==================== block 1
Block 1, clock routing:
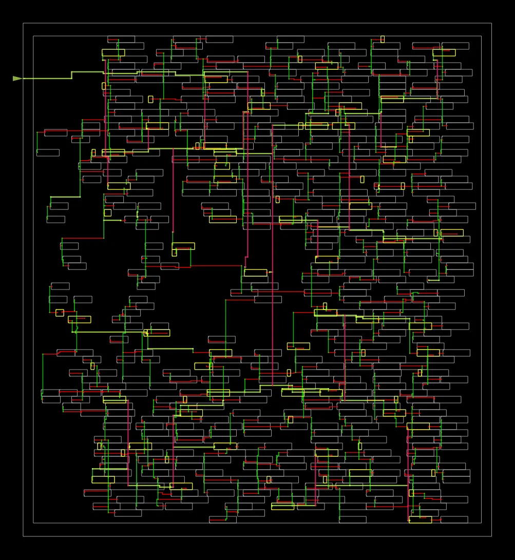
File: config.mk
export PLATFORM = sky130hd
export DESIGN_NAME = wb_resp_queue
export DESIGN_NICKNAME = d
export VERILOG_FILES = /design/src/rtl/boom_wb_pkg.sv /design/src/rtl/wb_resp_queue.sv
export SDC_FILE = /design/constraint.sdc
export NUM_CORES = 1
export LEC_CHECK = 0
export CORE_ASPECT_RATIO = 1.1
export CORE_MARGIN = 4
export CORE_UTILIZATION = 50
export DETAILED_ROUTE_END_ITERATION = 16
export GPL_ROUTABILITY_DRIVEN = 0
export PLACE_DENSITY = 0.74
export RECOVER_POWER = 100
export SETUP_SLACK_MARGIN = 0.3
export SYNTH_ARGS = -nofsm -noshare
export SYNTH_HDL_FRONTEND = slang
export SYNTH_SLANG_ARGS = --single-unit
File: constraint.sdc
create_clock -name clock -period 4.9 [get_ports clock]
set_input_delay 0.735 -clock clock [delete_from_list [all_inputs] [get_ports clock]]
set_output_delay 0.735 -clock clock [all_outputs]
set_load 0.02 [all_outputs]
File: src/rtl/boom_wb_pkg.sv
// Shared types for the writeback response path: response packet layout and branch-kill helper.
package boom_wb_pkg;

    localparam int BR_W      = 12;
    localparam int UOPC_W    = 7;
    localparam int ROB_W     = 6;
    localparam int PREG_W    = 7;
    localparam int DATA_W    = 65;
    localparam int WB_RESP_W = 119;

    typedef struct packed {
        logic [UOPC_W-1:0] uopc;
        logic [BR_W-1:0]   br_mask;
        logic [ROB_W-1:0]  rob_idx;
        logic [3:0]        stq_idx;
        logic [PREG_W-1:0] pdst;
        logic              is_amo;
        logic              uses_stq;
        logic [1:0]        dst_rtype;
        logic              fp_val;
        logic [DATA_W-1:0] data;
        logic              predicated;
        logic              fflags_valid;
        logic [ROB_W-1:0]  fflags_rob_idx;
        logic [4:0]        fflags_flags;
    } wb_resp_t;

    function automatic logic kill_check(input logic [BR_W-1:0] mask,
                                        input logic [BR_W-1:0] mispredict);
        return |(mask & mispredict);
    endfunction

endpackage

File: src/rtl/wb_resp_queue.sv
// Branch-killable response FIFO between the writeback arbiter and the regfile write port.
module wb_resp_queue #(
    parameter int ENTRIES = 4,
    parameter int BR_W    = 12
) (
    input  logic                              clock,
    input  logic                              reset,
    input  logic                              io_enq_valid,
    output logic                              io_enq_ready,
    input  logic [boom_wb_pkg::WB_RESP_W-1:0] io_enq_bits,
    output logic                              io_deq_valid,
    input  logic                              io_deq_ready,
    output logic [boom_wb_pkg::WB_RESP_W-1:0] io_deq_bits,
    input  logic [BR_W-1:0]                   io_brupdate_resolve_mask,
    input  logic [BR_W-1:0]                   io_brupdate_mispredict_mask,
    input  logic                              io_flush,
    output logic [$clog2(ENTRIES):0]          io_count
);
    import boom_wb_pkg::*;

    localparam int PTR_W = $clog2(ENTRIES);
    localparam int CNT_W = PTR_W + 1;

    wb_resp_t               payload_q [ENTRIES];
    wb_resp_t               payload_d [ENTRIES];
    logic [ENTRIES-1:0]     valid_q, valid_d;
    logic [PTR_W-1:0]       enq_ptr_q, enq_ptr_d;
    logic [PTR_W-1:0]       deq_ptr_q, deq_ptr_d;
    logic                   maybe_full_q, maybe_full_d;

    wb_resp_t               enq_pkt;
    wb_resp_t               head_pkt;
    logic                   ptr_match, full, empty;
    logic                   do_enq, do_deq;

    assign enq_pkt   = wb_resp_t'(io_enq_bits);
    assign ptr_match = (enq_ptr_q == deq_ptr_q);
    assign full      = ptr_match & maybe_full_q;
    assign empty     = ptr_match & ~maybe_full_q;

    assign io_enq_ready = ~full;
    assign do_enq       = io_enq_valid & ~full;

    always_comb begin
        head_pkt         = payload_q[deq_ptr_q];
        head_pkt.br_mask = head_pkt.br_mask & ~io_brupdate_resolve_mask;
    end

    assign io_deq_bits  = head_pkt;
    assign io_deq_valid = ~empty & ~io_flush & valid_q[deq_ptr_q]
                        & ~kill_check(payload_q[deq_ptr_q].br_mask, io_brupdate_mispredict_mask);

    // Killed holes at the head retire without waiting for the writeback port.
    assign do_deq = ~empty & (~valid_q[deq_ptr_q] | (io_deq_valid & io_deq_ready));

    assign io_count = full ? CNT_W'(ENTRIES) : {1'b0, enq_ptr_q - deq_ptr_q};

    genvar gi;
    generate
        for (gi = 0; gi < ENTRIES; gi++) begin : g_slot
            logic wr_en;
            assign wr_en = do_enq & (enq_ptr_q == PTR_W'(gi));

            always_comb begin
                payload_d[gi]         = wr_en ? enq_pkt : payload_q[gi];
                payload_d[gi].br_mask = payload_d[gi].br_mask & ~io_brupdate_resolve_mask;
            end

            assign valid_d[gi] = io_flush ? 1'b0 :
                                 wr_en    ? ~kill_check(enq_pkt.br_mask, io_brupdate_mispredict_mask) :
                                            valid_q[gi] & ~kill_check(payload_q[gi].br_mask,
                                                                      io_brupdate_mispredict_mask);
        end
    endgenerate

    always_comb begin
        enq_ptr_d    = enq_ptr_q + PTR_W'(do_enq);
        deq_ptr_d    = deq_ptr_q + PTR_W'(do_deq);
        maybe_full_d = maybe_full_q;
        if (do_enq != do_deq) begin
            maybe_full_d = do_enq;
        end
        if (io_flush) begin
            enq_ptr_d    = '0;
            deq_ptr_d    = '0;
            maybe_full_d = 1'b0;
        end
    end

    always_ff @(posedge clock or negedge reset) begin
        if (!reset) begin
            enq_ptr_q    <= '0;
            deq_ptr_q    <= '0;
            maybe_full_q <= 1'b0;
            valid_q      <= '0;
        end else begin
            enq_ptr_q    <= enq_ptr_d;
            deq_ptr_q    <= deq_ptr_d;
            maybe_full_q <= maybe_full_d;
            valid_q      <= valid_d;
        end
    end

    // Payload carries no reset; liveness is tracked solely by valid_q and the pointers.
    always_ff @(posedge clock) begin
        payload_q <= payload_d;
    end

endmodule

==> results_dict.tcl <==
# collected from the flow reports
set metrics [dict create \
    synth.most_common_cell "edfxtp_1" \
    dieWidth_um 191 \
    inv_count 13 \
    drv_slew 254 \
    r2r_cells 4 \
    fin_skew_ns 0.0158 \
    period_used_share 0.899 \
    nNonClkBuffers 289 \
    violations "max-capacitance violations, max-slew violations" \
    pg_clk_w 0.00327 \
    ys_cells 873 \
    ys_seq_share 0.763 \
    maxCapViolations 6 \
    path_class "reg -> out" \
    ys_types 41 \
    status "finished with violations" \
]
Notes on 'clock routing' of block 1 above:
Clock Latency Late Sink: 0.56 ns
CTS sink count: 485
Flops: 485
clk_buf instances: 63

==> state kept, by name (all words and copies together), names as in the netlist <==
register,count
deq_ptr_q,2
enq_ptr_q,2
maybe_full_q,1
payload_q,476
valid_q,4
==> cell families after synthesis <==
kind of cell / count (synthesis)
compound gates: 53
buf+inv: 50
mux: 175
flops: 485
xor+xnor: 4
simple gates: 103
fa+ha+maj: 3
==> per-stage QoR <==
stage | total power [W] | worst slack, ns | std cells | area, µm² | hold WS, ns
final | 0.0116 | 0.497 | 1699 | 23000 | 0.532
after floorplan | 0.00711 | 1.04 | 873 | 18400 | 0.439
after CTS | 0.0119 | 0.593 | 1697 | 23200 | 0.494
after global routing | 0.0121 | 0.229 | 1698 | 23000 | 0.560
after global placement | 0.00866 | 1.19 | 1612 | 21800 | 0.510
after detailed placement | 0.00868 | 1.19 | 1612 | 21800 | 0.518
==> routing by layer <==
metal  vias up  global-route usage  share of wire
li1       4231                   -              -
met1      4949               0.267           0.40
met2       370               0.327           0.51
met3        85              0.0384          0.064
met4         8              0.0552          0.025
met5         -                   0         0.0012
==> critical path, delay by kind of cell (launching register included) <==
kind | cells | cell delay (ns)
DFF | 1 | 0.73
muxes | 1 | 0.59
buffers and inverters | 3 | 1.77

==================== block 2
Block 2, sequential cells grouped by signal name:
Drawn at 8 px/µm. Other sequential cells in the stronger gray, the rest of the logic in the fainter gray.
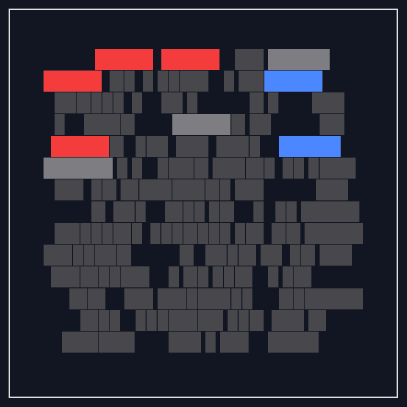
Block 2, cells by drive strength:
Drawn at 10 px/µm.
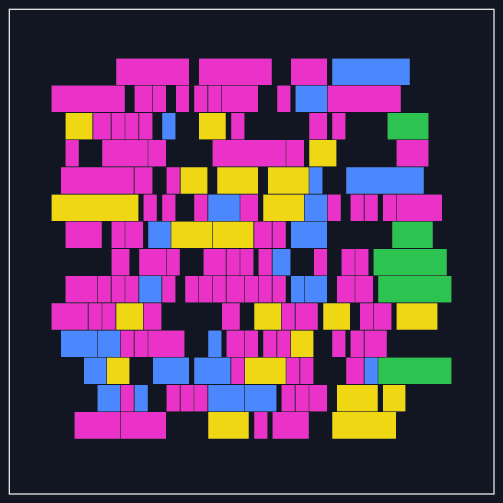
**src/rtl/bus2_arbiter.sv**
```systemverilog
// Round-robin arbiter for the RISC SPM Bus_2: one-hot grant and 3:1 mux select, bounded hold per holder.
// One-cycle req->gnt latency, all outputs from registers; requesters hold req until served, hold-limit expiry preempts.
module bus2_arbiter #(
  parameter int MAX_HOLD = 4
) (
  input  logic       clk,
  input  logic       rst,
  input  logic [2:0] req,
  output logic [2:0] gnt,
  output logic [1:0] sel,
  output logic       bus_busy,
  output logic       preempt
);

  typedef enum logic {IDLE, GRANT} state_t;

  localparam logic [3:0] HOLD_LIM = MAX_HOLD[3:0];

  state_t     state, state_nxt;
  logic [1:0] holder, holder_nxt;
  logic [1:0] ptr, ptr_nxt;
  logic [3:0] cnt, cnt_nxt;
  logic       pre_q, pre_nxt;

  logic [2:0] others;
  logic [2:0] pick_all;
  logic [2:0] pick_oth;

  function automatic logic [1:0] inc3(input logic [1:0] x);
    return (x >= 2'd2) ? 2'd0 : x + 2'd1;
  endfunction

  function automatic logic [2:0] onehot(input logic [1:0] idx);
    return 3'b001 << idx;
  endfunction

  // Returns {found, index}: first set bit of r searching ptr+1, ptr+2, ptr+3 (mod 3).
  function automatic logic [2:0] rr_pick(input logic [2:0] r, input logic [1:0] p);
    logic [1:0] c;
    logic [2:0] res;
    res = 3'b000;
    c   = p;
    for (int i = 0; i < 3; i++) begin
      c = inc3(c);
      if (!res[2] && r[c]) res = {1'b1, c};
    end
    return res;
  endfunction

  assign others   = req & ~onehot(holder);
  assign pick_all = rr_pick(req, ptr);
  assign pick_oth = rr_pick(others, ptr);

  always_ff @(posedge clk) begin
    if (!rst) begin
      state  <= IDLE;
      holder <= 2'd0;
      ptr    <= 2'd2;
      cnt    <= 4'd0;
      pre_q  <= 1'b0;
    end else begin
      state  <= state_nxt;
      holder <= holder_nxt;
      ptr    <= ptr_nxt;
      cnt    <= cnt_nxt;
      pre_q  <= pre_nxt;
    end
  end

  always_comb begin
    state_nxt  = state;
    holder_nxt = holder;
    ptr_nxt    = ptr;
    cnt_nxt    = cnt;
    pre_nxt    = 1'b0;
    case (state)
      IDLE: begin
        if (pick_all[2]) begin
          state_nxt  = GRANT;
          holder_nxt = pick_all[1:0];
          ptr_nxt    = pick_all[1:0];
          cnt_nxt    = 4'd1;
        end
      end
      GRANT: begin
        if (!req[holder]) begin
          if (pick_oth[2]) begin
            holder_nxt = pick_oth[1:0];
            ptr_nxt    = pick_oth[1:0];
            cnt_nxt    = 4'd1;
          end else begin
            state_nxt = IDLE;
            cnt_nxt   = 4'd0;
          end
        end else if (cnt < HOLD_LIM) begin
          cnt_nxt = cnt + 4'd1;
        end else if (pick_oth[2]) begin
          // ptr equals the holder here, so the search over others never returns it
          holder_nxt = pick_oth[1:0];
          ptr_nxt    = pick_oth[1:0];
          cnt_nxt    = 4'd1;
          pre_nxt    = 1'b1;
        end
      end
      default: state_nxt = IDLE;
    endcase
  end

  always_comb begin
    gnt      = 3'b000;
    sel      = 2'b11;
    bus_busy = 1'b0;
    preempt  = pre_q;
    if (state == GRANT) begin
      gnt      = onehot(holder);
      sel      = holder;
      bus_busy = 1'b1;
    end
  end

endmodule

```
**config.mk**
```make
export PLATFORM = sky130hd
export DESIGN_NAME = bus2_arbiter
export DESIGN_NICKNAME = d
export VERILOG_FILES = /design/src/rtl/bus2_arbiter.sv
export SDC_FILE = /design/constraint.sdc
export NUM_CORES = 1
export LEC_CHECK = 0
export ABC_AREA = 1
export CAP_MARGIN = 20
export CORE_MARGIN = 4
export CORE_UTILIZATION = 52
export CTS_CLUSTER_DIAMETER = 30
export DETAILED_ROUTE_END_ITERATION = 7
export GPL_TIMING_DRIVEN = 0
export HOLD_SLACK_MARGIN = 0.08
export PLACE_DENSITY_LB_ADDON = 0.12
export SETUP_SLACK_MARGIN = 0.2
export SLEW_MARGIN = 5
export SYNTH_ARGS = -nofsm -noshare
export SYNTH_HDL_FRONTEND = slang
export SYNTH_SLANG_ARGS = --single-unit
```
**constraint.sdc**
```tcl
create_clock -name clk -period 1.8 [get_ports clk]
set_input_delay 0.18 -clock clk [delete_from_list [all_inputs] [get_ports clk]]
set_output_delay 0.18 -clock clk [all_outputs]
set_load 0.005 [all_outputs]
```
==> results_dict.tcl <==
# collected from the flow reports
set metrics [dict create \
    htree_levels 1 \
    syn2layout_area_growth_pct 29.7 \
    track_usage 0.168 \
    cp_top_family "simple AND/OR/NAND/NOR gates" \
    status "finished, final reports clean" \
    dpl.hpwl_mm 1.45 \
    wirelength_mm 2.05 \
    layout_setup_ws_ns 0.221 \
    path_class "reg -> reg" \
    reg2reg_to "cnt[0]$_SDFFE_PN0P_" \
    seq_area_frac 0.170 \
    placed_area_um2 976 \
    tap_cells 16 \
    logic_family "simple AND/OR/NAND/NOR gates" \
    first_pass_iters 4 \
    port_buffers 11 \
    max_clock_freq_ghz 0.633 \
    holdPathEnd "cnt[3]$_SDFFE_PN0P_" \
    critPathMaxStageDelay_ns 0.33 \
    power_frac_comb 0.730 \
    seqCellArea_um2 186 \
    critPathArrivalTime_ns 1.72 \
    topCellsByArea "dfxtp_1 (21%), nand2_1 (16%), nand2_2 (6.7%), nand3_1 (6.5%), nand3_2 (5.9%)" \
    clk_latency_ns 0.26 \
    synth.most_common_cell "nand2_1" \
    slowest_stage "dfxtp_2" \
    synth-compound-area-share 0.0888 \
    ys_cells 129 \
    maxCapViolations 0 \
    ys_ff 9 \
    edf_count 0 \
    ant_nets 0 \
    clk_path_buf_depth 2 \
    hp-class "reg -> reg" \
    utilization 0.720 \
    nets 157 \
    crit_chain "buf_6, buf_12, nor2_8, nand2_2, nand2_2, inv_4, nand2_4, nand2_4, nor2_8, a21oi_2, o21ai_1, nor2_1" \
    cts_tree "yes" \
]
About 'sequential cells grouped by signal name' of block 2:
Key: red = cnt [sequential cells 4, where north-west]; blue = ptr [sequential cells 2]
Another 3 sequential cells are not colored.

About 'cells by drive strength' of block 2:
Key: green = x6 and larger [cells 5, share 3.3%]; magenta = x1 and smaller [cells 100, share 67%, most used nand2_1]; yellow = x3 and x4 [cells 21, share 14%, most used nand2_4]; blue = x2 [cells 24, share 16%, most used nand2_2]

==> cells in the final DEF (no fill, tap or decap) <==
cell	instances
nand2_1	36
inv_1	12
nor2_1	10
nand3_1	10
nand2_2	7
a21oi_1	7
inv_2	6
nand2_4	6
dfxtp_1	6
clkdlybuf4s50_1	6
nand3_2	5
buf_4	4
inv_4	3
nor2_4	3
clkbuf_4	3
dlymetal6s2s_1	3
buf_6	2
nor2_8	2
nand4_1	2
a21oi_2	2
o21ai_1	2
dfxtp_2	2
dlygate4sd2_1	2
nand3_4	1
o21ai_2	1
o211ai_1	1
nor4_1	1
ha_1	1
clkbuf_1	1
buf_2	1
buf_12	1
dfxtp_4	1
==> per-layer routing <==
layer | GRT usage | up-vias | routed length [µm]
met2 | 0.259 | 30 | 978
met3 | 0.0644 | 2 | 126
met4 | 0.0138 | 0 | 10
met5 | 0 | - | 0
met1 | 0.230 | 399 | 931
li1 | - | 444 | -
==> tightest hold or removal path: cells and delay by family (launching register included) <==
kind / cells / cell delay, ns
AND/OR/NAND/NOR: 2 / 0.09
flip-flops: 1 / 0.31
==> sequential cells by signal, summed over array words and instances (netlist names) <==
signal   cells
state        1
preempt      1
ptr          2
cnt          4
holder       1

==================== block 3
Block 3, cells by drive strength:
Drawn at 8 px/µm.
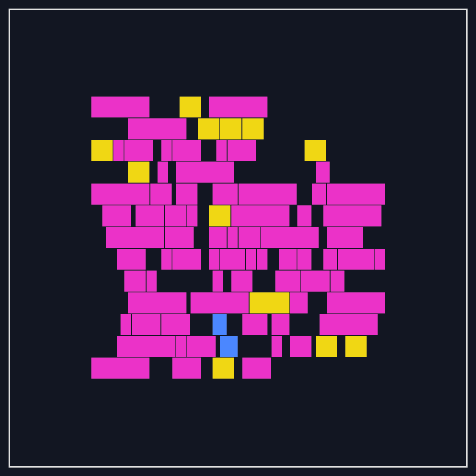
Block 3, sequential cells grouped by signal name:
Drawn at 6 px/µm. Other sequential cells in the stronger gray, the rest of the logic in the fainter gray.
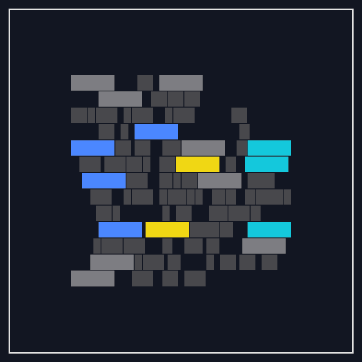
Block 3, signal wires on met3:
Drawn at 8 px/µm.
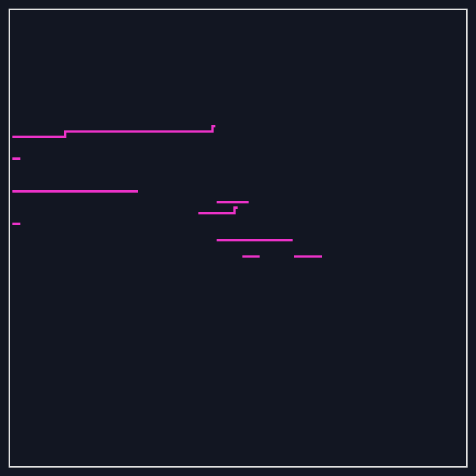
**src/rtl/serial_frame_receiver.sv**
```systemverilog
// serial_frame_receiver: start/data/stop serial deframer with per-frame bit order.
// Samples ser_in only on bit_en strobes and presents each good word on data_out.
module serial_frame_receiver #(
  parameter int unsigned WIDTH      = 4,
  parameter bit          CHECK_STOP = 1'b1
) (
  input  logic             clk,
  input  logic             clr,
  input  logic             ser_in,
  input  logic             bit_en,
  input  logic             dir,
  output logic [WIDTH-1:0] data_out,
  output logic             data_valid,
  output logic             frame_err,
  output logic             busy
);

  localparam int unsigned CW = $clog2(WIDTH) + 1;

  typedef enum logic [1:0] {
    IDLE = 2'd0,
    DATA = 2'd1,
    STOP = 2'd2
  } state_t;

  state_t           state, state_nxt;
  logic [WIDTH-1:0] shift_q, shift_nxt;
  logic [WIDTH-1:0] data_nxt;
  logic [CW-1:0]    cnt_q, cnt_nxt;
  logic             dir_q, dir_nxt;
  logic             valid_nxt, err_nxt;

  // State register
  always_ff @(posedge clk) begin
    if (clr) state <= IDLE;
    else     state <= state_nxt;
  end

  // Next-state and next-value logic; pulses default low every cycle
  always_comb begin
    state_nxt = state;
    shift_nxt = shift_q;
    cnt_nxt   = cnt_q;
    dir_nxt   = dir_q;
    data_nxt  = data_out;
    valid_nxt = 1'b0;
    err_nxt   = 1'b0;
    case (state)
      IDLE: begin
        if (bit_en && !ser_in) begin
          state_nxt = DATA;
          cnt_nxt   = '0;
          dir_nxt   = dir;
        end
      end
      DATA: begin
        if (bit_en) begin
          // Latched direction picks which end the new bit enters
          if (dir_q) shift_nxt = {ser_in, shift_q[WIDTH-1:1]};
          else       shift_nxt = {shift_q[WIDTH-2:0], ser_in};
          cnt_nxt = cnt_q + CW'(1);
          if (cnt_q == CW'(WIDTH - 1)) state_nxt = STOP;
        end
      end
      STOP: begin
        if (bit_en) begin
          state_nxt = IDLE;
          if (ser_in || !CHECK_STOP) begin
            data_nxt  = shift_q;
            valid_nxt = 1'b1;
          end else begin
            err_nxt = 1'b1;
          end
        end
      end
      default: state_nxt = IDLE;
    endcase
  end

  // Datapath and registered outputs
  always_ff @(posedge clk) begin
    if (clr) begin
      shift_q    <= '0;
      cnt_q      <= '0;
      dir_q      <= 1'b0;
      data_out   <= '0;
      data_valid <= 1'b0;
      frame_err  <= 1'b0;
      busy       <= 1'b0;
    end else begin
      shift_q    <= shift_nxt;
      cnt_q      <= cnt_nxt;
      dir_q      <= dir_nxt;
      data_out   <= data_nxt;
      data_valid <= valid_nxt;
      frame_err  <= err_nxt;
      busy       <= (state_nxt != IDLE);
    end
  end

endmodule

```
**config.mk**
```make
export PLATFORM = sky130hd
export DESIGN_NAME = serial_frame_receiver
export DESIGN_NICKNAME = d
export VERILOG_FILES = /design/src/rtl/serial_frame_receiver.sv
export SDC_FILE = /design/constraint.sdc
export NUM_CORES = 1
export LEC_CHECK = 0
export CORE_MARGIN = 10
export CORE_UTILIZATION = 53
export CTS_BUF_LIST = sky130_fd_sc_hd__clkbuf_4 sky130_fd_sc_hd__clkbuf_8
export DETAILED_ROUTE_END_ITERATION = 16
export HOLD_SLACK_MARGIN = 0.12
export PLACE_DENSITY = 0.79
export SYNTH_ARGS = -nofsm -noshare
export SYNTH_HDL_FRONTEND = slang
export SYNTH_SLANG_ARGS = --single-unit
```
**constraint.sdc**
```tcl
create_clock -name clk -period 1.8 [get_ports clk]
set_input_delay 0.18 -clock clk [delete_from_list [all_inputs] [get_ports clk]]
set_output_delay 0.18 -clock clk [all_outputs]
set_load 0.1 [all_outputs]
```
==> results_dict.tcl <==
# collected from the flow reports
set metrics [dict create \
    power_density_mw_per_mm2 798 \
    grt_max_degree 17 \
    hold_violations 0 \
    clk_path_buf_depth 2 \
    setup_viol 0 \
    wirelength_mm 1.38 \
    routed.top_layer "met3" \
    worst-path-max-fanout 3 \
    clkbuf_count 3 \
    max_clock_freq_ghz 0.670 \
    grt_busiest_layer "met2" \
    wl_per_cell_um 13.9 \
    ant_nets 0 \
    ys_cells 75 \
    cts.root.buffer_cell "clkbuf_4" \
    drive_above_1_share 0.167 \
    status "finished, final reports clean" \
    common_cells "dfxtp_1 (17), nor2_1 (13), mux2i_1 (9), a211oi_1 (4)" \
    syn2layout_area_growth_pct 15.0 \
    use_met3 0.0243 \
    numCtsBuffers 3 \
]
Notes on 'cells by drive strength' of block 3 above:
Key: blue = x2 [cells 2, share 2.4%]; yellow = x3 and x4 [cells 12, share 14%, most used buf_4]; magenta = x1 and smaller [cells 70, share 83%, most used dfxtp_1]

Notes on 'sequential cells grouped by signal name' of block 3 above:
Key: yellow = state [sequential cells 2]; blue = shift_q [sequential cells 4]; cyan = cnt_q [sequential cells 3]
Register Area: 340 µm²
Seq area share: 0.408
sequential cell power: 0.000397 W
Post-Route Utilization: 0.641

Notes on 'signal wires on met3' of block 3 above:
The layer carries 66.4 µm of wire. The wires run mostly horizontal.

[power groups by stage]
| stage | clock network [W] | logic, W | registers (W) |
|---|---|---|---|
| after floorplan | 0 | 0.0000435 | 0.000411 |
| after global placement | 0 | 0.0000665 | 0.000406 |
| after detailed placement | 0 | 0.0000676 | 0.000406 |
| after CTS | 0.000203 | 0.0000684 | 0.000397 |
| after global routing | 0.000220 | 0.0000739 | 0.000400 |
| final | 0.000201 | 0.0000683 | 0.000397 |
[flip-flops by register name (all words and copies together), names as in the netlist]
register / flops
busy: 1
shift_q: 4
frame_err: 1
cnt_q: 3
dir_q: 1
data_valid: 1
state: 2
data_out: 4
[metrics by stage]
step | setup WS (ns) | area, µm² | hold WS, ns
2_1_floorplan | 0.381 | 726 | 0.258
4_1_cts | 0.311 | 835 | 0.488
6_report | 0.307 | 835 | 0.483
3_3_place_gp | 0.196 | 807 | 0.460
5_1_grt | 0.213 | 835 | 0.534
3_5_place_dp | 0.153 | 807 | 0.472
[cell families after synthesis]
group / share of synthesized area
simple gates: 0.203
buf+inv: 0.0569
fa+ha+maj: 0.0345
flops: 0.469
mux: 0.124
compound gates: 0.112

==================== block 4
Block 4, sequential cells grouped by signal name:
Drawn at 4 px/µm. Other sequential cells in the stronger gray, the rest of the logic in the fainter gray.
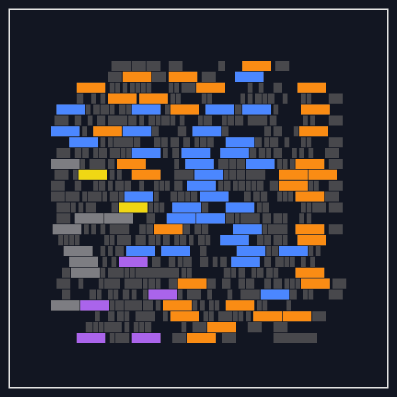
Block 4, signal wires on met3:
Drawn at 4 px/µm.
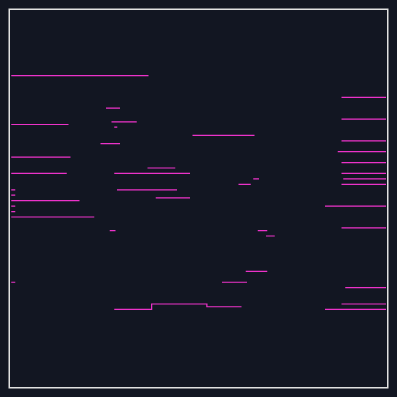
## src/rtl/pmod_spi_rx.sv

```systemverilog
// pmod_spi_rx: SPI mode 0 peripheral-side receiver, MSB first, oversampled on clk.
// csn/mosi/sck are synchronised, sck rising edges are detected in the clk domain,
// and each completed WIDTH-bit word is offered on a valid/ready output register.
//
// Ports:
//   clk        system clock (100 MHz)
//   rstn       synchronous active-low reset
//   csn        SPI chip select, active low, asynchronous
//   mosi       SPI serial data, asynchronous
//   sck        SPI serial clock, asynchronous, <= clk/8
//   data       received word, stable while data_valid=1
//   data_valid word available
//   data_ready consumer accepts (transfer on data_valid & data_ready)
//   overrun    sticky: a completed word was dropped (cleared only by rstn)
//   busy       a partial word is being shifted
//
// Optional feature: define PMOD_SPI_RX_IDLE_RESYNC_EN to build an sck-inactivity
// counter that drops a partial word after IDLE_CYCLES clk cycles with no sck edge.
module pmod_spi_rx #(
  parameter int unsigned WIDTH       = 32,
  parameter int unsigned SYNC_STAGES = 2,
  parameter int unsigned IDLE_CYCLES = 2048
) (
  input  logic             clk,
  input  logic             rstn,
  input  logic             csn,
  input  logic             mosi,
  input  logic             sck,
  output logic [WIDTH-1:0] data,
  output logic             data_valid,
  input  logic             data_ready,
  output logic             overrun,
  output logic             busy
);

  localparam int unsigned CntW = (WIDTH > 2) ? $clog2(WIDTH) : 1;

  if (SYNC_STAGES < 2 || IDLE_CYCLES < 1 || WIDTH < 2) begin : g_param_check
    $error("pmod_spi_rx: needs SYNC_STAGES >= 2, IDLE_CYCLES >= 1, WIDTH >= 2");
  end

  typedef enum logic [0:0] {StIdle, StShift} state_e;

  logic [SYNC_STAGES-1:0] csn_sync_q, mosi_sync_q, sck_sync_q;
  logic                   csn_s, mosi_s, sck_s, sck_d_q, rise;
  state_e                 state_q, state_d;
  logic [CntW-1:0]        bit_cnt_q, bit_cnt_d;
  logic [WIDTH-1:0]       shift_q, shift_d, word;
  logic                   word_done;
  logic [WIDTH-1:0]       data_q, data_d;
  logic                   valid_q, valid_d, overrun_q, overrun_d;

  // Synchronisers reset to the idle bus state: deselected, sck low.
  always_ff @(posedge clk) begin
    if (!rstn) begin
      csn_sync_q  <= '1;
      mosi_sync_q <= '0;
      sck_sync_q  <= '0;
      sck_d_q     <= 1'b0;
    end else begin
      csn_sync_q  <= {csn_sync_q[SYNC_STAGES-2:0], csn};
      mosi_sync_q <= {mosi_sync_q[SYNC_STAGES-2:0], mosi};
      sck_sync_q  <= {sck_sync_q[SYNC_STAGES-2:0], sck};
      sck_d_q     <= sck_s;
    end
  end

  assign csn_s  = csn_sync_q[SYNC_STAGES-1];
  assign mosi_s = mosi_sync_q[SYNC_STAGES-1];
  assign sck_s  = sck_sync_q[SYNC_STAGES-1];
  assign rise   = sck_s & ~sck_d_q;
  assign word   = {shift_q[WIDTH-2:0], mosi_s};

`ifdef PMOD_SPI_RX_IDLE_RESYNC_EN
  localparam int unsigned IdleW = $clog2(IDLE_CYCLES + 1);

  logic [IdleW-1:0] idle_cnt_q, idle_cnt_d;
  logic             sck_edge, idle_hit;

  assign sck_edge = sck_s ^ sck_d_q;
  assign idle_hit = (idle_cnt_q == IdleW'(IDLE_CYCLES));

  // Saturates at IDLE_CYCLES; any sck edge or leaving SHIFT restarts it.
  always_comb begin
    idle_cnt_d = idle_cnt_q;
    if (state_q != StShift || state_d != StShift || sck_edge) begin
      idle_cnt_d = '0;
    end else if (!idle_hit) begin
      idle_cnt_d = idle_cnt_q + IdleW'(1);
    end
  end

  always_ff @(posedge clk) begin
    if (!rstn) idle_cnt_q <= '0;
    else       idle_cnt_q <= idle_cnt_d;
  end
`endif

  always_comb begin
    state_d   = state_q;
    bit_cnt_d = bit_cnt_q;
    shift_d   = shift_q;
    word_done = 1'b0;
    unique case (state_q)
      StIdle: begin
        if (!csn_s) begin
          state_d   = StShift;
          bit_cnt_d = '0;
        end
      end
      StShift: begin
        // Deselect wins over a coincident sck rise.
        if (csn_s) begin
          state_d   = StIdle;
          bit_cnt_d = '0;
        end else if (rise) begin
          shift_d = word;
          if (bit_cnt_q == CntW'(WIDTH - 1)) begin
            bit_cnt_d = '0;
            word_done = 1'b1;
          end else begin
            bit_cnt_d = bit_cnt_q + CntW'(1);
          end
        end
`ifdef PMOD_SPI_RX_IDLE_RESYNC_EN
        else if (idle_hit) begin
          bit_cnt_d = '0;
        end
`endif
      end
      default: state_d = StIdle;
    endcase
  end

  // Output holding register; a load in the same cycle as an accept is not an overrun.
  always_comb begin
    data_d    = data_q;
    valid_d   = valid_q;
    overrun_d = overrun_q;
    if (valid_q && data_ready) valid_d = 1'b0;
    if (word_done) begin
      if (!valid_q || data_ready) begin
        data_d  = word;
        valid_d = 1'b1;
      end else begin
        overrun_d = 1'b1;
      end
    end
  end

  always_ff @(posedge clk) begin
    if (!rstn) begin
      state_q   <= StIdle;
      bit_cnt_q <= '0;
      shift_q   <= '0;
      data_q    <= '0;
      valid_q   <= 1'b0;
      overrun_q <= 1'b0;
    end else begin
      state_q   <= state_d;
      bit_cnt_q <= bit_cnt_d;
      shift_q   <= shift_d;
      data_q    <= data_d;
      valid_q   <= valid_d;
      overrun_q <= overrun_d;
    end
  end

  assign data       = data_q;
  assign data_valid = valid_q;
  assign overrun    = overrun_q;
  assign busy       = (bit_cnt_q != '0);

endmodule

```

## config.mk

```make
export PLATFORM = sky130hd
export DESIGN_NAME = pmod_spi_rx
export DESIGN_NICKNAME = d
export VERILOG_FILES = /design/src/rtl/pmod_spi_rx.sv
export SDC_FILE = /design/constraint.sdc
export NUM_CORES = 1
export LEC_CHECK = 0
export ABC_AREA = 1
export CORE_MARGIN = 10
export CORE_UTILIZATION = 55
export DETAILED_ROUTE_END_ITERATION = 8
export GPL_ROUTABILITY_DRIVEN = 0
export PLACE_DENSITY = 0.8
export SYNTH_ARGS = -nofsm -noshare
export SYNTH_HDL_FRONTEND = slang
export SYNTH_SLANG_ARGS = --single-unit
```

## constraint.sdc

```tcl
create_clock -name clk -period 4.2 [get_ports clk]
set_input_delay 1.05 -clock clk [delete_from_list [all_inputs] [get_ports clk]]
set_output_delay 1.05 -clock clk [all_outputs]
set_load 0.005 [all_outputs]
```

==> results_dict.tcl <==
# collected from the flow reports
set metrics [dict create \
    cp_top_family "buffers and inverters" \
    dieWidth_um 94.2 \
    clk_pin_slew_ns 0.07 \
    design.seq.count 78 \
    cts_sinks 78 \
    clk_path_buf_depth 2 \
    clk_latency_ns 0.35 \
    comb_cells 241 \
    status "finished, final reports clean" \
    power.internal_w 0.00112 \
    place_inst 480 \
    setup_tns_ns 0 \
    ys_seq_share 0.515 \
    pg_clk_w 0.000619 \
    vias_per_cell 5.05 \
    edf_count 0 \
    topCellsByArea "dfxtp_1 (52%), nor2_1 (8.7%), nand4_1 (6.8%), nand2_1 (6.6%), a21oi_1 (6.1%)" \
]
Notes on 'sequential cells grouped by signal name' of block 4 above:
Key: purple = bit_cnt_q [sequential cells 5]; yellow = mosi_sync_q [sequential cells 2]; blue = shift_q [sequential cells 31]; orange = data [sequential cells 32]
Register Area: 0.00156 mm²
Post-Route Utilization: 0.691
sequential cell power: 0.000744 W
Seq area share: 0.432

Notes on 'signal wires on met3' of block 4 above:
The wires run mostly horizontal. 32 nets have wire on it.
Detailed Route WL: 5.82 mm
met3 usage: 0.0424
total number of vias: 2501

[path summary, 6_finish.rpt]
path / start / to / slack, ns / cells past startpoint
worst max-delay path: bit_cnt_q[0]$_SDFFE_PN0P_ / busy / 1.56 / 4
worst min-delay path: mosi_sync_q[0]$_SDFF_PN0_ / mosi_sync_q[1]$_SDFF_PN0_ / 0.42 / 2
worst max register to register: bit_cnt_q[1]$_SDFFE_PN0P_ / data[28]$_SDFFE_PN0P_ / 2.25 / 8
worst min register to register: mosi_sync_q[0]$_SDFF_PN0_ / mosi_sync_q[1]$_SDFF_PN0_ / 0.42 / 2
[per-layer routing]
layer / vias up / part of all wire / track usage / wire length (µm)
met3: 8 / 0.068 / 0.0424 / 396
met5: - / 0 / 0 / 0
li1: 1318 / - / - / -
met2: 52 / 0.46 / 0.220 / 2690
met4: 0 / 0.014 / 0.0709 / 81
met1: 1123 / 0.46 / 0.161 / 2650
[sequential cells by signal (all words and copies together), names as in the netlist]
| register | cells |
|---|---|
| data | 32 |
| mosi_sync_q | 2 |
| overrun | 1 |
| bit_cnt_q | 5 |
| state_q | 1 |
| csn_sync_q | 2 |
| sck_d_q | 1 |
| shift_q | 31 |
| data_valid | 1 |
| sck_sync_q | 2 |

==================== block 5
Block 5, signal wires on met3:
Drawn at 4 px/µm.
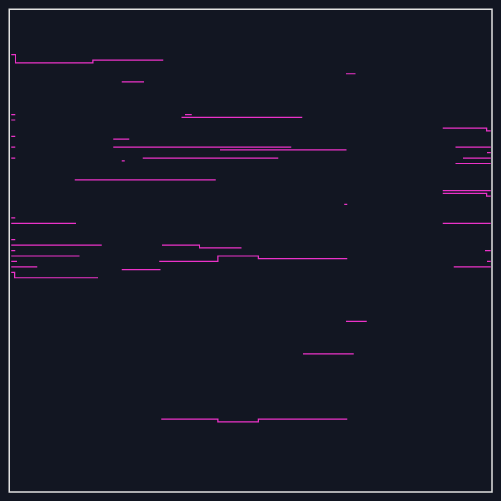
Block 5, sequential cells grouped by signal name:
Drawn at 3 px/µm. Other sequential cells in the stronger gray, the rest of the logic in the fainter gray.
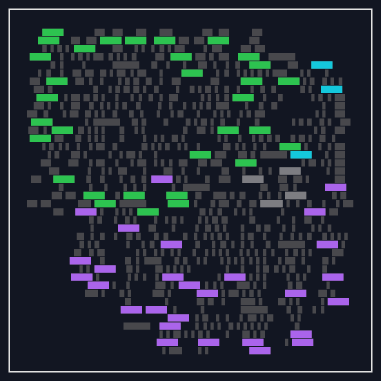
[src/rtl/cpu_run_pkg.sv]
// Shared definitions for the CPU run controller: FSM state encodings,
// divider counter width and the execution-rate to period mapping.
package cpu_run_pkg;

    localparam int COUNTER_W = 28;

    typedef enum logic [2:0] {
        ST_IDLE  = 3'd0,
        ST_RUN   = 3'd1,
        ST_PAUSE = 3'd2,
        ST_STEP  = 3'd3,
        ST_HALT  = 3'd4
    } run_state_e;

    // Terminal count of the divider for a given rate select: P-1 with P = 2^(4*freq).
    // For freq=7 the shift overflows to 0 and the subtraction yields 2^28-1.
    function automatic logic [COUNTER_W-1:0] period_m1(input logic [2:0] freq_sel);
        logic [COUNTER_W-1:0] one_v;
        one_v = {{(COUNTER_W-1){1'b0}}, 1'b1};
        return (one_v << {freq_sel, 2'b00}) - one_v;
    endfunction

endpackage

[src/rtl/run_div.sv]
// Execution-rate divider: registers the rate select, runs a 28-bit counter
// while the controller is in RUN and flags the terminal-count tick.
// A change of the registered rate gives one dead cycle and restarts the count.
module run_div
    import cpu_run_pkg::*;
(
    input  logic       clk,
    input  logic       rst,
    input  logic [2:0] freq_i,
    input  logic       run_i,
    output logic       tick_o
);

    logic [2:0]           freq_q;
    logic                 chg_q;
    logic [COUNTER_W-1:0] cnt_q;
    logic [COUNTER_W-1:0] cnt_d;
    logic                 at_end_s;

    // Terminal-count decode, tick gating and next counter value.
    always_comb begin
        at_end_s = (cnt_q == period_m1(freq_q));
        tick_o   = run_i && !chg_q && at_end_s;
        if (!run_i || chg_q || at_end_s) begin
            cnt_d = {COUNTER_W{1'b0}};
        end else begin
            cnt_d = cnt_q + {{(COUNTER_W-1){1'b0}}, 1'b1};
        end
    end

    // Rate register, rate-change flag and divider counter.
    always_ff @(posedge clk) begin
        if (rst) begin
            freq_q <= 3'd0;
            chg_q  <= 1'b0;
            cnt_q  <= {COUNTER_W{1'b0}};
        end else begin
            freq_q <= freq_i;
            chg_q  <= (freq_i != freq_q);
            cnt_q  <= cnt_d;
        end
    end

endmodule

[src/rtl/cpu_run_ctl.sv]
// CPU run controller: IDLE/RUN/PAUSE/STEP/HALT sequencing of instruction
// commits, with a rate divider for free-running mode and a commit counter.
module cpu_run_ctl
    import cpu_run_pkg::*;
(
    input  logic        clk,
    input  logic        rst,
    input  logic [2:0]  freq,
    input  logic        start,
    input  logic        step,
    input  logic        pause,
    input  logic        halt_req,
    output logic        exec_en,
    output logic        halted,
    output logic [2:0]  state,
    output logic [31:0] instr_count
);

    run_state_e  state_q;
    run_state_e  state_d;
    logic        tick_s;
    logic        exec_s;
    logic [31:0] count_q;
    logic [31:0] count_d;

    run_div u_div (
        .clk    (clk),
        .rst    (rst),
        .freq_i (freq),
        .run_i  (state_q == ST_RUN),
        .tick_o (tick_s)
    );

    // Commit enable decoded from the current state; forced low while in reset.
    always_comb begin
        exec_s = 1'b0;
        if (rst) begin
            exec_s = 1'b0;
        end else if (state_q == ST_STEP) begin
            exec_s = 1'b1;
        end else if (state_q == ST_RUN) begin
            exec_s = tick_s;
        end else begin
            exec_s = 1'b0;
        end
    end

    // Next-state logic; a committing halt instruction outranks a same-cycle pause.
    always_comb begin
        state_d = state_q;
        case (state_q)
            ST_IDLE, ST_PAUSE: begin
                if (start) begin
                    state_d = ST_RUN;
                end else if (step) begin
                    state_d = ST_STEP;
                end else begin
                    state_d = state_q;
                end
            end
            ST_RUN: begin
                if (exec_s && halt_req) begin
                    state_d = ST_HALT;
                end else if (pause) begin
                    state_d = ST_PAUSE;
                end else begin
                    state_d = ST_RUN;
                end
            end
            ST_STEP: begin
                if (halt_req) begin
                    state_d = ST_HALT;
                end else begin
                    state_d = ST_PAUSE;
                end
            end
            ST_HALT: begin
                state_d = ST_HALT;
            end
            default: begin
                state_d = ST_IDLE;
            end
        endcase
    end

    // Commit counter next value: wraps naturally at 32 bits.
    always_comb begin
        if (exec_s) begin
            count_d = count_q + 32'd1;
        end else begin
            count_d = count_q;
        end
    end

    // State and commit counter registers.
    always_ff @(posedge clk) begin
        if (rst) begin
            state_q <= ST_IDLE;
            count_q <= 32'd0;
        end else begin
            state_q <= state_d;
            count_q <= count_d;
        end
    end

    assign exec_en     = exec_s;
    assign halted      = (state_q == ST_HALT);
    assign state       = state_q;
    assign instr_count = count_q;

endmodule

[config.mk]
export PLATFORM = sky130hd
export DESIGN_NAME = cpu_run_ctl
export DESIGN_NICKNAME = d
export VERILOG_FILES = /design/src/rtl/cpu_run_pkg.sv /design/src/rtl/run_div.sv /design/src/rtl/cpu_run_ctl.sv
export SDC_FILE = /design/constraint.sdc
export NUM_CORES = 1
export LEC_CHECK = 0
export ABC_AREA = 1
export ABC_CLOCK_PERIOD_IN_PS = 3800
export CAP_MARGIN = 20
export CELL_PAD_IN_SITES_DETAIL_PLACEMENT = 1
export CELL_PAD_IN_SITES_GLOBAL_PLACEMENT = 2
export CORE_MARGIN = 5
export CORE_UTILIZATION = 33
export CTS_CLUSTER_DIAMETER = 200
export DETAILED_ROUTE_END_ITERATION = 6
export GPL_ROUTABILITY_DRIVEN = 0
export PLACE_DENSITY = 0.88
export SYNTH_ARGS = -nofsm -noshare
export SYNTH_HDL_FRONTEND = slang
export SYNTH_SLANG_ARGS = --single-unit
[constraint.sdc]
create_clock -name clk -period 3.8 [get_ports clk]
set_clock_uncertainty 0.1 [all_clocks]
set_input_delay 0.57 -clock clk [delete_from_list [all_inputs] [get_ports clk]]
set_output_delay 0.57 -clock clk [all_outputs]
set_load 0.01 [all_outputs]
==> results_dict.tcl <==
# collected from the flow reports
set metrics [dict create \
    drc 0 \
    mux_share 0 \
    power-top-group "clock" \
    post_cts.repair.setup_buffers 0 \
    cp-startpoint "u_div.freq_q[1]$_SDFF_PP0_" \
    dp_slack_ns 0.314 \
    finalNonFillerCells 814 \
    n_antenna_cell 0 \
    logic_family "simple AND/OR/NAND/NOR gates" \
    slowest_stage "dfxtp_2" \
    ff_type "dfxtp_1" \
    pg_clk_w 0.000786 \
    clk_path_buf_depth 2 \
    switching_power_w 0.000400 \
    synthCells 616 \
    status "finished, final reports clean" \
    dpl.hpwl_mm 9.18 \
    mostFrequentLayoutCell "nand2_1" \
    ys_ff 67 \
    nets 674 \
    grt_pass1_vias 4231 \
]
## Picture notes: 'signal wires on met3' of block 5
The longest straight run is 44.2 µm. The layer carries 545 µm of wire. 35 nets have wire on it. The wires run mostly horizontal.
Detailed Route WL: 11.9 mm
total number of vias: 4066
met3 usage: 0.0388

## Picture notes: 'sequential cells grouped by signal name' of block 5
Key: green = instr_count [sequential cells 32]; cyan = state [sequential cells 3]; purple = u_div.cnt_q [sequential cells 28]
Post-Route Utilization: 0.407
sequential cell power: 0.000720 W
Register Area: 0.00134 mm²
Seq area share: 0.276

[worst register-to-register path, stage by stage (launching register included)]
cell and delay, ns:
dfxtp_2 0.45, inv_4 0.07, nand2_2 0.11, nor2_2 0.06
inv_2 0.07, ha_1 0.26, inv_1 0.12, nand2_1 0.07
nand2_1 0.06, inv_1 0.05, nand2_1 0.04, nand2_1 0.06
nor2_1 0.04, nand2_1 0.06, nor2_2 0.05, nand3_1 0.09
nand3_2 0.50, o21bai_1 0.39, a21oi_1 0.12
[flip-flops by register name (all words and copies together) (netlist names)]
signal        flops
instr_count      32
u_div.chg_q       1
u_div.cnt_q      28
u_div.freq_q      3
state             3
[layout make-up]
cell class | count | area [µm²]
clock buffers | 14 | 264
clock inverters | 2 | 10.0
fillers | 1550 | 7100
inverters | 72 | 280
multi-input cells | 462 | 2290
flip-flops and latches | 67 | 1340
well taps | 147 | 184
repair buffers | 50 | 490
[layer usage]
| layer | wire length (µm) | track usage |
|---|---|---|
| met2 | 5160 | 0.270 |
| met5 | 0 | 0 |
| met1 | 6010 | 0.246 |
| met4 | 179 | 0.0552 |
| met3 | 544 | 0.0388 |

==================== block 6
Block 6, clock routing:
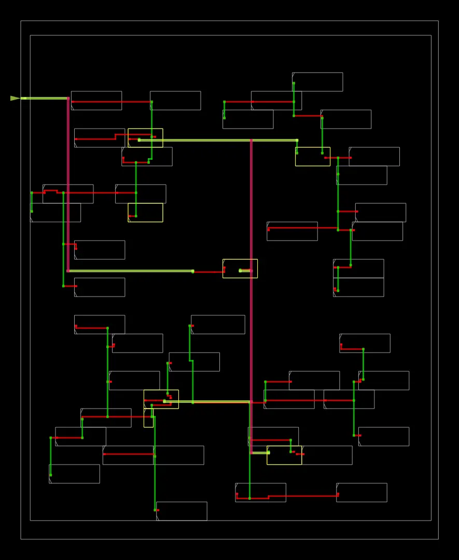
Block 6, sequential cells grouped by signal name:
Drawn at 4 px/µm. Other sequential cells in the stronger gray, the rest of the logic in the fainter gray.
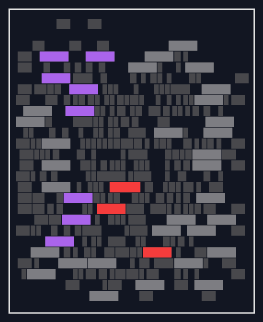
**src/rtl/seq_add_sub.sv**
```systemverilog
// Multi-cycle ripple adder/subtractor: one DIGIT-bit slice per cycle, LSB slice first,
// with a registered carry between slices and start/busy/done handshake.
module seq_add_sub #(
  parameter int WIDTH = 8,
  parameter int DIGIT = 1
) (
  input  logic             i_clk,
  input  logic             i_reset,
  input  logic             i_start,
  input  logic             i_sub,
  input  logic [WIDTH-1:0] i_A,
  input  logic [WIDTH-1:0] i_B,
  output logic             o_busy,
  output logic             o_done,
  output logic [WIDTH-1:0] o_sum,
  output logic             o_carry,
  output logic             o_overflow,
  output logic             o_zero
);

  localparam int NSLICE = WIDTH / DIGIT;
  localparam int CW     = (NSLICE > 1) ? $clog2(NSLICE) : 1;
  localparam logic [CW-1:0] LAST = CW'(NSLICE - 1);

  typedef enum logic {IDLE, RUN} state_t;

  state_t           state;
  state_t           state_next;
  logic             load;
  logic             step;
  logic             finish;

  logic [CW-1:0]    cnt;
  logic [WIDTH-1:0] a_reg;
  logic [WIDTH-1:0] b_reg;
  logic [WIDTH-1:0] res;
  logic             carry;

  logic [DIGIT-1:0] a_sl;
  logic [DIGIT-1:0] b_sl;
  logic [DIGIT-1:0] sl_sum;
  logic             c_chain;
  logic             c_top;
  logic             c_out;
  logic [WIDTH-1:0] res_full;

  always_ff @(posedge i_clk) begin
    if (i_reset) state <= IDLE;
    else         state <= state_next;
  end

  always_comb begin
    state_next = state;
    load       = 1'b0;
    step       = 1'b0;
    finish     = 1'b0;
    case (state)
      IDLE: begin
        if (i_start) begin
          load       = 1'b1;
          state_next = RUN;
        end
      end
      RUN: begin
        step = 1'b1;
        if (cnt == LAST) begin
          finish     = 1'b1;
          state_next = IDLE;
        end
      end
      default: state_next = IDLE;
    endcase
  end

  assign o_busy = (state == RUN);

  // Slice select by counter; constant part-selects keep the mux explicit.
  always_comb begin
    a_sl = '0;
    b_sl = '0;
    for (int i = 0; i < NSLICE; i++) begin
      if (cnt == CW'(i)) begin
        a_sl = a_reg[i*DIGIT +: DIGIT];
        b_sl = b_reg[i*DIGIT +: DIGIT];
      end
    end
  end

  // DIGIT-bit ripple chain; c_top is the carry into the slice MSB (the word MSB on the last slice).
  always_comb begin
    sl_sum  = '0;
    c_chain = carry;
    c_top   = 1'b0;
    for (int j = 0; j < DIGIT; j++) begin
      if (j == DIGIT - 1) c_top = c_chain;
      sl_sum[j] = a_sl[j] ^ b_sl[j] ^ c_chain;
      c_chain   = (a_sl[j] & b_sl[j]) | (c_chain & (a_sl[j] ^ b_sl[j]));
    end
    c_out = c_chain;
  end

  always_comb begin
    res_full = res;
    for (int i = 0; i < NSLICE; i++) begin
      if (cnt == CW'(i)) res_full[i*DIGIT +: DIGIT] = sl_sum;
    end
  end

  always_ff @(posedge i_clk) begin
    if (i_reset) begin
      cnt        <= '0;
      a_reg      <= '0;
      b_reg      <= '0;
      res        <= '0;
      carry      <= 1'b0;
      o_done     <= 1'b0;
      o_sum      <= '0;
      o_carry    <= 1'b0;
      o_overflow <= 1'b0;
      o_zero     <= 1'b0;
    end else begin
      o_done <= finish;
      if (load) begin
        a_reg <= i_A;
        b_reg <= i_B ^ {WIDTH{i_sub}};
        carry <= i_sub;
        cnt   <= '0;
        res   <= '0;
      end
      if (step) begin
        res   <= res_full;
        carry <= c_out;
        cnt   <= cnt + 1'b1;
      end
      if (finish) begin
        cnt        <= '0;
        o_sum      <= res_full;
        o_carry    <= c_out;
        o_overflow <= c_top ^ c_out;
        o_zero     <= (res_full == '0);
      end
    end
  end

endmodule

```
**config.mk**
```make
export PLATFORM = sky130hd
export DESIGN_NAME = seq_add_sub
export DESIGN_NICKNAME = d
export VERILOG_FILES = /design/src/rtl/seq_add_sub.sv
export SDC_FILE = /design/constraint.sdc
export NUM_CORES = 1
export LEC_CHECK = 0
export ABC_AREA = 1
export ABC_CLOCK_PERIOD_IN_PS = 3150
export CORE_ASPECT_RATIO = 1.25
export CORE_MARGIN = 1
export CORE_UTILIZATION = 45
export DETAILED_ROUTE_END_ITERATION = 12
export PLACE_DENSITY = 0.75
export SKIP_LAST_GASP = 1
export SLEW_MARGIN = 5
export SYNTH_ARGS = -nofsm -noshare
export SYNTH_HDL_FRONTEND = slang
export SYNTH_SLANG_ARGS = --single-unit
```
**constraint.sdc**
```tcl
create_clock -name i_clk -period 3.15 [get_ports i_clk]
set_input_delay 0.945 -clock i_clk [delete_from_list [all_inputs] [get_ports i_clk]]
set_output_delay 0.945 -clock i_clk [all_outputs]
set_load 0.005 [all_outputs]
```
==> results_dict.tcl <==
# collected from the flow reports
set metrics [dict create \
    status "finished, final reports clean" \
    htree_levels 2 \
    die_height_um 75.6 \
    slew_headroom 0.672 \
    cts_resized 0 \
    sh_comb_area 0.394 \
    dpl.hpwl_mm 3.07 \
    syn_area_per_cell_um2 7.30 \
    cp_top_family "simple AND/OR/NAND/NOR gates" \
    grt_max_degree 25 \
    vias_per_cell 4.77 \
    holdPathEnd "o_zero$_SDFFE_PP0P_" \
    power-top-group "registers" \
    fp_util 0.472 \
    dominant_cells "logic gates" \
    critPathArrivalTime_ns 2.98 \
    use_met3 0.0577 \
    critPathMaxStageDelay_ns 0.57 \
    ys_cells 267 \
    n_antenna_cell 0 \
    yosysWarnings 0 \
    adder_share 0.0488 \
    grt_pass1_wl_mm 7.00 \
    met1_usage 0.234 \
    fin_crit_ns 2.75 \
    clk_path_buf_depth 2 \
    hold_violations 0 \
    ant_nets 0 \
    hold_depth 2 \
    drive_above_1_share 0.0831 \
    dieWidth_um 60.9 \
    syn2layout_area_growth_pct 23.2 \
    use_met2 0.361 \
    logic_family "simple AND/OR/NAND/NOR gates" \
    synthesis.nets 294 \
    nNonClkBuffers 36 \
    grt_busiest_layer "met2" \
    rows 26 \
    grt_overflow_total 0 \
    place_inst 350 \
    ios 33 \
    fin_skew_ns 0.00710 \
]
Notes on 'clock routing' of block 6 above:
cts bufs inserted: 5
clk pwr: 0.000341 W
Flops: 41
clk_buf instances: 7
CTS sink count: 41

Notes on 'sequential cells grouped by signal name' of block 6 above:
Key: purple = b_reg [sequential cells 8]; red = cnt [sequential cells 3]
Another 30 sequential cells are not colored.
Seq area share: 0.342
Post-Route Utilization: 0.581
Register Area: 822 µm²
sequential cell power: 0.000553 W

-- cell usage after synthesis (2+ instances only) --
library cell  count
dfxtp_1          41
nand3_1           5
o21ai_2           2
nand2_1          65
buf_2             4
a22o_1            3
xnor2_1           9
nand2_2           4
nor2_2            3
inv_2             3
ha_1              6
buf_6             2
o21ai_1           8
nor3_1            2
a21oi_1          23
o21ai_0          21
nor2_1           27
inv_1            27
-- layout by cell type, fill, tap and decap left out --
cell             Yosys  routed
nand2_1             65      65
dfxtp_1             41      40
clkdlybuf4s50_1      0      32
inv_1               27      27
nor2_1              27      27
a21oi_1             23      23
o21ai_0             21      21
xnor2_1              9       9
o21ai_1              8       8
ha_1                 6       6
clkbuf_8             0       6
nand3_1              5       5
nand2_2              4       4
buf_4                0       4
nor2_2               3       3
inv_2                3       3
a22o_1               3       3
o21ai_2              2       2
nor3_1               2       2
inv_6                1       1
or2_0                1       1
o21a_1               1       1
a22oi_1              1       1
or2_1                1       1
nor2_4               1       1
clkinv_1             1       1
nand4_1              1       1
fa_1                 1       1
clkbuf_1             1       1
dfxtp_2              0       1

==================== block 7
==> src/rtl/avalon_rr_arbiter.sv <==
// Round-robin arbiter sharing one Avalon-MM agent between N_HOSTS hosts.
// One grant per transaction (incl. read response), with a bus watchdog.
module avalon_rr_arbiter #(
  parameter int N_HOSTS = 2,
  parameter int ADDR_W  = 32,
  parameter int TIMEOUT = 256
) (
  input  logic                      clk,
  input  logic                      reset,
  input  logic [N_HOSTS*ADDR_W-1:0] h_address,
  input  logic [N_HOSTS*4-1:0]      h_byteenable,
  input  logic [N_HOSTS-1:0]        h_read,
  input  logic [N_HOSTS-1:0]        h_write,
  input  logic [N_HOSTS*32-1:0]     h_writedata,
  output logic [N_HOSTS-1:0]        h_waitrequest,
  output logic [31:0]               h_readdata,
  output logic [N_HOSTS-1:0]        h_readdatavalid,
  output logic [ADDR_W-1:0]         a_address,
  output logic [3:0]                a_byteenable,
  output logic                      a_read,
  output logic                      a_write,
  output logic [31:0]               a_writedata,
  input  logic                      a_waitrequest,
  input  logic [31:0]               a_readdata,
  input  logic                      a_readdatavalid,
  output logic [N_HOSTS-1:0]        grant,
  output logic                      timeout_err
);

  localparam int PW = $clog2(N_HOSTS);
  localparam int CW = (TIMEOUT > 2) ? $clog2(TIMEOUT) : 1;
  localparam logic [CW-1:0] CLIM = CW'((TIMEOUT > 0) ? TIMEOUT - 1 : 0);
  localparam logic [PW-1:0] LAST = PW'(N_HOSTS - 1);

  typedef enum logic [1:0] {IDLE, CMD, RESP} state_e;

  state_e             state_q, state_d;
  logic [N_HOSTS-1:0] grant_q, grant_d;
  logic [PW-1:0]      gidx_q, gidx_d;
  logic [PW-1:0]      ptr_q, ptr_d;
  logic [CW-1:0]      cnt_q, cnt_d;
  logic               terr_q, terr_d;

  logic [N_HOSTS-1:0] req;
  logic [PW-1:0]      pick;
  logic               found;
  logic               req_g, wr_g, rd_g;
  logic               busy, done, fire;

  assign req   = h_read | h_write;
  assign req_g = req[gidx_q];
  assign wr_g  = h_write[gidx_q];
  assign rd_g  = h_read[gidx_q] & ~wr_g;
  assign busy  = (state_q != IDLE);

  // First requester at or after ptr, wrapping.
  always_comb begin
    int idx;
    idx   = 0;
    pick  = '0;
    found = 1'b0;
    for (int k = 0; k < N_HOSTS; k++) begin
      idx = int'(ptr_q) + k;
      if (idx >= N_HOSTS) idx = idx - N_HOSTS;
      if (!found && req[idx]) begin
        found = 1'b1;
        pick  = PW'(idx);
      end
    end
  end

  always_comb begin
    done = 1'b0;
    unique case (state_q)
      CMD:  done = !req_g
                 | (!a_waitrequest & (wr_g | a_readdatavalid));
      RESP: done = a_readdatavalid;
      default: done = 1'b0;
    endcase
  end

  assign fire = (TIMEOUT != 0) && busy && (cnt_q == CLIM) && !done;

  always_ff @(posedge clk or posedge reset) begin
    if (reset) begin
      state_q <= IDLE;
      grant_q <= '0;
      gidx_q  <= '0;
      ptr_q   <= '0;
      cnt_q   <= '0;
      terr_q  <= 1'b0;
    end else begin
      state_q <= state_d;
      grant_q <= grant_d;
      gidx_q  <= gidx_d;
      ptr_q   <= ptr_d;
      cnt_q   <= cnt_d;
      terr_q  <= terr_d;
    end
  end

  always_comb begin
    state_d = state_q;
    grant_d = grant_q;
    gidx_d  = gidx_q;
    ptr_d   = ptr_q;
    cnt_d   = cnt_q;
    terr_d  = fire;
    unique case (state_q)
      IDLE: begin
        if (found) begin
          state_d = CMD;
          gidx_d  = pick;
          grant_d = N_HOSTS'(1) << pick;
          cnt_d   = '0;
        end
      end
      CMD, RESP: begin
        cnt_d = cnt_q + 1'b1;
        if (done || fire) begin
          state_d = IDLE;
          grant_d = '0;
          ptr_d   = (gidx_q == LAST) ? '0 : gidx_q + 1'b1;
        end else if (state_q == CMD && !a_waitrequest) begin
          state_d = RESP;
        end
      end
      default: state_d = IDLE;
    endcase
  end

  always_comb begin
    a_address       = '0;
    a_byteenable    = '0;
    a_writedata     = '0;
    a_read          = 1'b0;
    a_write         = 1'b0;
    h_waitrequest   = req;
    h_readdatavalid = '0;
    h_readdata      = '0;
    if (state_q == CMD && req_g && !fire) begin
      a_address    = h_address[int'(gidx_q)*ADDR_W +: ADDR_W];
      a_byteenable = h_byteenable[int'(gidx_q)*4 +: 4];
      a_writedata  = h_writedata[int'(gidx_q)*32 +: 32];
      a_write      = wr_g;
      a_read       = rd_g;
    end
    if (busy) begin
      h_readdata              = a_readdata;
      h_readdatavalid[gidx_q] = a_readdatavalid;
      if (state_q == CMD) h_waitrequest[gidx_q] = a_waitrequest;
      // Watchdog completes the stuck transaction toward the host.
      if (fire) begin
        h_waitrequest[gidx_q] = 1'b0;
        h_readdatavalid[gidx_q] = 1'b0;
        if (state_q == RESP || rd_g) begin
          h_readdatavalid[gidx_q] = 1'b1;
          h_readdata = 32'hFFFF_FFFF;
        end
      end
    end
  end

  assign grant       = grant_q;
  assign timeout_err = terr_q;

endmodule

==> config.mk <==
export PLATFORM = sky130hd
export DESIGN_NAME = avalon_rr_arbiter
export DESIGN_NICKNAME = d
export VERILOG_FILES = /design/src/rtl/avalon_rr_arbiter.sv
export SDC_FILE = /design/constraint.sdc
export NUM_CORES = 1
export LEC_CHECK = 0
export CAP_MARGIN = 10
export CORE_AREA = 4 4 108 110
export CTS_CLUSTER_DIAMETER = 100
export DETAILED_ROUTE_END_ITERATION = 10
export DIE_AREA = 0 0 112 114
export GPL_TIMING_DRIVEN = 0
export PLACE_DENSITY = 0.74
export RECOVER_POWER = 25
export SLEW_MARGIN = 20
export SYNTH_ARGS = -nofsm -noshare
export SYNTH_HDL_FRONTEND = slang
export SYNTH_SLANG_ARGS = --single-unit
==> constraint.sdc <==
create_clock -name clk -period 2.85 [get_ports clk]
set_input_delay 0.4275 -clock clk [delete_from_list [all_inputs] [get_ports clk]]
set_output_delay 0.4275 -clock clk [all_outputs]
set_load 0.1 [all_outputs]
Block 7, sequential cells grouped by signal name:
Drawn at 3 px/µm. Other sequential cells in the stronger gray, the rest of the logic in the fainter gray.
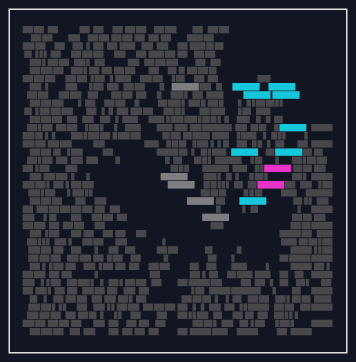
Key: cyan = cnt_q [sequential cells 8]; magenta = grant [sequential cells 2]
Another 5 sequential cells are not colored.
Register Area: 375 µm²
Seq area share: 0.0600
Post-Route Utilization: 0.584

Block 7, cells by drive strength:
Drawn at 4 px/µm.
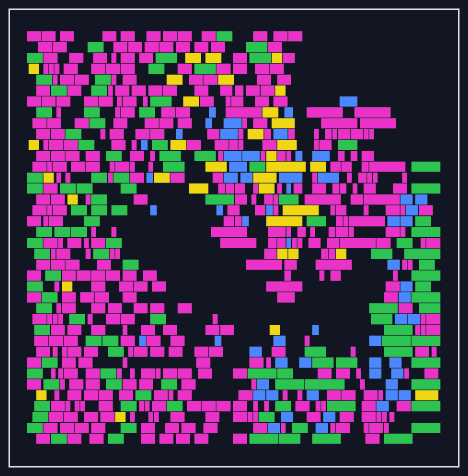
Key: green = x6 and larger [cells 111, share 17%, most used buf_6]; magenta = x1 and smaller [cells 436, share 68%, most used clkdlybuf4s50_1]; yellow = x3 and x4 [cells 34, share 5.3%, most used buf_4]; blue = x2 [cells 59, share 9.2%, most used o21ai_2]

Block 7, clock routing:
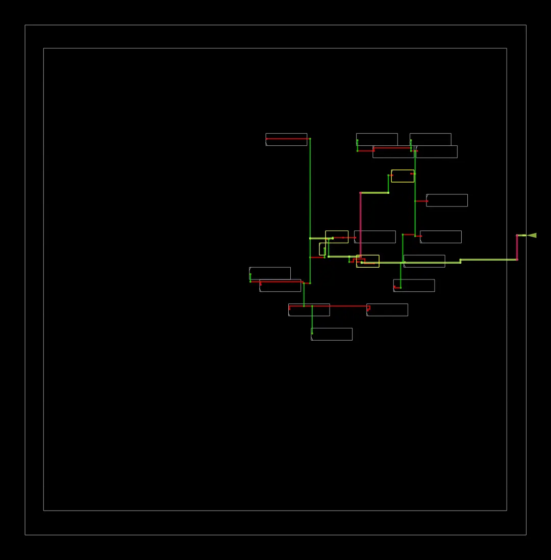
cts bufs inserted: 3
clk_buf instances: 4
Setup Skew: 0.0104 ns

-- cell usage in the layout, fill, tap and decap left out, drive strengths merged, types with 2 or more instances in the layout --
cell,instances
a211oi,2
a21oi,5
a22o,2
a31oi,3
and3,2
buf,123
clkbuf,21
clkdlybuf4s50,173
dfrtp,15
dlygate4sd2,4
ha,5
inv,38
mux2i,68
nand2,7
nand2b,2
nand3,4
nand4,3
nor2,87
nor2b,3
nor3,5
nor3b,2
nor4,2
o21ai,38
o22a,2
o22ai,2
o32ai,2
xnor2,3
xor2,4
-- registers in the layout, indices dropped and copies added (netlist names) --
register	cells
cnt_q	8
grant	2
state_q	2
gidx_q	1
ptr_q	1
timeout_err	1
-- cell families after synthesis --
family | Yosys count
fa+ha+maj | 5
xor+xnor | 7
simple gates | 120
mux | 69
buf+inv | 65
flops | 15
compound gates | 64
==> results_dict.tcl <==
# collected from the flow reports
set metrics [dict create \
    common_cells "nor2_1 (87), mux2i_1 (68), inv_1 (38), o21ai_0 (36), dfrtp_1 (15)" \
    ios 285 \
    ant_nets 0 \
    rrSetupSlack_ns 0.76 \
    ys_ff 15 \
    buffer_area_frac 0.552 \
    period_used_share 0.983 \
    cp_num_buf_inv 3 \
    rows 38 \
    design.seq.count 15 \
    dominant_cells "buffers" \
    fin_area_mm2 0.00625 \
    max_clock_freq_ghz 0.357 \
    crit_chain "clkdlybuf4s50_1, nand2b_4, o2bb2ai_4, a21oi_4, or3_4, buf_8, o21ai_2, buf_12" \
    gp_congestion 0.916 \
    regToRegStartpoint "state_q[1]$_DFFE_PP0P_" \
    grt_busiest_layer "met2" \
    initialDrtViolationCount 89 \
    ff_type "dfrtp_1" \
    clk_latency_ns 0.26 \
    comb_cells 265 \
    critPathCaptureType "output pin" \
    cts_tree "yes" \
    grt_max_degree 16 \
    fp_util 0.224 \
    port_buffers 284 \
    synthXorXnorAreaFrac 0.0256 \
    rsz0062_at_grt "true" \
    synthesis.nets 526 \
    status "finished, final reports clean" \
    syn_area_per_cell_um2 6.93 \
    drc 0 \
    dp_slack_ns -1.22 \
    track_usage 0.204 \
    yosysWarnings 0 \
    path_class "in -> out" \
    path_depth 8 \
    synth-compound-area-share 0.164 \
    placed_area_mm2 0.00563 \
    mux_share 0.289 \
    cts.root.buffer_cell "clkbuf_8" \
]

==================== block 8
File: src/rtl/booth_seq_mul.sv
// Sequential radix-2 Booth multiplier.
// Operands are widened to WIDTH+1 bits (sign- or zero-extended by mode), so
// every operation is a signed (WIDTH+1)x(WIDTH+1) Booth multiply that takes
// exactly WIDTH+1 add/shift iterations, one per clock.
module booth_seq_mul #(
    parameter int WIDTH = 8,
    parameter int CNT_W = $clog2(WIDTH + 2)
) (
    input  logic                 clk,
    input  logic                 rst,
    input  logic                 start,
    input  logic                 is_signed,
    input  logic [WIDTH-1:0]     M,
    input  logic [WIDTH-1:0]     P,
    output logic                 busy,
    output logic                 done,
    output logic [2*WIDTH-1:0]   op
);

    typedef enum logic [1:0] {
        IDLE = 2'd0,
        RUN  = 2'd1,
        DONE = 2'd2
    } state_t;

    state_t state, state_next;

    // Accumulator carries one guard bit above the WIDTH+1 operand width so
    // that subtracting the most negative extended multiplicand cannot wrap.
    logic [WIDTH+1:0] acc;
    logic [WIDTH:0]   q;
    logic             q_1;
    logic [WIDTH:0]   mreg;
    logic [CNT_W-1:0] cnt;

    logic [WIDTH+1:0]   m_sext;
    logic [WIDTH+1:0]   sum;
    logic [WIDTH+1:0]   acc_shift;
    logic [WIDTH:0]     q_shift;
    logic               last;
    logic [2*WIDTH-1:0] product;
    logic [WIDTH:0]     m_ext;
    logic [WIDTH:0]     p_ext;

    assign m_sext = {mreg[WIDTH], mreg};
    assign last   = (cnt == CNT_W'(1));

    // Operand widening at acceptance: mode decides sign vs zero extension.
    assign m_ext = is_signed ? {M[WIDTH-1], M} : {1'b0, M};
    assign p_ext = is_signed ? {P[WIDTH-1], P} : {1'b0, P};

    // Booth recode of {Q[0], q_1}: add, subtract or pass the multiplicand.
    always_comb begin
        sum = acc;
        case ({q[0], q_1})
            2'b01:   sum = acc + m_sext;
            2'b10:   sum = acc - m_sext;
            default: sum = acc;
        endcase
    end

    // Arithmetic right shift of {A,Q,q_1}; q_1 picks up the old Q[0].
    assign acc_shift = {sum[WIDTH+1], sum[WIDTH+1:1]};
    assign q_shift   = {sum[0], q[WIDTH:1]};

    // The low 2*WIDTH bits of {A,Q} after the final shift are the product;
    // the exact result always fits there in both modes.
    assign product = {acc_shift[WIDTH-2:0], q_shift};

    // State register.
    always_ff @(posedge clk or posedge rst) begin
        if (rst) state <= IDLE;
        else     state <= state_next;
    end

    // Next-state logic: start only matters in IDLE, DONE lasts one cycle.
    always_comb begin
        state_next = state;
        case (state)
            IDLE:    if (start) state_next = RUN;
            RUN:     if (last)  state_next = DONE;
            DONE:    state_next = IDLE;
            default: state_next = IDLE;
        endcase
    end

    // Registered status outputs, decoded from the next state so they line
    // up with the state register.
    always_ff @(posedge clk or posedge rst) begin
        if (rst) begin
            busy <= 1'b0;
            done <= 1'b0;
        end else begin
            busy <= (state_next == RUN);
            done <= (state_next == DONE);
        end
    end

    // Datapath: load on acceptance, iterate in RUN, capture result on the
    // final iteration. op is otherwise held.
    always_ff @(posedge clk or posedge rst) begin
        if (rst) begin
            acc  <= '0;
            q    <= '0;
            q_1  <= 1'b0;
            mreg <= '0;
            cnt  <= '0;
            op   <= '0;
        end else begin
            case (state)
                IDLE: begin
                    if (start) begin
                        mreg <= m_ext;
                        q    <= p_ext;
                        acc  <= '0;
                        q_1  <= 1'b0;
                        cnt  <= CNT_W'(WIDTH + 1);
                    end
                end
                RUN: begin
                    acc <= acc_shift;
                    q   <= q_shift;
                    q_1 <= q[0];
                    cnt <= cnt - CNT_W'(1);
                    if (last) op <= product;
                end
                default: ;
            endcase
        end
    end

endmodule

File: config.mk
export PLATFORM = sky130hd
export DESIGN_NAME = booth_seq_mul
export DESIGN_NICKNAME = d
export VERILOG_FILES = /design/src/rtl/booth_seq_mul.sv
export SDC_FILE = /design/constraint.sdc
export NUM_CORES = 1
export LEC_CHECK = 0
export ABC_AREA = 1
export CAP_MARGIN = 30
export CORE_MARGIN = 3
export CORE_UTILIZATION = 45
export DETAILED_ROUTE_END_ITERATION = 12
export HOLD_SLACK_MARGIN = 0.02
export PLACE_DENSITY = 0.67
export SLEW_MARGIN = 20
export SYNTH_ARGS = -nofsm -noshare
export SYNTH_HDL_FRONTEND = slang
export SYNTH_SLANG_ARGS = --single-unit
File: constraint.sdc
create_clock -name clk -period 7.2 [get_ports clk]
set_clock_uncertainty 0.05 [all_clocks]
set_input_delay 1.08 -clock clk [delete_from_list [all_inputs] [get_ports clk]]
set_output_delay 1.08 -clock clk [all_outputs]
set_load 0.05 [all_outputs]
Block 8, signal wires on met3:
Drawn at 6 px/µm.
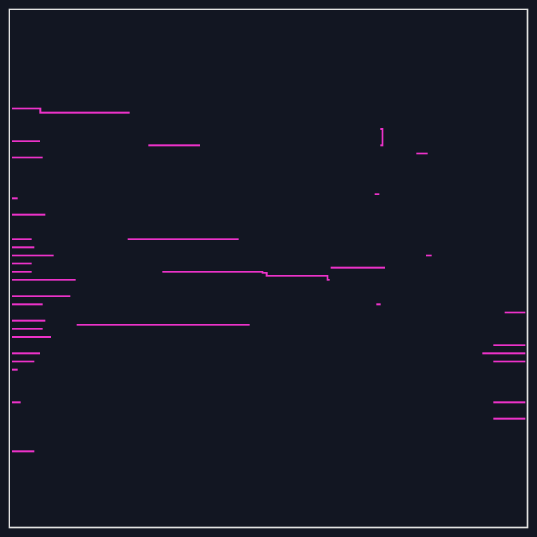
The layer carries 237 µm of wire. The longest straight run is 28.5 µm.
Detailed Route WL: 6.25 mm
total number of vias: 2366
met3 usage: 0.0298

Block 8, routed metal per tile:
Drawn at 4 px/µm. 17 x 17 tiles, from black (low) to pale yellow (high), scaled to the fullest tile. Values are wire area over tile area, all layers added.
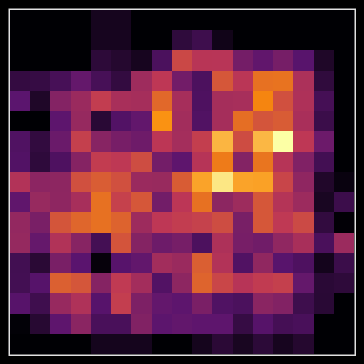
The fullest tile reaches 0.44. The mean over all tiles is 0.13. 20% of the tiles are over half the peak. 18% of the tiles are nearly empty. The densest ninth of the die: center.

## layout by cell type (no fill, tap or decap)
master / count
inv_1: 45
clkbuf_8: 6
o21ai_1: 3
nor3_1: 1
a21boi_1: 1
nor2_1: 12
inv_4: 1
or2_1: 1
ha_1: 13
o22ai_1: 2
or2_2: 1
nand2_4: 1
a22oi_1: 2
xnor2_1: 2
inv_2: 8
fa_1: 1
nor2_2: 3
nand2_1: 109
clkbuf_1: 1
nand4_1: 3
o21ai_2: 2
dfrtp_1: 52
a21o_1: 1
o21ai_0: 27
nand2_2: 1
nand3_1: 27
a21oi_2: 2
o31a_1: 1
nand3_2: 5
a31oi_1: 1
nor2_4: 3
o211ai_1: 2
xor2_1: 6
buf_12: 1
a21oi_1: 10
clkinvlp_4: 1
a22o_1: 1
clkdlybuf4s50_1: 37
nand3b_1: 1
nand4_2: 1
## routing by layer
metal	wire length, µm	track usage	vias up
li1	-	-	1222
met1	3170	0.268	1095
met2	2790	0.289	43
met3	236	0.0298	6
met4	56	0.0388	0
met5	0	0	-
## state kept, by name, summed over array words and instances, names as in the netlist
signal	flops
busy	1
acc	9
state	2
op	16
q	9
mreg	9
cnt	4
done	1
q_1	1
==> results_dict.tcl <==
# collected from the flow reports
set metrics [dict create \
    status "finished, final reports clean" \
    cts_tree "yes" \
    ys_area_mm2 0.00289 \
    cp-startpoint "op[3]$_DFFE_PP0P_" \
    dieWidth_um 86.1 \
    place_inst 465 \
    required_ns 6.07 \
    ff_type "dfrtp_1" \
    grt_max_degree 32 \
    postSynth.asyncResetShare 1.00 \
    nets 431 \
    rsz0062_at_grt "false" \
    comb_cells 246 \
    ant_nets 0 \
    critPathCaptureType "output pin" \
    period_used_share 0.364 \
    worst-path-max-fanout 2 \
    regToRegStartpoint "mreg[0]$_DFFE_PP0P_" \
    finalNonFillerCells 473 \
    fin_crit_ns 2.62 \
    vias_per_cell 5.00 \
    initialDrtViolationCount 112 \
    fin_area_mm2 0.00342 \
    dp_slack_ns 4.35 \
    crit_path_start_kind "flop" \
    port_buffers 37 \
    gp_congestion 0.877 \
    max_clock_freq_ghz 0.382 \
    warnings 27 \
    syn2layout_area_growth_pct 18.4 \
    synth.most_common_cell "nand2_1" \
    edf_count 0 \
    buffer_area_frac 0.114 \
    ys_cells 359 \
    fp_util 0.477 \
    numCtsBuffers 5 \
    clk_path_buf_depth 2 \
    whs_ns 0.436 \
    dpl.hpwl_mm 4.82 \
]

==================== block 9
<file path="src/rtl/aftab_dbg_pkg.sv">
// Shared definitions for the AFTAB register-file debug arbiter: sequencer
// state encoding, GPR address width and a small address helper.
package aftab_dbg_pkg;

  localparam int GPR_AW = 5;

  typedef enum logic [1:0] {
    IDLE      = 2'd0,
    WAIT_HALT = 2'd1,
    ACCESS    = 2'd2,
    RESP      = 2'd3
  } dbg_state_e;

  // x0 is hardwired to zero in the ISA; debug accesses to it are special-cased.
  function automatic logic is_x0(input logic [GPR_AW-1:0] addr);
    return addr == '0;
  endfunction

endpackage

</file>
<file path="src/rtl/aftab_regfile_dbg_arbiter_if.sv">
// Debug-module side handshake of the register-file arbiter.
// master = debug module (requester), slave = arbiter.
interface aftab_regfile_dbg_arbiter_if #(
  parameter int size = 32
);
  import aftab_dbg_pkg::*;

  logic              dbgReq;
  logic              dbgWrite;
  logic [GPR_AW-1:0] dbgAddr;
  logic [size-1:0]   dbgWData;
  logic              dbgAck;
  logic              dbgErr;
  logic [size-1:0]   dbgRData;
  logic              dbgBusy;

  modport master (
    output dbgReq, dbgWrite, dbgAddr, dbgWData,
    input  dbgAck, dbgErr, dbgRData, dbgBusy
  );

  modport slave (
    input  dbgReq, dbgWrite, dbgAddr, dbgWData,
    output dbgAck, dbgErr, dbgRData, dbgBusy
  );

endinterface

</file>
<file path="src/rtl/aftab_regfile_port_mux.sv">
// Combinational core/debug selector in front of the register-file ports.
// Outside the debug access cycle the core controls pass through untouched so
// core traffic sees no added latency.
module aftab_regfile_port_mux
  import aftab_dbg_pkg::*;
#(
  parameter int size = 32
) (
  input  logic              access,
  input  logic              dbg_write,
  input  logic              dbg_wr_en,
  input  logic [GPR_AW-1:0] dbg_addr,
  input  logic [size-1:0]   dbg_wdata,

  input  logic [GPR_AW-1:0] coreRs1,
  input  logic [GPR_AW-1:0] coreRs2,
  input  logic [GPR_AW-1:0] coreRd,
  input  logic [size-1:0]   coreWriteData,
  input  logic              coreWriteRegFile,
  input  logic              coreSetZero,
  input  logic              coreSetOne,

  output logic [GPR_AW-1:0] rfRs1,
  output logic [GPR_AW-1:0] rfRs2,
  output logic [GPR_AW-1:0] rfRd,
  output logic [size-1:0]   rfWriteData,
  output logic              rfWriteRegFile,
  output logic              rfSetZero,
  output logic              rfSetOne
);

  // Pass-through by default; in the access cycle debug owns Rs1 (read) or
  // Rd/write data (write). dbg_wr_en already folds in halt, reset and x0.
  always_comb begin
    rfRs1          = coreRs1;
    rfRs2          = coreRs2;
    rfRd           = coreRd;
    rfWriteData    = coreWriteData;
    rfWriteRegFile = coreWriteRegFile;
    rfSetZero      = coreSetZero;
    rfSetOne       = coreSetOne;
    if (access) begin
      rfRs1          = dbg_write ? '0 : dbg_addr;
      rfRs2          = coreRs2;
      rfRd           = dbg_write ? dbg_addr : '0;
      rfWriteData    = dbg_write ? dbg_wdata : '0;
      rfWriteRegFile = dbg_write & dbg_wr_en;
      rfSetZero      = 1'b0;
      rfSetOne       = 1'b0;
    end
  end

endmodule

</file>
<file path="src/rtl/aftab_regfile_dbg_arbiter.sv">
// AFTAB register-file arbiter between the core datapath and the debug module.
// A debug GPR read/write waits (bounded) for the core to halt, owns the
// register-file ports for one cycle, then returns a one-cycle acknowledge.
//
// state     | meaning
// ----------+---------------------------------------------------------------
// IDLE      | core passes through; a debug request is latched here
// WAIT_HALT | waiting for coreHalted, up to TIMEOUT cycles
// ACCESS    | debug drives the register-file ports for exactly one cycle
// RESP      | dbgAck high for one cycle, dbgErr reports timeout/abort
module aftab_regfile_dbg_arbiter
  import aftab_dbg_pkg::*;
#(
  parameter int size    = 32,
  parameter int TIMEOUT = 16
) (
  input  logic              clk,
  input  logic              rst,

  input  logic [GPR_AW-1:0] coreRs1,
  input  logic [GPR_AW-1:0] coreRs2,
  input  logic [GPR_AW-1:0] coreRd,
  input  logic [size-1:0]   coreWriteData,
  input  logic              coreWriteRegFile,
  input  logic              coreSetZero,
  input  logic              coreSetOne,
  input  logic              coreHalted,

  aftab_regfile_dbg_arbiter_if.slave dbg,

  output logic [GPR_AW-1:0] rfRs1,
  output logic [GPR_AW-1:0] rfRs2,
  output logic [GPR_AW-1:0] rfRd,
  output logic [size-1:0]   rfWriteData,
  output logic              rfWriteRegFile,
  output logic              rfSetZero,
  output logic              rfSetOne,
  input  logic [size-1:0]   rfP1
);

  localparam int              CW       = $clog2(TIMEOUT + 1);
  localparam logic [CW-1:0]   CNT_LAST = CW'(TIMEOUT - 1);

  dbg_state_e        state;
  logic [CW-1:0]     cnt;
  logic              lat_write;
  logic [GPR_AW-1:0] lat_addr;
  logic [size-1:0]   lat_wdata;
  logic              ack_q;
  logic              err_q;
  logic [size-1:0]   rdata_q;

  logic              access;
  logic              dbg_wr_en;

  // Sequencer, halt-wait counter and registered response outputs.
  always_ff @(posedge clk) begin
    if (rst) begin
      state     <= IDLE;
      cnt       <= '0;
      lat_write <= 1'b0;
      lat_addr  <= '0;
      lat_wdata <= '0;
      ack_q     <= 1'b0;
      err_q     <= 1'b0;
      rdata_q   <= '0;
    end else begin
      ack_q <= 1'b0;
      err_q <= 1'b0;
      case (state)
        IDLE: begin
          if (dbg.dbgReq) begin
            lat_write <= dbg.dbgWrite;
            lat_addr  <= dbg.dbgAddr;
            lat_wdata <= dbg.dbgWData;
            cnt       <= '0;
            state     <= WAIT_HALT;
          end
        end
        WAIT_HALT: begin
          if (coreHalted) begin
            state <= ACCESS;
          end else if (cnt == CNT_LAST) begin
            ack_q <= 1'b1;
            err_q <= 1'b1;
            state <= RESP;
          end else begin
            cnt <= cnt + CW'(1);
          end
        end
        ACCESS: begin
          // A halt that drops during the access cycle aborts it: no capture.
          if (coreHalted && !lat_write) begin
            rdata_q <= is_x0(lat_addr) ? '0 : rfP1;
          end
          ack_q <= 1'b1;
          err_q <= ~coreHalted;
          state <= RESP;
        end
        RESP: begin
          state <= IDLE;
        end
        default: state <= IDLE;
      endcase
    end
  end

  assign access = (state == ACCESS);
  // Write strobe is withheld on abort, on reset (pending access is dropped)
  // and for x0 so a debug write to x0 cannot disturb the register file.
  assign dbg_wr_en = coreHalted & ~rst & ~is_x0(lat_addr);

  assign dbg.dbgAck   = ack_q;
  assign dbg.dbgErr   = err_q;
  assign dbg.dbgRData = rdata_q;
  assign dbg.dbgBusy  = (state != IDLE);

  aftab_regfile_port_mux #(
    .size(size)
  ) u_port_mux (
    .access           (access),
    .dbg_write        (lat_write),
    .dbg_wr_en        (dbg_wr_en),
    .dbg_addr         (lat_addr),
    .dbg_wdata        (lat_wdata),
    .coreRs1          (coreRs1),
    .coreRs2          (coreRs2),
    .coreRd           (coreRd),
    .coreWriteData    (coreWriteData),
    .coreWriteRegFile (coreWriteRegFile),
    .coreSetZero      (coreSetZero),
    .coreSetOne       (coreSetOne),
    .rfRs1            (rfRs1),
    .rfRs2            (rfRs2),
    .rfRd             (rfRd),
    .rfWriteData      (rfWriteData),
    .rfWriteRegFile   (rfWriteRegFile),
    .rfSetZero        (rfSetZero),
    .rfSetOne         (rfSetOne)
  );

endmodule
</file>
<file path="src/flat_wrapper.sv">
// flat-port wrapper written by rule: the top's interface ports become plain ports
module aftab_regfile_dbg_arbiter_flat import aftab_dbg_pkg::*;
#(
  parameter int size    = 32,
  parameter int TIMEOUT = 16
)
  (clk, rst, coreRs1, coreRs2, coreRd, coreWriteData, coreWriteRegFile, coreSetZero, coreSetOne, coreHalted, rfRs1, rfRs2, rfRd, rfWriteData, rfWriteRegFile, rfSetZero, rfSetOne, rfP1, dbg_dbgReq, dbg_dbgWrite, dbg_dbgAddr, dbg_dbgWData, dbg_dbgAck, dbg_dbgErr, dbg_dbgRData, dbg_dbgBusy);
  aftab_regfile_dbg_arbiter_if #(.size(size)) dbg_i ();
  input  logic clk;
  input  logic rst;
  input  logic [GPR_AW-1:0] coreRs1;
  input  logic [GPR_AW-1:0] coreRs2;
  input  logic [GPR_AW-1:0] coreRd;
  input  logic [size-1:0] coreWriteData;
  input  logic coreWriteRegFile;
  input  logic coreSetZero;
  input  logic coreSetOne;
  input  logic coreHalted;
  output logic [GPR_AW-1:0] rfRs1;
  output logic [GPR_AW-1:0] rfRs2;
  output logic [GPR_AW-1:0] rfRd;
  output logic [size-1:0] rfWriteData;
  output logic rfWriteRegFile;
  output logic rfSetZero;
  output logic rfSetOne;
  input  logic [size-1:0] rfP1;
  input wire logic [$bits(dbg_i.dbgReq)-1:0] dbg_dbgReq;
  input wire logic [$bits(dbg_i.dbgWrite)-1:0] dbg_dbgWrite;
  input wire logic [$bits(dbg_i.dbgAddr)-1:0] dbg_dbgAddr;
  input wire logic [$bits(dbg_i.dbgWData)-1:0] dbg_dbgWData;
  output wire logic [$bits(dbg_i.dbgAck)-1:0] dbg_dbgAck;
  output wire logic [$bits(dbg_i.dbgErr)-1:0] dbg_dbgErr;
  output wire logic [$bits(dbg_i.dbgRData)-1:0] dbg_dbgRData;
  output wire logic [$bits(dbg_i.dbgBusy)-1:0] dbg_dbgBusy;
  assign dbg_i.dbgReq = dbg_dbgReq;
  assign dbg_i.dbgWrite = dbg_dbgWrite;
  assign dbg_i.dbgAddr = dbg_dbgAddr;
  assign dbg_i.dbgWData = dbg_dbgWData;
  assign dbg_dbgAck = dbg_i.dbgAck;
  assign dbg_dbgErr = dbg_i.dbgErr;
  assign dbg_dbgRData = dbg_i.dbgRData;
  assign dbg_dbgBusy = dbg_i.dbgBusy;
  aftab_regfile_dbg_arbiter #(.size(size), .TIMEOUT(TIMEOUT)) u_core (.clk(clk), .rst(rst), .coreRs1(coreRs1), .coreRs2(coreRs2), .coreRd(coreRd), .coreWriteData(coreWriteData), .coreWriteRegFile(coreWriteRegFile), .coreSetZero(coreSetZero), .coreSetOne(coreSetOne), .coreHalted(coreHalted), .dbg(dbg_i), .rfRs1(rfRs1), .rfRs2(rfRs2), .rfRd(rfRd), .rfWriteData(rfWriteData), .rfWriteRegFile(rfWriteRegFile), .rfSetZero(rfSetZero), .rfSetOne(rfSetOne), .rfP1(rfP1));
endmodule
</file>
<file path="config.mk">
export PLATFORM = sky130hd
export DESIGN_NAME = aftab_regfile_dbg_arbiter_flat
export DESIGN_NICKNAME = d
export VERILOG_FILES = /design/src/rtl/aftab_dbg_pkg.sv /design/src/rtl/aftab_regfile_dbg_arbiter_if.sv /design/src/rtl/aftab_regfile_port_mux.sv /design/src/rtl/aftab_regfile_dbg_arbiter.sv /design/src/flat_wrapper.sv
export SDC_FILE = /design/constraint.sdc
export NUM_CORES = 1
export LEC_CHECK = 0
export ABC_AREA = 1
export CORE_MARGIN = 3
export CORE_UTILIZATION = 25
export CTS_CLUSTER_SIZE = 28
export DETAILED_ROUTE_END_ITERATION = 10
export GPL_TIMING_DRIVEN = 0
export PLACE_DENSITY = 0.64
export SYNTH_ARGS = -nofsm -noshare
export SYNTH_HDL_FRONTEND = slang
export SYNTH_SLANG_ARGS = --single-unit
</file>
<file path="constraint.sdc">
create_clock -name clk -period 1.9 [get_ports clk]
set_input_delay 0.19 -clock clk [delete_from_list [all_inputs] [get_ports clk]]
set_output_delay 0.19 -clock clk [all_outputs]
set_load 0.005 [all_outputs]
</file>
Block 9, cells by drive strength:
Drawn at 4 px/µm.
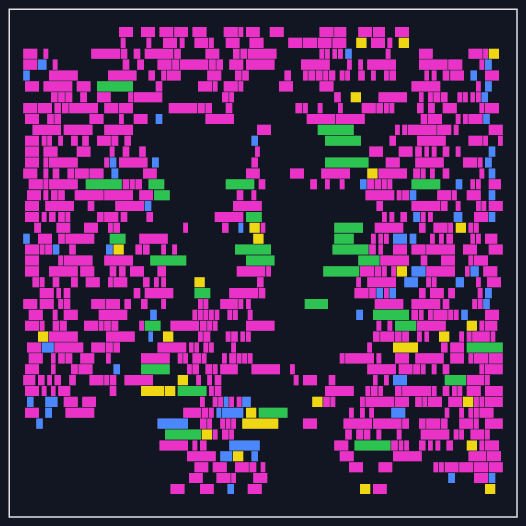
Key: magenta = x1 and smaller [cells 652, share 84%, most used clkdlybuf4s50_1]; green = x6 and larger [cells 31, share 4.0%, most used clkbuf_16]; blue = x2 [cells 61, share 7.9%, most used buf_2]; yellow = x3 and x4 [cells 28, share 3.6%, most used buf_4]

Block 9, sequential cells grouped by signal name:
Drawn at 3 px/µm. Other sequential cells in the stronger gray, the rest of the logic in the fainter gray.
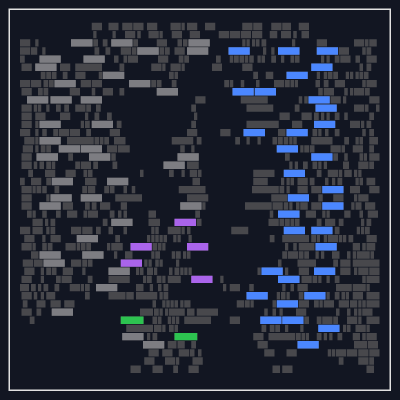
Key: purple = u_core.cnt [sequential cells 5]; blue = u_core.lat_wdata [sequential cells 32, where a vertical strip on the right]; green = u_core.state [sequential cells 2]
Another 40 sequential cells are not colored.
Post-Route Utilization: 0.464
Register Area: 0.00158 mm²
Seq area share: 0.243
sequential cell power: 0.00230 W

Block 9, signal wires on met3:
Drawn at 4 px/µm.
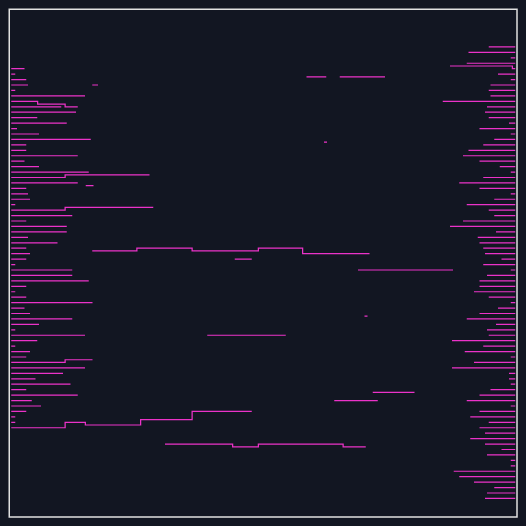
The layer holds 10% of the routed length. The wires run mostly horizontal.

-- worst register-to-register path: cells and delay by family (launching register included) --
| family | cells | cell delay [ns] |
|---|---|---|
| AND-OR/OR-AND | 1 | 0.10 |
| adder cells (fa/ha/maj) | 1 | 0.13 |
| buffers and inverters | 6 | 0.89 |
| flip-flops | 1 | 0.32 |
| AND/OR/NAND/NOR | 2 | 0.24 |
-- cell type report --
type	instances	area (µm²)	share of cell area
repair buffers	226	2120	0.326
multi-input cells	386	1840	0.282
flip-flops and latches	79	1580	0.243
plain buffers	41	355	0.0546
clock buffers	11	233	0.0358
well taps	180	225	0.0346
inverters	25	106	0.0163
clock inverters	4	47.5	0.00730
-- layer usage --
layer  share of wire  up-vias  GRT usage
met2            0.46      174      0.278
met3            0.10       10     0.0674
met1            0.43     1860      0.212
met5               0        -          0
li1                -     2192          -
met4           0.011        0     0.0454
-- synth_stat cells (all sizes together) --
cell type  instances
inv               25
ha                 5
nor2              83
nor3               2
dfxtp             79
clkbuf            17
nand4              2
buf               24
nand3             34
a21oi             41
nand2            133
o21ai             86
==> results_dict.tcl <==
# collected from the flow reports
set metrics [dict create \
    ios 209 \
    yosysWarnings 0 \
    clk_path_buf_depth 2 \
    synthXorXnorAreaFrac 0 \
    clockPowerShare 0.211 \
    power.internal_w 0.00507 \
    ys_seq_share 0.435 \
    setup_tns_ns 0 \
    nets 897 \
    pwr-share-seq 0.287 \
    dp_slack_ns -0.497 \
    dpl.hpwl_mm 10.5 \
    rows 43 \
    rsz0062_at_grt "true" \
    cp-startpoint "u_core.state[0]$_SDFFE_PP0P_" \
    status "finished, final reports clean" \
    drive_above_1_share 0.155 \
    track_usage 0.171 \
    core_region_area_mm2 0.0140 \
    htree_levels 3 \
    maxCapViolations 0 \
    synth-compound-area-share 0.175 \
    critPathMaxStageDelay_ns 0.33 \
]

==================== block 10
Block 10, routed metal per tile:
Drawn at 2 px/µm. 12 x 24 tiles, from black (low) to pale yellow (high), scaled to the fullest tile. Values are wire area over tile area, all layers added.
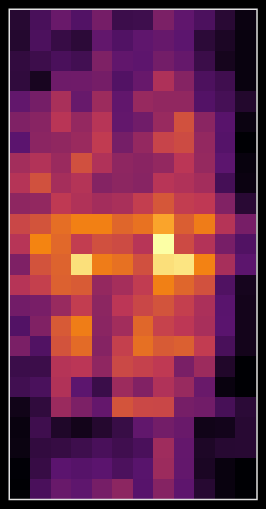
===== src/rtl/instruction_fetch.sv =====
// Instruction fetch stage: holds the PC, issues one word read per instruction,
// latches the returned word for the decoder and selects the next PC on retire.
// Optional memory-wait watchdog and jump-target alignment check: IFETCH_WATCHDOG_EN.
module instruction_fetch #(
  parameter logic [31:0] RESET_PC  = 32'h0000_0000,
  parameter int unsigned TIMEOUT_W = 4
) (
  input  logic        clk,
  input  logic        reset,
  input  logic [1:0]  pc_mux_sel,
  input  logic        branch_taken,
  input  logic [31:0] reg_target,
  input  logic        advance,
  input  logic        stall,
  output logic [31:0] imem_addr,
  output logic        imem_req,
  input  logic [31:0] imem_rdata,
  input  logic        imem_ready,
  output logic [31:0] instr,
  output logic        instr_valid,
  output logic [31:0] pc,
  output logic [31:0] pc_plus4,
  output logic        fault
);

  localparam logic [1:0] SEL_REG  = 2'b00;
  localparam logic [1:0] SEL_BR   = 2'b01;
  localparam logic [1:0] SEL_JUMP = 2'b10;

  typedef enum logic [1:0] {
    S_BOOT  = 2'b00,
    S_FETCH = 2'b01,
    S_ISSUE = 2'b10
  } state_t;

  state_t      state;
  state_t      state_next;
  logic        capture;
  logic        retire;
  logic [31:0] br_offset;
  logic [31:0] next_pc;
  logic [31:0] pc_load;

`ifdef IFETCH_WATCHDOG_EN
  localparam logic [TIMEOUT_W-1:0] WD_LAST = ~TIMEOUT_W'(1);
  logic [TIMEOUT_W-1:0] wd_cnt;
  logic                 fault_set;
`endif

  assign imem_addr = pc;

  // Next-PC selection from the registered pc/pc_plus4 and current instruction
  always_comb begin
    br_offset = {{14{instr[15]}}, instr[15:0], 2'b00};
    next_pc   = pc_plus4;
    case (pc_mux_sel)
      SEL_REG:  next_pc = reg_target;
      SEL_BR:   next_pc = branch_taken ? (pc_plus4 + br_offset) : pc_plus4;
      SEL_JUMP: next_pc = {pc_plus4[31:28], instr[25:0], 2'b00};
      default:  next_pc = pc_plus4;
    endcase
`ifdef IFETCH_WATCHDOG_EN
    pc_load = next_pc & ~32'h3;
`else
    pc_load = next_pc;
`endif
  end

  // State register
  always_ff @(posedge clk) begin
    if (reset) state <= S_BOOT;
    else       state <= state_next;
  end

  // Next-state and control decode
  always_comb begin
    state_next = state;
    capture    = 1'b0;
    retire     = 1'b0;
`ifdef IFETCH_WATCHDOG_EN
    fault_set  = 1'b0;
`endif
    case (state)
      S_BOOT: state_next = S_FETCH;
      S_FETCH: begin
        if (imem_ready) begin
          capture    = 1'b1;
          state_next = S_ISSUE;
        end
`ifdef IFETCH_WATCHDOG_EN
        else if (wd_cnt == WD_LAST) begin
          fault_set  = 1'b1;
          state_next = S_BOOT;
        end
`endif
      end
      S_ISSUE: begin
        if (advance && !stall) begin
          retire     = 1'b1;
          state_next = S_FETCH;
`ifdef IFETCH_WATCHDOG_EN
          if (pc_mux_sel == SEL_REG && reg_target[1:0] != 2'b00) fault_set = 1'b1;
`endif
        end
      end
      default: state_next = S_BOOT;
    endcase
  end

  // PC, instruction register and registered handshake outputs
  always_ff @(posedge clk) begin
    if (reset) begin
      pc          <= RESET_PC;
      pc_plus4    <= RESET_PC + 32'd4;
      instr       <= 32'h0;
      instr_valid <= 1'b0;
      imem_req    <= 1'b0;
    end else begin
      if (retire) begin
        pc       <= pc_load;
        pc_plus4 <= pc_load + 32'd4;
      end
      if (capture) instr <= imem_rdata;
      imem_req    <= (state_next == S_FETCH);
      instr_valid <= (state_next == S_ISSUE);
    end
  end

`ifdef IFETCH_WATCHDOG_EN
  // Memory-wait counter, cleared whenever not waiting in S_FETCH
  always_ff @(posedge clk) begin
    if (reset || state != S_FETCH) wd_cnt <= '0;
    else if (!imem_ready)          wd_cnt <= wd_cnt + TIMEOUT_W'(1);
  end

  // Sticky fault flag
  always_ff @(posedge clk) begin
    if (reset)          fault <= 1'b0;
    else if (fault_set) fault <= 1'b1;
  end
`else
  assign fault = 1'b0;
`endif

endmodule


===== config.mk =====
export PLATFORM = sky130hd
export DESIGN_NAME = instruction_fetch
export DESIGN_NICKNAME = d
export VERILOG_FILES = /design/src/rtl/instruction_fetch.sv
export SDC_FILE = /design/constraint.sdc
export NUM_CORES = 1
export LEC_CHECK = 0
export ABC_AREA = 0
export ABC_CLOCK_PERIOD_IN_PS = 5800
export CORE_ASPECT_RATIO = 2
export CORE_UTILIZATION = 25
export CTS_CLUSTER_SIZE = 40
export DETAILED_ROUTE_END_ITERATION = 6
export DONT_BUFFER_PORTS = 1
export GPL_ROUTABILITY_DRIVEN = 0
export HOLD_SLACK_MARGIN = 0.05
export PLACE_DENSITY = 0.34
export SYNTH_ARGS = -nofsm -noshare
export SYNTH_HDL_FRONTEND = slang
export SYNTH_SLANG_ARGS = --single-unit

===== constraint.sdc =====
create_clock -name clk -period 5.8 [get_ports clk]
set_input_delay 0.87 -clock clk [delete_from_list [all_inputs] [get_ports clk]]
set_output_delay 0.87 -clock clk [all_outputs]
set_load 0.02 [all_outputs]

==> results_dict.tcl <==
# collected from the flow reports
set metrics [dict create \
    setup_tns_ns 0 \
    dieWidth_um 123 \
    cts_hold_buf 0 \
    clk_latency_ns 0.39 \
    seq-power_w 0.000740 \
    top_area_frac 0.267 \
    edf_count 0 \
    warnings 28 \
    nets 1026 \
    grt_max_degree 101 \
    power.internal_w 0.00112 \
    path_depth 15 \
    placed_area_mm2 0.00738 \
    period_used_share 0.738 \
    status "finished, final reports clean" \
    path_class "reg -> reg" \
    min-delay-start "reset" \
    track_usage 0.224 \
    power-top-group "registers" \
    fin_crit_ns 4.28 \
    synthCells 1002 \
    grt_overflow_total 0 \
    rsz0062_at_grt "false" \
    ys_cells 1002 \
    cp_num_buf_inv 2 \
    core_region_area_mm2 0.0288 \
    postSynth.asyncResetShare 0 \
    n_antenna_cell 0 \
    die-area_mm2 0.0301 \
]
Notes on 'routed metal per tile' of block 10 above:
The mean over all tiles is 0.18. 2.4% of the tiles are nearly empty. The emptiest ninth of the die: south-east.

==> layer usage <==
layer,wire [µm],vias up,GRT usage
met2,18400,188,0.442
met1,10500,3412,0.191
met5,11,-,0
met4,2190,2,0.146
met3,1720,55,0.0522
li1,-,3455,-
==> stage by stage <==
| step | std cells | total power [W] | util | worst slack [ns] |
|---|---|---|---|---|
| 2_1_floorplan | 1002 | 0.000934 | - | 2.17 |
| 3_3_place_gp | 1272 | 0.00100 | 0.256 | 1.56 |
| 3_5_place_dp | 1272 | 0.00100 | 0.256 | 1.49 |
| 4_1_cts | 1288 | 0.00171 | 0.267 | 1.53 |
| 5_1_grt | 1288 | 0.00174 | 0.267 | 1.09 |
| 6_report | 1288 | 0.00167 | 0.267 | 1.52 |
==> area by class of cell <==
type | count | area share
clock inverters | 7 | 0.0122
multi-input cells | 783 | 0.623
inverters | 16 | 0.00780
repair buffers | 15 | 0.0146
well taps | 360 | 0.0585
clock buffers | 9 | 0.0293
flip-flops and latches | 98 | 0.255
==> flip-flops by register name, summed over array words and instances (netlist names), named ones only <==
name         count
pc_plus4        30
instr_valid      1
state            2
instr           32
imem_addr       30
imem_req         1

==================== block 11
Block 11, clock routing:
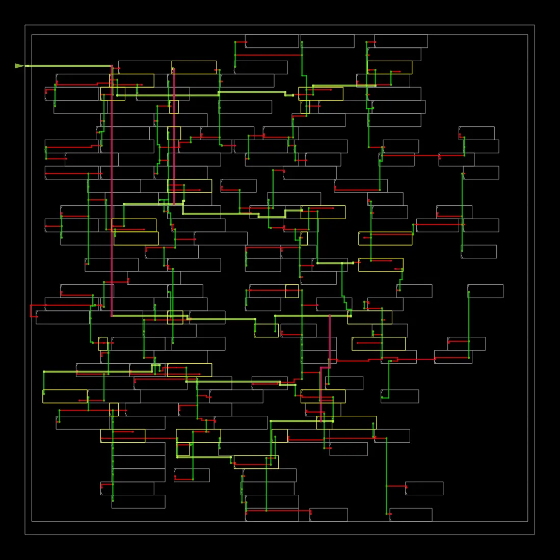
Block 11, routed metal per tile:
Drawn at 4 px/µm. 21 x 21 tiles, from black (low) to pale yellow (high), scaled to the fullest tile. Values are wire area over tile area, all layers added.
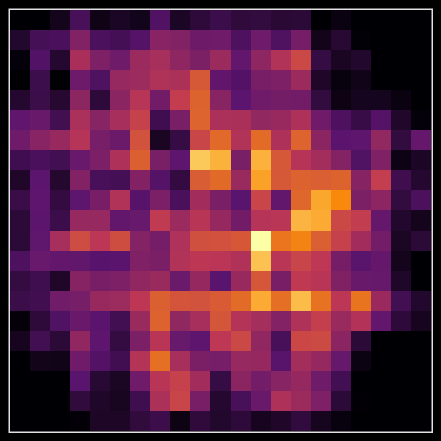
<file path="src/rtl/midi_tx_encoder_if.sv">
// Byte handshake between the MIDI transmit encoder and the UART transmitter.
// A byte transfers on a clock edge where tx_valid and tx_ready are both high.
interface midi_tx_if;
    logic [7:0] tx_data;
    logic       tx_valid;
    logic       tx_ready;

    modport master (
        output tx_data,
        output tx_valid,
        input  tx_ready
    );

    modport slave (
        input  tx_data,
        input  tx_valid,
        output tx_ready
    );
endinterface

</file>
<file path="src/rtl/midi_tx_encoder.sv">
// MIDI transmit encoder: queues note/controller events and serialises them into
// MIDI message bytes over a valid/ready byte handshake, with optional running status.
module midi_tx_encoder #(
    parameter int unsigned FIFO_DEPTH     = 4,
    parameter bit          RUNNING_STATUS = 1'b1
) (
    input  logic        clk96,
    input  logic        rst,
    input  logic        note_on,
    input  logic        note_off,
    input  logic        key_pressure,
    input  logic        pitch_bend,
    input  logic [3:0]  channel,
    input  logic [6:0]  note,
    input  logic [6:0]  velocity,
    input  logic [13:0] bend,
    midi_tx_if.master   tx,
    output logic        busy,
    output logic        overflow
);

    localparam int unsigned PtrW = (FIFO_DEPTH > 1) ? $clog2(FIFO_DEPTH) : 1;

    typedef enum logic [1:0] {StIdle, StStatus, StData1, StData2} state_e;

    // Entry layout: {type[1:0], channel[3:0], d1[6:0], d2[6:0]}
    logic [3:0]  pulses;
    logic        ev_valid;
    logic        ev_collide;
    logic [1:0]  ev_type;
    logic [6:0]  ev_d1;
    logic [6:0]  ev_d2;
    logic [19:0] ev_entry;

    logic [19:0]   fifo_q [FIFO_DEPTH];
    logic [PtrW:0] wr_ptr_q;
    logic [PtrW:0] rd_ptr_q;
    logic          fifo_empty;
    logic          fifo_full;
    logic          push;
    logic          pop;
    logic [19:0]   head;
    logic [7:0]    head_status;
    logic          overflow_q;

    state_e      state_q;
    logic [13:0] msg_q;
    logic [7:0]  status_q;
    logic [7:0]  last_status_q;
    logic [7:0]  tx_data_q;
    logic        tx_valid_q;

    assign pulses = {pitch_bend, key_pressure, note_on, note_off};

    always_comb begin
        ev_valid   = |pulses;
        ev_collide = (pulses & (pulses - 4'd1)) != 4'd0;
        ev_type    = 2'd3;
        if (note_off) begin
            ev_type = 2'd0;
        end else if (note_on) begin
            ev_type = 2'd1;
        end else if (key_pressure) begin
            ev_type = 2'd2;
        end
        ev_d1    = (ev_type == 2'd3) ? bend[6:0]  : note;
        ev_d2    = (ev_type == 2'd3) ? bend[13:7] : velocity;
        ev_entry = {ev_type, channel, ev_d1, ev_d2};
    end

    assign fifo_empty = (wr_ptr_q == rd_ptr_q);
    assign fifo_full  = (wr_ptr_q[PtrW] != rd_ptr_q[PtrW]) &&
                        (wr_ptr_q[PtrW-1:0] == rd_ptr_q[PtrW-1:0]);
    assign pop        = (state_q == StIdle) && !fifo_empty;
    // A pop in the same edge frees the slot the write needs.
    assign push       = ev_valid && (!fifo_full || pop);
    assign head       = fifo_q[rd_ptr_q[PtrW-1:0]];

    // Type codes 0..2 map to 0x8/0x9/0xA; pitch bend is 0xE.
    assign head_status = {1'b1, (head[19:18] == 2'd3) ? 3'b110 : {1'b0, head[19:18]},
                          head[17:14]};

    always_ff @(posedge clk96) begin
        if (push) begin
            fifo_q[wr_ptr_q[PtrW-1:0]] <= ev_entry;
        end
    end

    always_ff @(posedge clk96) begin
        if (rst) begin
            wr_ptr_q   <= '0;
            rd_ptr_q   <= '0;
            overflow_q <= 1'b0;
        end else begin
            if (push) begin
                wr_ptr_q <= wr_ptr_q + 1'b1;
            end
            if (pop) begin
                rd_ptr_q <= rd_ptr_q + 1'b1;
            end
            overflow_q <= overflow_q | ev_collide | (ev_valid && !push);
        end
    end

    // Each byte state first presents its byte, then advances on the handshake while
    // loading the following byte so consecutive bytes of a message go out back to back.
    always_ff @(posedge clk96) begin
        if (rst) begin
            state_q       <= StIdle;
            msg_q         <= '0;
            status_q      <= 8'h00;
            last_status_q <= 8'h00;
            tx_data_q     <= 8'h00;
            tx_valid_q    <= 1'b0;
        end else begin
            unique case (state_q)
                StIdle: begin
                    if (!fifo_empty) begin
                        msg_q    <= head[13:0];
                        status_q <= head_status;
                        if (RUNNING_STATUS && (head_status == last_status_q)) begin
                            state_q <= StData1;
                        end else begin
                            state_q <= StStatus;
                        end
                    end
                end
                StStatus: begin
                    if (!tx_valid_q) begin
                        tx_valid_q <= 1'b1;
                        tx_data_q  <= status_q;
                    end else if (tx.tx_ready) begin
                        last_status_q <= status_q;
                        tx_data_q     <= {1'b0, msg_q[13:7]};
                        state_q       <= StData1;
                    end
                end
                StData1: begin
                    if (!tx_valid_q) begin
                        tx_valid_q <= 1'b1;
                        tx_data_q  <= {1'b0, msg_q[13:7]};
                    end else if (tx.tx_ready) begin
                        tx_data_q <= {1'b0, msg_q[6:0]};
                        state_q   <= StData2;
                    end
                end
                StData2: begin
                    if (!tx_valid_q) begin
                        tx_valid_q <= 1'b1;
                        tx_data_q  <= {1'b0, msg_q[6:0]};
                    end else if (tx.tx_ready) begin
                        tx_valid_q <= 1'b0;
                        state_q    <= StIdle;
                    end
                end
                default: state_q <= StIdle;
            endcase
        end
    end

    assign tx.tx_data  = tx_data_q;
    assign tx.tx_valid = tx_valid_q;
    assign busy        = !fifo_empty || (state_q != StIdle);
    assign overflow    = overflow_q;

endmodule
</file>
<file path="src/flat_wrapper.sv">
// flat-port wrapper written by rule: the top's interface ports become plain ports
module midi_tx_encoder_flat 
#(
    parameter int unsigned FIFO_DEPTH     = 4,
    parameter bit          RUNNING_STATUS = 1'b1
)
  (clk96, rst, note_on, note_off, key_pressure, pitch_bend, channel, note, velocity, bend, busy, overflow, tx_tx_data, tx_tx_valid, tx_tx_ready);
  midi_tx_if tx_i ();
  input  logic clk96;
  input  logic rst;
  input  logic note_on;
  input  logic note_off;
  input  logic key_pressure;
  input  logic pitch_bend;
  input  logic [3:0] channel;
  input  logic [6:0] note;
  input  logic [6:0] velocity;
  input  logic [13:0] bend;
  output logic busy;
  output logic overflow;
  output wire logic [$bits(tx_i.tx_data)-1:0] tx_tx_data;
  output wire logic [$bits(tx_i.tx_valid)-1:0] tx_tx_valid;
  input wire logic [$bits(tx_i.tx_ready)-1:0] tx_tx_ready;
  assign tx_tx_data = tx_i.tx_data;
  assign tx_tx_valid = tx_i.tx_valid;
  assign tx_i.tx_ready = tx_tx_ready;
  midi_tx_encoder #(.FIFO_DEPTH(FIFO_DEPTH), .RUNNING_STATUS(RUNNING_STATUS)) u_core (.clk96(clk96), .rst(rst), .note_on(note_on), .note_off(note_off), .key_pressure(key_pressure), .pitch_bend(pitch_bend), .channel(channel), .note(note), .velocity(velocity), .bend(bend), .tx(tx_i), .busy(busy), .overflow(overflow));
endmodule
</file>
<file path="config.mk">
export PLATFORM = sky130hd
export DESIGN_NAME = midi_tx_encoder_flat
export DESIGN_NICKNAME = d
export VERILOG_FILES = /design/src/rtl/midi_tx_encoder_if.sv /design/src/rtl/midi_tx_encoder.sv /design/src/flat_wrapper.sv
export SDC_FILE = /design/constraint.sdc
export NUM_CORES = 1
export LEC_CHECK = 0
export ABC_CLOCK_PERIOD_IN_PS = 2000
export CORE_UTILIZATION = 51
export DETAILED_ROUTE_END_ITERATION = 8
export GPL_TIMING_DRIVEN = 0
export PLACE_DENSITY = 0.74
export SLEW_MARGIN = 20
export SYNTH_ARGS = -nofsm -noshare
export SYNTH_HDL_FRONTEND = slang
export SYNTH_SLANG_ARGS = --single-unit
</file>
<file path="constraint.sdc">
create_clock -name clk96 -period 2 [get_ports clk96]
set_input_delay 0.4 -clock clk96 [delete_from_list [all_inputs] [get_ports clk96]]
set_output_delay 0.4 -clock clk96 [all_outputs]
set_load 0.1 [all_outputs]
</file>
==> results_dict.tcl <==
# collected from the flow reports
set metrics [dict create \
    status "finished, final reports clean" \
    ios 50 \
    numCtsBuffers 17 \
    grt_overflow_total 0 \
    critPathArrivalTime_ns 2.36 \
    rows 37 \
    seq-power_w 0.00377 \
    rrSetupSlack_ns 0.06 \
    sh_comb_area 0.296 \
    power_density_mw_per_mm2 1480 \
    reg2reg_to "u_core.state_q[0]$_SDFFE_PP0P_" \
    ys_types 45 \
    mostFrequentLayoutCells "edfxtp_1 (80), nand2_1 (47), dfxtp_1 (40)" \
    slowest_stage "mux4_2" \
    nNonClkBuffers 78 \
    holdPathEnd "u_core.state_q[0]$_SDFFE_PP0P_" \
    synthesis.nets 453 \
    grt_max_degree 22 \
    nets 527 \
    grt_pass1_wl_mm 18.5 \
    period_used_share 0.972 \
    clk_pin_slew_ns 0.06 \
    cts_tree "yes" \
    required_ns 2.41 \
    cts.root.buffer_cell "clkbuf_8" \
    crit_path_start_kind "flop" \
    r2r_cells 6 \
    grt_pass1_vias 3582 \
    path_depth 6 \
    setup_tns_ns 0 \
    drive_above_1_share 0.257 \
    critPathMaxStageDelay_ns 0.56 \
    place_inst 588 \
    fp_util 0.528 \
    core_region_area_mm2 0.0103 \
    hp-class "in -> reg" \
    ant_nets 0 \
    power.internal_w 0.00665 \
    post_cts.repair.setup_buffers 0 \
    syn-cell-area_mm2 0.00545 \
    dp_slack_ns -1.02 \
]
About 'clock routing' of block 11:
clk_buf instances: 19
Flops: 130
CTS sink count: 130
Clock Latency Late Sink: 0.54 ns

About 'routed metal per tile' of block 11:
15% of the tiles are over half the peak. The densest ninth of the die: center. The emptiest ninth of the die: north-east.
GRT Resource Usage Total: 0.228
total number of vias: 3610

## registers in the layout, indices dropped and copies added (netlist names), named ones only
register,count
u_core.status_q,8
u_core.rd_ptr_q,3
u_core.wr_ptr_q,3
u_core.state_q,2
u_core.tx.tx_data,8
u_core.overflow,1
u_core.msg_q,14
u_core.tx.tx_valid,1
u_core.last_status_q,8
u_core.fifo_q,80
## cells in the mapped netlist, types with 3 or more instances
cell and n:
edfxtp_1 80, dfxtp_1 50, nand2_1 47, a21oi_1 40, nor2_1 30, clkbuf_1 19, mux2_2 16, mux4_2 14
ha_1 10, mux2i_1 10, xnor2_1 9, inv_1 8, a211oi_1 7, a221oi_1 6, a22oi_1 6, mux4_1 6
nand4_1 5, and2_1 4, nand3_1 4, xor2_1 3
## worst reg2reg max path, stage by stage (launching register included)
cell and delay, ns:
dfxtp_4 0.40, buf_12 0.13, buf_4 0.11, mux4_2 0.56
xor2_2 0.19, nor4_4 0.31, o41ai_1 0.12
## per-stage QoR
stage                     cell area (µm²)  hold WS [ns]  total power, W
final                                6950         0.184          0.0103
after global routing                 6950         0.195          0.0108
after CTS                            6780         0.174         0.00999
after detailed placement             6140         0.451         0.00694
after global placement               6140         0.442         0.00683
after floorplan                      5490         0.436         0.00607

==================== block 12
<file path="src/rtl/brush_painter.sv">
// brush_painter: paints a (2R+1)x(2R+1) dab of pixels around the cursor
// into a frame buffer through a valid/ready pixel write port.
// Optional feature macro: BRUSH_ROUND_EN (round brush instead of square).
module brush_painter #(
  parameter int WIDTH  = 640,
  parameter int HEIGHT = 480,
  parameter int R      = 2
) (
  input  logic        clk,
  input  logic        reset,
  input  logic        button_left,
  input  logic [9:0]  x,
  input  logic [8:0]  y,
  input  logic [2:0]  color,
  input  logic        wr_ready,
  output logic        wr_valid,
  output logic [9:0]  wr_x,
  output logic [8:0]  wr_y,
  output logic [23:0] wr_rgb,
  output logic        busy
);

  typedef enum logic {IDLE, PAINT} state_t;

  localparam logic signed [12:0] RS  = 13'(R);
  localparam logic signed [12:0] WS  = 13'(WIDTH);
  localparam logic signed [12:0] HS  = 13'(HEIGHT);

  state_t             state_q;
  logic [9:0]         latchX_q;
  logic [8:0]         latchY_q;
  logic [2:0]         latchColor_q;
  logic signed [12:0] dx_q, dy_q;
  logic               wrValid_q;
  logic [9:0]         wrX_q;
  logic [8:0]         wrY_q;
  logic [23:0]        wrRgb_q;

  logic signed [12:0] dx_d, dy_d;
  logic signed [12:0] baseX, baseY;
  logic signed [12:0] col_d, row_d;
  logic [2:0]         code;
  logic               hit_d;
  logic [23:0]        rgb_d;
  logic               lastPixel;
  logic               advance;

`ifdef BRUSH_ROUND_EN
  localparam logic signed [25:0] RR = 26'(R * R);
  logic signed [25:0] dxWide, dyWide, dist;
`endif

  function automatic logic [23:0] colorMap(input logic [2:0] c);
    case (c)
      3'b000:  colorMap = 24'hFFFFFF;
      3'b001:  colorMap = 24'hFFFFFF;
      3'b010:  colorMap = 24'h000000;
      3'b011:  colorMap = 24'hFF0000;
      3'b100:  colorMap = 24'h0000FF;
      3'b101:  colorMap = 24'hFFFF00;
      3'b110:  colorMap = 24'h00FF00;
      default: colorMap = 24'h800080;
    endcase
  endfunction

  assign lastPixel = (dx_q == RS) && (dy_q == RS);
  assign advance   = !wrValid_q || wr_ready;

  // Work out the pixel that becomes current at the next edge: the first
  // offset of a new dab when idle, otherwise the raster successor.
  always_comb begin
    dx_d  = dx_q;
    dy_d  = dy_q;
    baseX = {3'b000, latchX_q};
    baseY = {4'b0000, latchY_q};
    code  = latchColor_q;
    if (state_q == IDLE) begin
      dx_d  = -RS;
      dy_d  = -RS;
      baseX = {3'b000, x};
      baseY = {4'b0000, y};
      code  = color;
    end else if (dx_q == RS) begin
      dx_d = -RS;
      dy_d = dy_q + 13'sd1;
    end else begin
      dx_d = dx_q + 13'sd1;
    end
    col_d = baseX + dx_d;
    row_d = baseY + dy_d;
    hit_d = (col_d >= 13'sd0) && (col_d < WS) && (row_d >= 13'sd0) && (row_d < HS);
`ifdef BRUSH_ROUND_EN
    dxWide = 26'(dx_d);
    dyWide = 26'(dy_d);
    dist   = dxWide * dxWide + dyWide * dyWide;
    hit_d  = hit_d && (dist <= RR);
`endif
    rgb_d = colorMap(code);
  end

  // Dab sequencer: latches the press, walks the offsets and registers the write port.
  always_ff @(posedge clk) begin
    if (!reset) begin
      state_q      <= IDLE;
      latchX_q     <= '0;
      latchY_q     <= '0;
      latchColor_q <= '0;
      dx_q         <= '0;
      dy_q         <= '0;
      wrValid_q    <= 1'b0;
      wrX_q        <= '0;
      wrY_q        <= '0;
      wrRgb_q      <= '0;
      busy         <= 1'b0;
    end else begin
      case (state_q)
        IDLE: begin
          if (button_left) begin
            state_q      <= PAINT;
            busy         <= 1'b1;
            latchX_q     <= x;
            latchY_q     <= y;
            latchColor_q <= color;
            dx_q         <= dx_d;
            dy_q         <= dy_d;
            wrValid_q    <= hit_d;
            wrX_q        <= col_d[9:0];
            wrY_q        <= row_d[8:0];
            wrRgb_q      <= rgb_d;
          end
        end
        PAINT: begin
          if (advance) begin
            if (lastPixel) begin
              state_q   <= IDLE;
              busy      <= 1'b0;
              wrValid_q <= 1'b0;
              wrX_q     <= '0;
              wrY_q     <= '0;
              wrRgb_q   <= '0;
            end else begin
              dx_q      <= dx_d;
              dy_q      <= dy_d;
              wrValid_q <= hit_d;
              wrX_q     <= col_d[9:0];
              wrY_q     <= row_d[8:0];
              wrRgb_q   <= rgb_d;
            end
          end
        end
        default: state_q <= IDLE;
      endcase
    end
  end

  assign wr_valid = wrValid_q;
  assign wr_x     = wrX_q;
  assign wr_y     = wrY_q;
  assign wr_rgb   = wrRgb_q;

endmodule

</file>
<file path="config.mk">
export PLATFORM = sky130hd
export DESIGN_NAME = brush_painter
export DESIGN_NICKNAME = d
export VERILOG_FILES = /design/src/rtl/brush_painter.sv
export SDC_FILE = /design/constraint.sdc
export NUM_CORES = 1
export LEC_CHECK = 0
export CORE_ASPECT_RATIO = 0.7
export CORE_MARGIN = 2
export CORE_UTILIZATION = 59
export CTS_BUF_LIST = sky130_fd_sc_hd__clkbuf_8 sky130_fd_sc_hd__clkbuf_16
export DETAILED_ROUTE_END_ITERATION = 8
export PLACE_DENSITY = 0.93
export SLEW_MARGIN = 25
export SYNTH_ARGS = -nofsm -noshare
export SYNTH_HDL_FRONTEND = slang
export SYNTH_SLANG_ARGS = --single-unit
</file>
<file path="constraint.sdc">
create_clock -name clk -period 7.5 [get_ports clk]
set_input_delay 1.125 -clock clk [delete_from_list [all_inputs] [get_ports clk]]
set_output_delay 1.125 -clock clk [all_outputs]
set_load 0.01 [all_outputs]
</file>
Block 12, routed metal per tile:
Drawn at 3 px/µm. 22 x 16 tiles, from black (low) to pale yellow (high), scaled to the fullest tile. Values are wire area over tile area, all layers added.
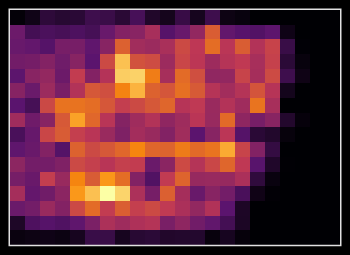
The mean over all tiles is 0.25. The emptiest ninth of the die: south-east. 19% of the tiles are nearly empty.

Block 12, signal wires on met3:
Drawn at 4 px/µm.
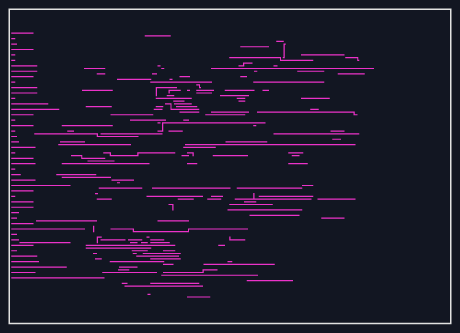
The layer holds 11% of the routed length. The wires run mostly horizontal. 142 nets have wire on it.
met3 usage: 0.0673
total number of vias: 4643

==> results_dict.tcl <==
# collected from the flow reports
set metrics [dict create \
    port_buffers 70 \
    ys_types 57 \
    dieWidth_um 110 \
    comb_cells 451 \
    gp_congestion 0.933 \
    maxCapViolations 0 \
    crit_chain "inv_1, ha_1, nor4b_4, a31oi_1, and2_1, ha_1, inv_1, fa_1, nand2b_1, a21oi_1, o311ai_0, a21oi_1, xor2_1, o21ai_0, nand3_1, a211oi_2" \
    endpoint "wr_valid$_SDFFE_PN0P_" \
    period_used_share 0.568 \
    edf_count 0 \
    fin_skew_ns 0.0190 \
    status "finished, final reports clean" \
    hold_violations 0 \
    rows 27 \
    initialDrtViolationCount 481 \
    die-area_mm2 0.00860 \
    drc 0 \
    grt_busiest_layer "met2" \
    htree_levels 3 \
    fp_util 0.600 \
    routed.top_layer "met4" \
    seq_area_frac 0.276 \
    cts_resized 0 \
    syn2layout_area_growth_pct 17.3 \
    ys_cells 590 \
    ys_area_mm2 0.00464 \
    clockPowerShare 0.284 \
    mostFrequentLayoutCells "nand2_1 (83), nor2_1 (82), dfxtp_1 (75)" \
    switching_power_w 0.000414 \
    wirelength_mm 12.8 \
    drive_above_1_share 0.0889 \
    dominant_cells "logic gates" \
    pg_clk_w 0.000338 \
    ys_sh_simple 0.264 \
    seqCellArea_mm2 0.00150 \
    slew_headroom 0.352 \
    slowest_stage "a31oi_1" \
    regToRegStartpoint "dx_q[0]$_SDFFE_PN0P_" \
    antenna_found_initial 0 \
]
==> worst max-delay path: cells and delay by family, from the launching register on <==
kind	cells	cell delay, ns
AND-OR/OR-AND	6	1.96
adder cells (fa/ha/maj)	3	0.83
AND/OR/NAND/NOR	4	0.79
flip-flops	1	0.38
buffers and inverters	2	0.13
XOR/XNOR	1	0.11
==> cells in the mapped netlist (all sizes together) (10+ instances only) <==
master,number,share of area
nor2,83,0.067
buf,29,0.041
xnor2,16,0.030
nor3,23,0.027
ha,23,0.062
a21oi,42,0.045
inv,14,0.011
a211oi,10,0.017
nand2,83,0.067
nand3,20,0.023
o21ai,21,0.023
xor2,10,0.019
dfxtp,75,0.32
mux2,20,0.049
a22oi,17,0.027
clkbuf,21,0.017
==> through the flow <==
step | setup WS [ns] | util | instances | total power [W] | hold WS (ns)
after floorplan | 3.79 | - | 590 | 0.000724 | 0.433
after global placement | 3.25 | 0.677 | 715 | 0.000828 | 0.438
after detailed placement | 3.10 | 0.677 | 715 | 0.000842 | 0.448
after CTS | 3.41 | 0.704 | 731 | 0.00118 | 0.458
after global routing | 3.07 | 0.704 | 731 | 0.00124 | 0.479
final | 3.24 | 0.704 | 731 | 0.00119 | 0.456


==> gallery <==
Signal wires on met3.
shot_01.png
Drawn at 2 px/µm.
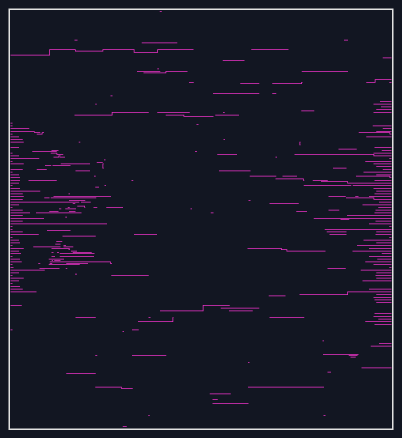
shot_02.png
Drawn at 4 px/µm.
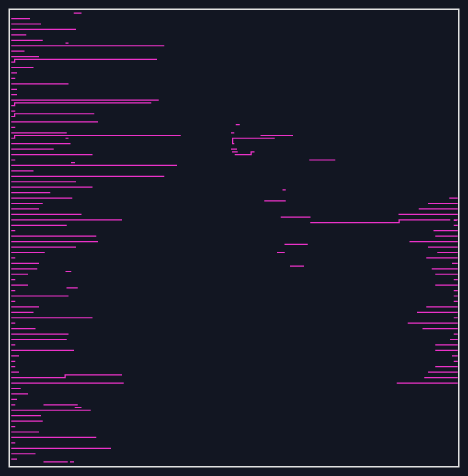
shot_03.png
Drawn at 6 px/µm.
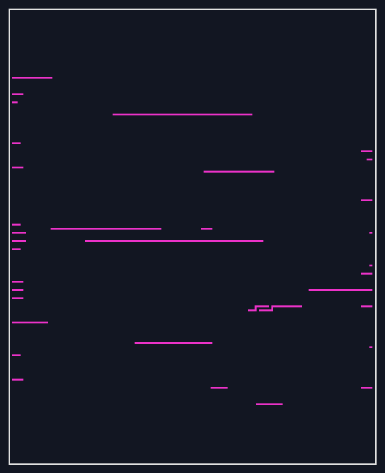
shot_04.png
Drawn at 4 px/µm.
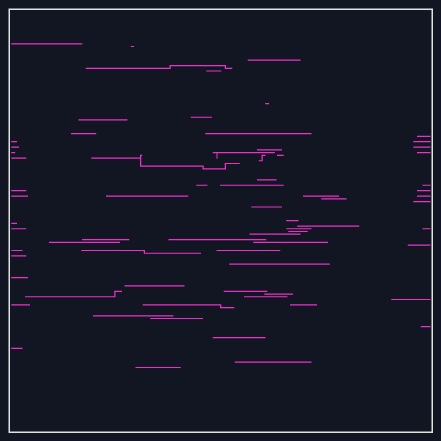
shot_05.png
Drawn at 10 px/µm.
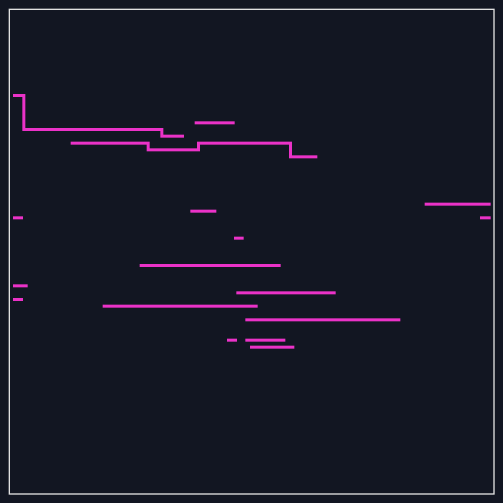
shot_06.png
Drawn at 2 px/µm.
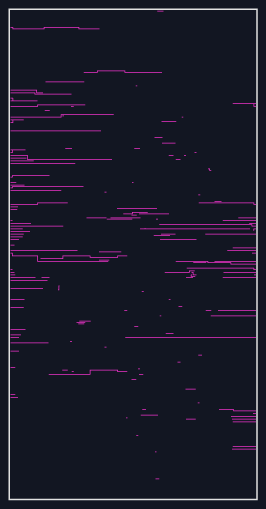
Block 11 is shot_04.png.
Block 6 is shot_03.png.
Block 1 is shot_01.png.
Block 2 is shot_05.png.
Block 10 is shot_06.png.
Block 7 is shot_02.png.
Of these, smallest die: shot_05.png

Key to shot_02.png:
The layer holds 8.7% of the routed length. The wires run mostly horizontal. The longest straight run is 41.4 µm. 133 nets have wire on it. The layer carries 1230 µm of wire.


==> layout pictures side by side <==
Routed metal per tile.
Plate I
Drawn at 2 px/µm. 19 x 21 tiles, from black (low) to pale yellow (high), scaled to the fullest tile. Values are wire area over tile area, all layers added.
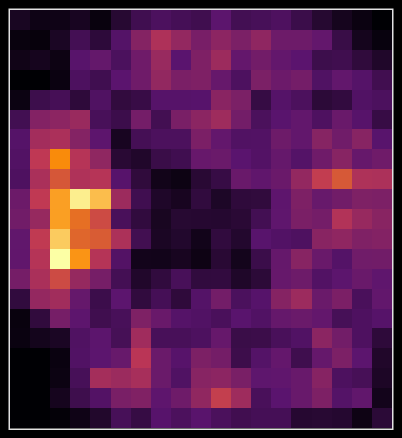
Plate II
Drawn at 8 px/µm. 10 x 10 tiles, from black (low) to pale yellow (high), scaled to the fullest tile. Values are wire area over tile area, all layers added.
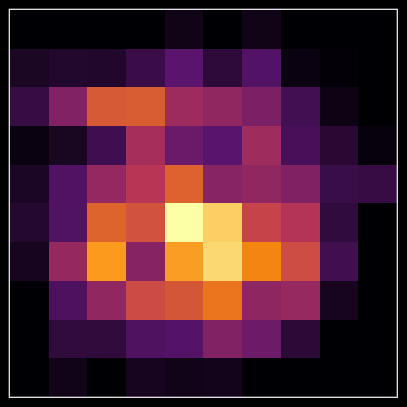
Plate III
Drawn at 4 px/µm. 19 x 19 tiles, from black (low) to pale yellow (high), scaled to the fullest tile. Values are wire area over tile area, all layers added.
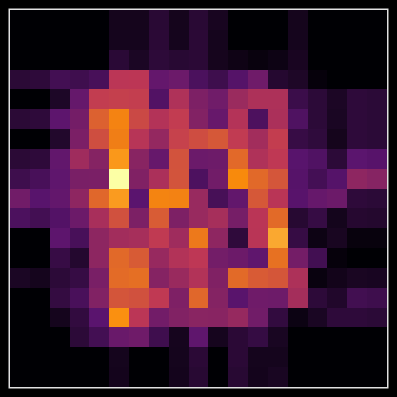
Plate IV
Drawn at 3 px/µm. 25 x 25 tiles, from black (low) to pale yellow (high), scaled to the fullest tile. Values are wire area over tile area, all layers added.
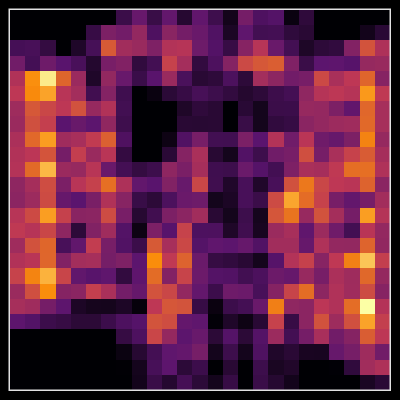
Plate V
Drawn at 6 px/µm. 11 x 11 tiles, from black (low) to pale yellow (high), scaled to the fullest tile. Values are wire area over tile area, all layers added.
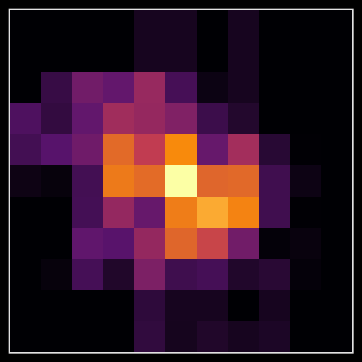
Plate VI
Drawn at 4 px/µm. 12 x 15 tiles, from black (low) to pale yellow (high), scaled to the fullest tile. Values are wire area over tile area, all layers added.
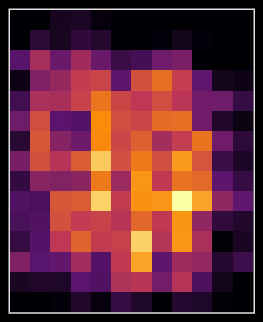
Plate V comes from block 3.
Plate IV comes from block 9.
Plate II comes from block 2.
Plate III comes from block 4.
Plate VI comes from block 6.
Plate I comes from block 1.

Power figures rest on the tool's default switching activity, not on a simulated workload.
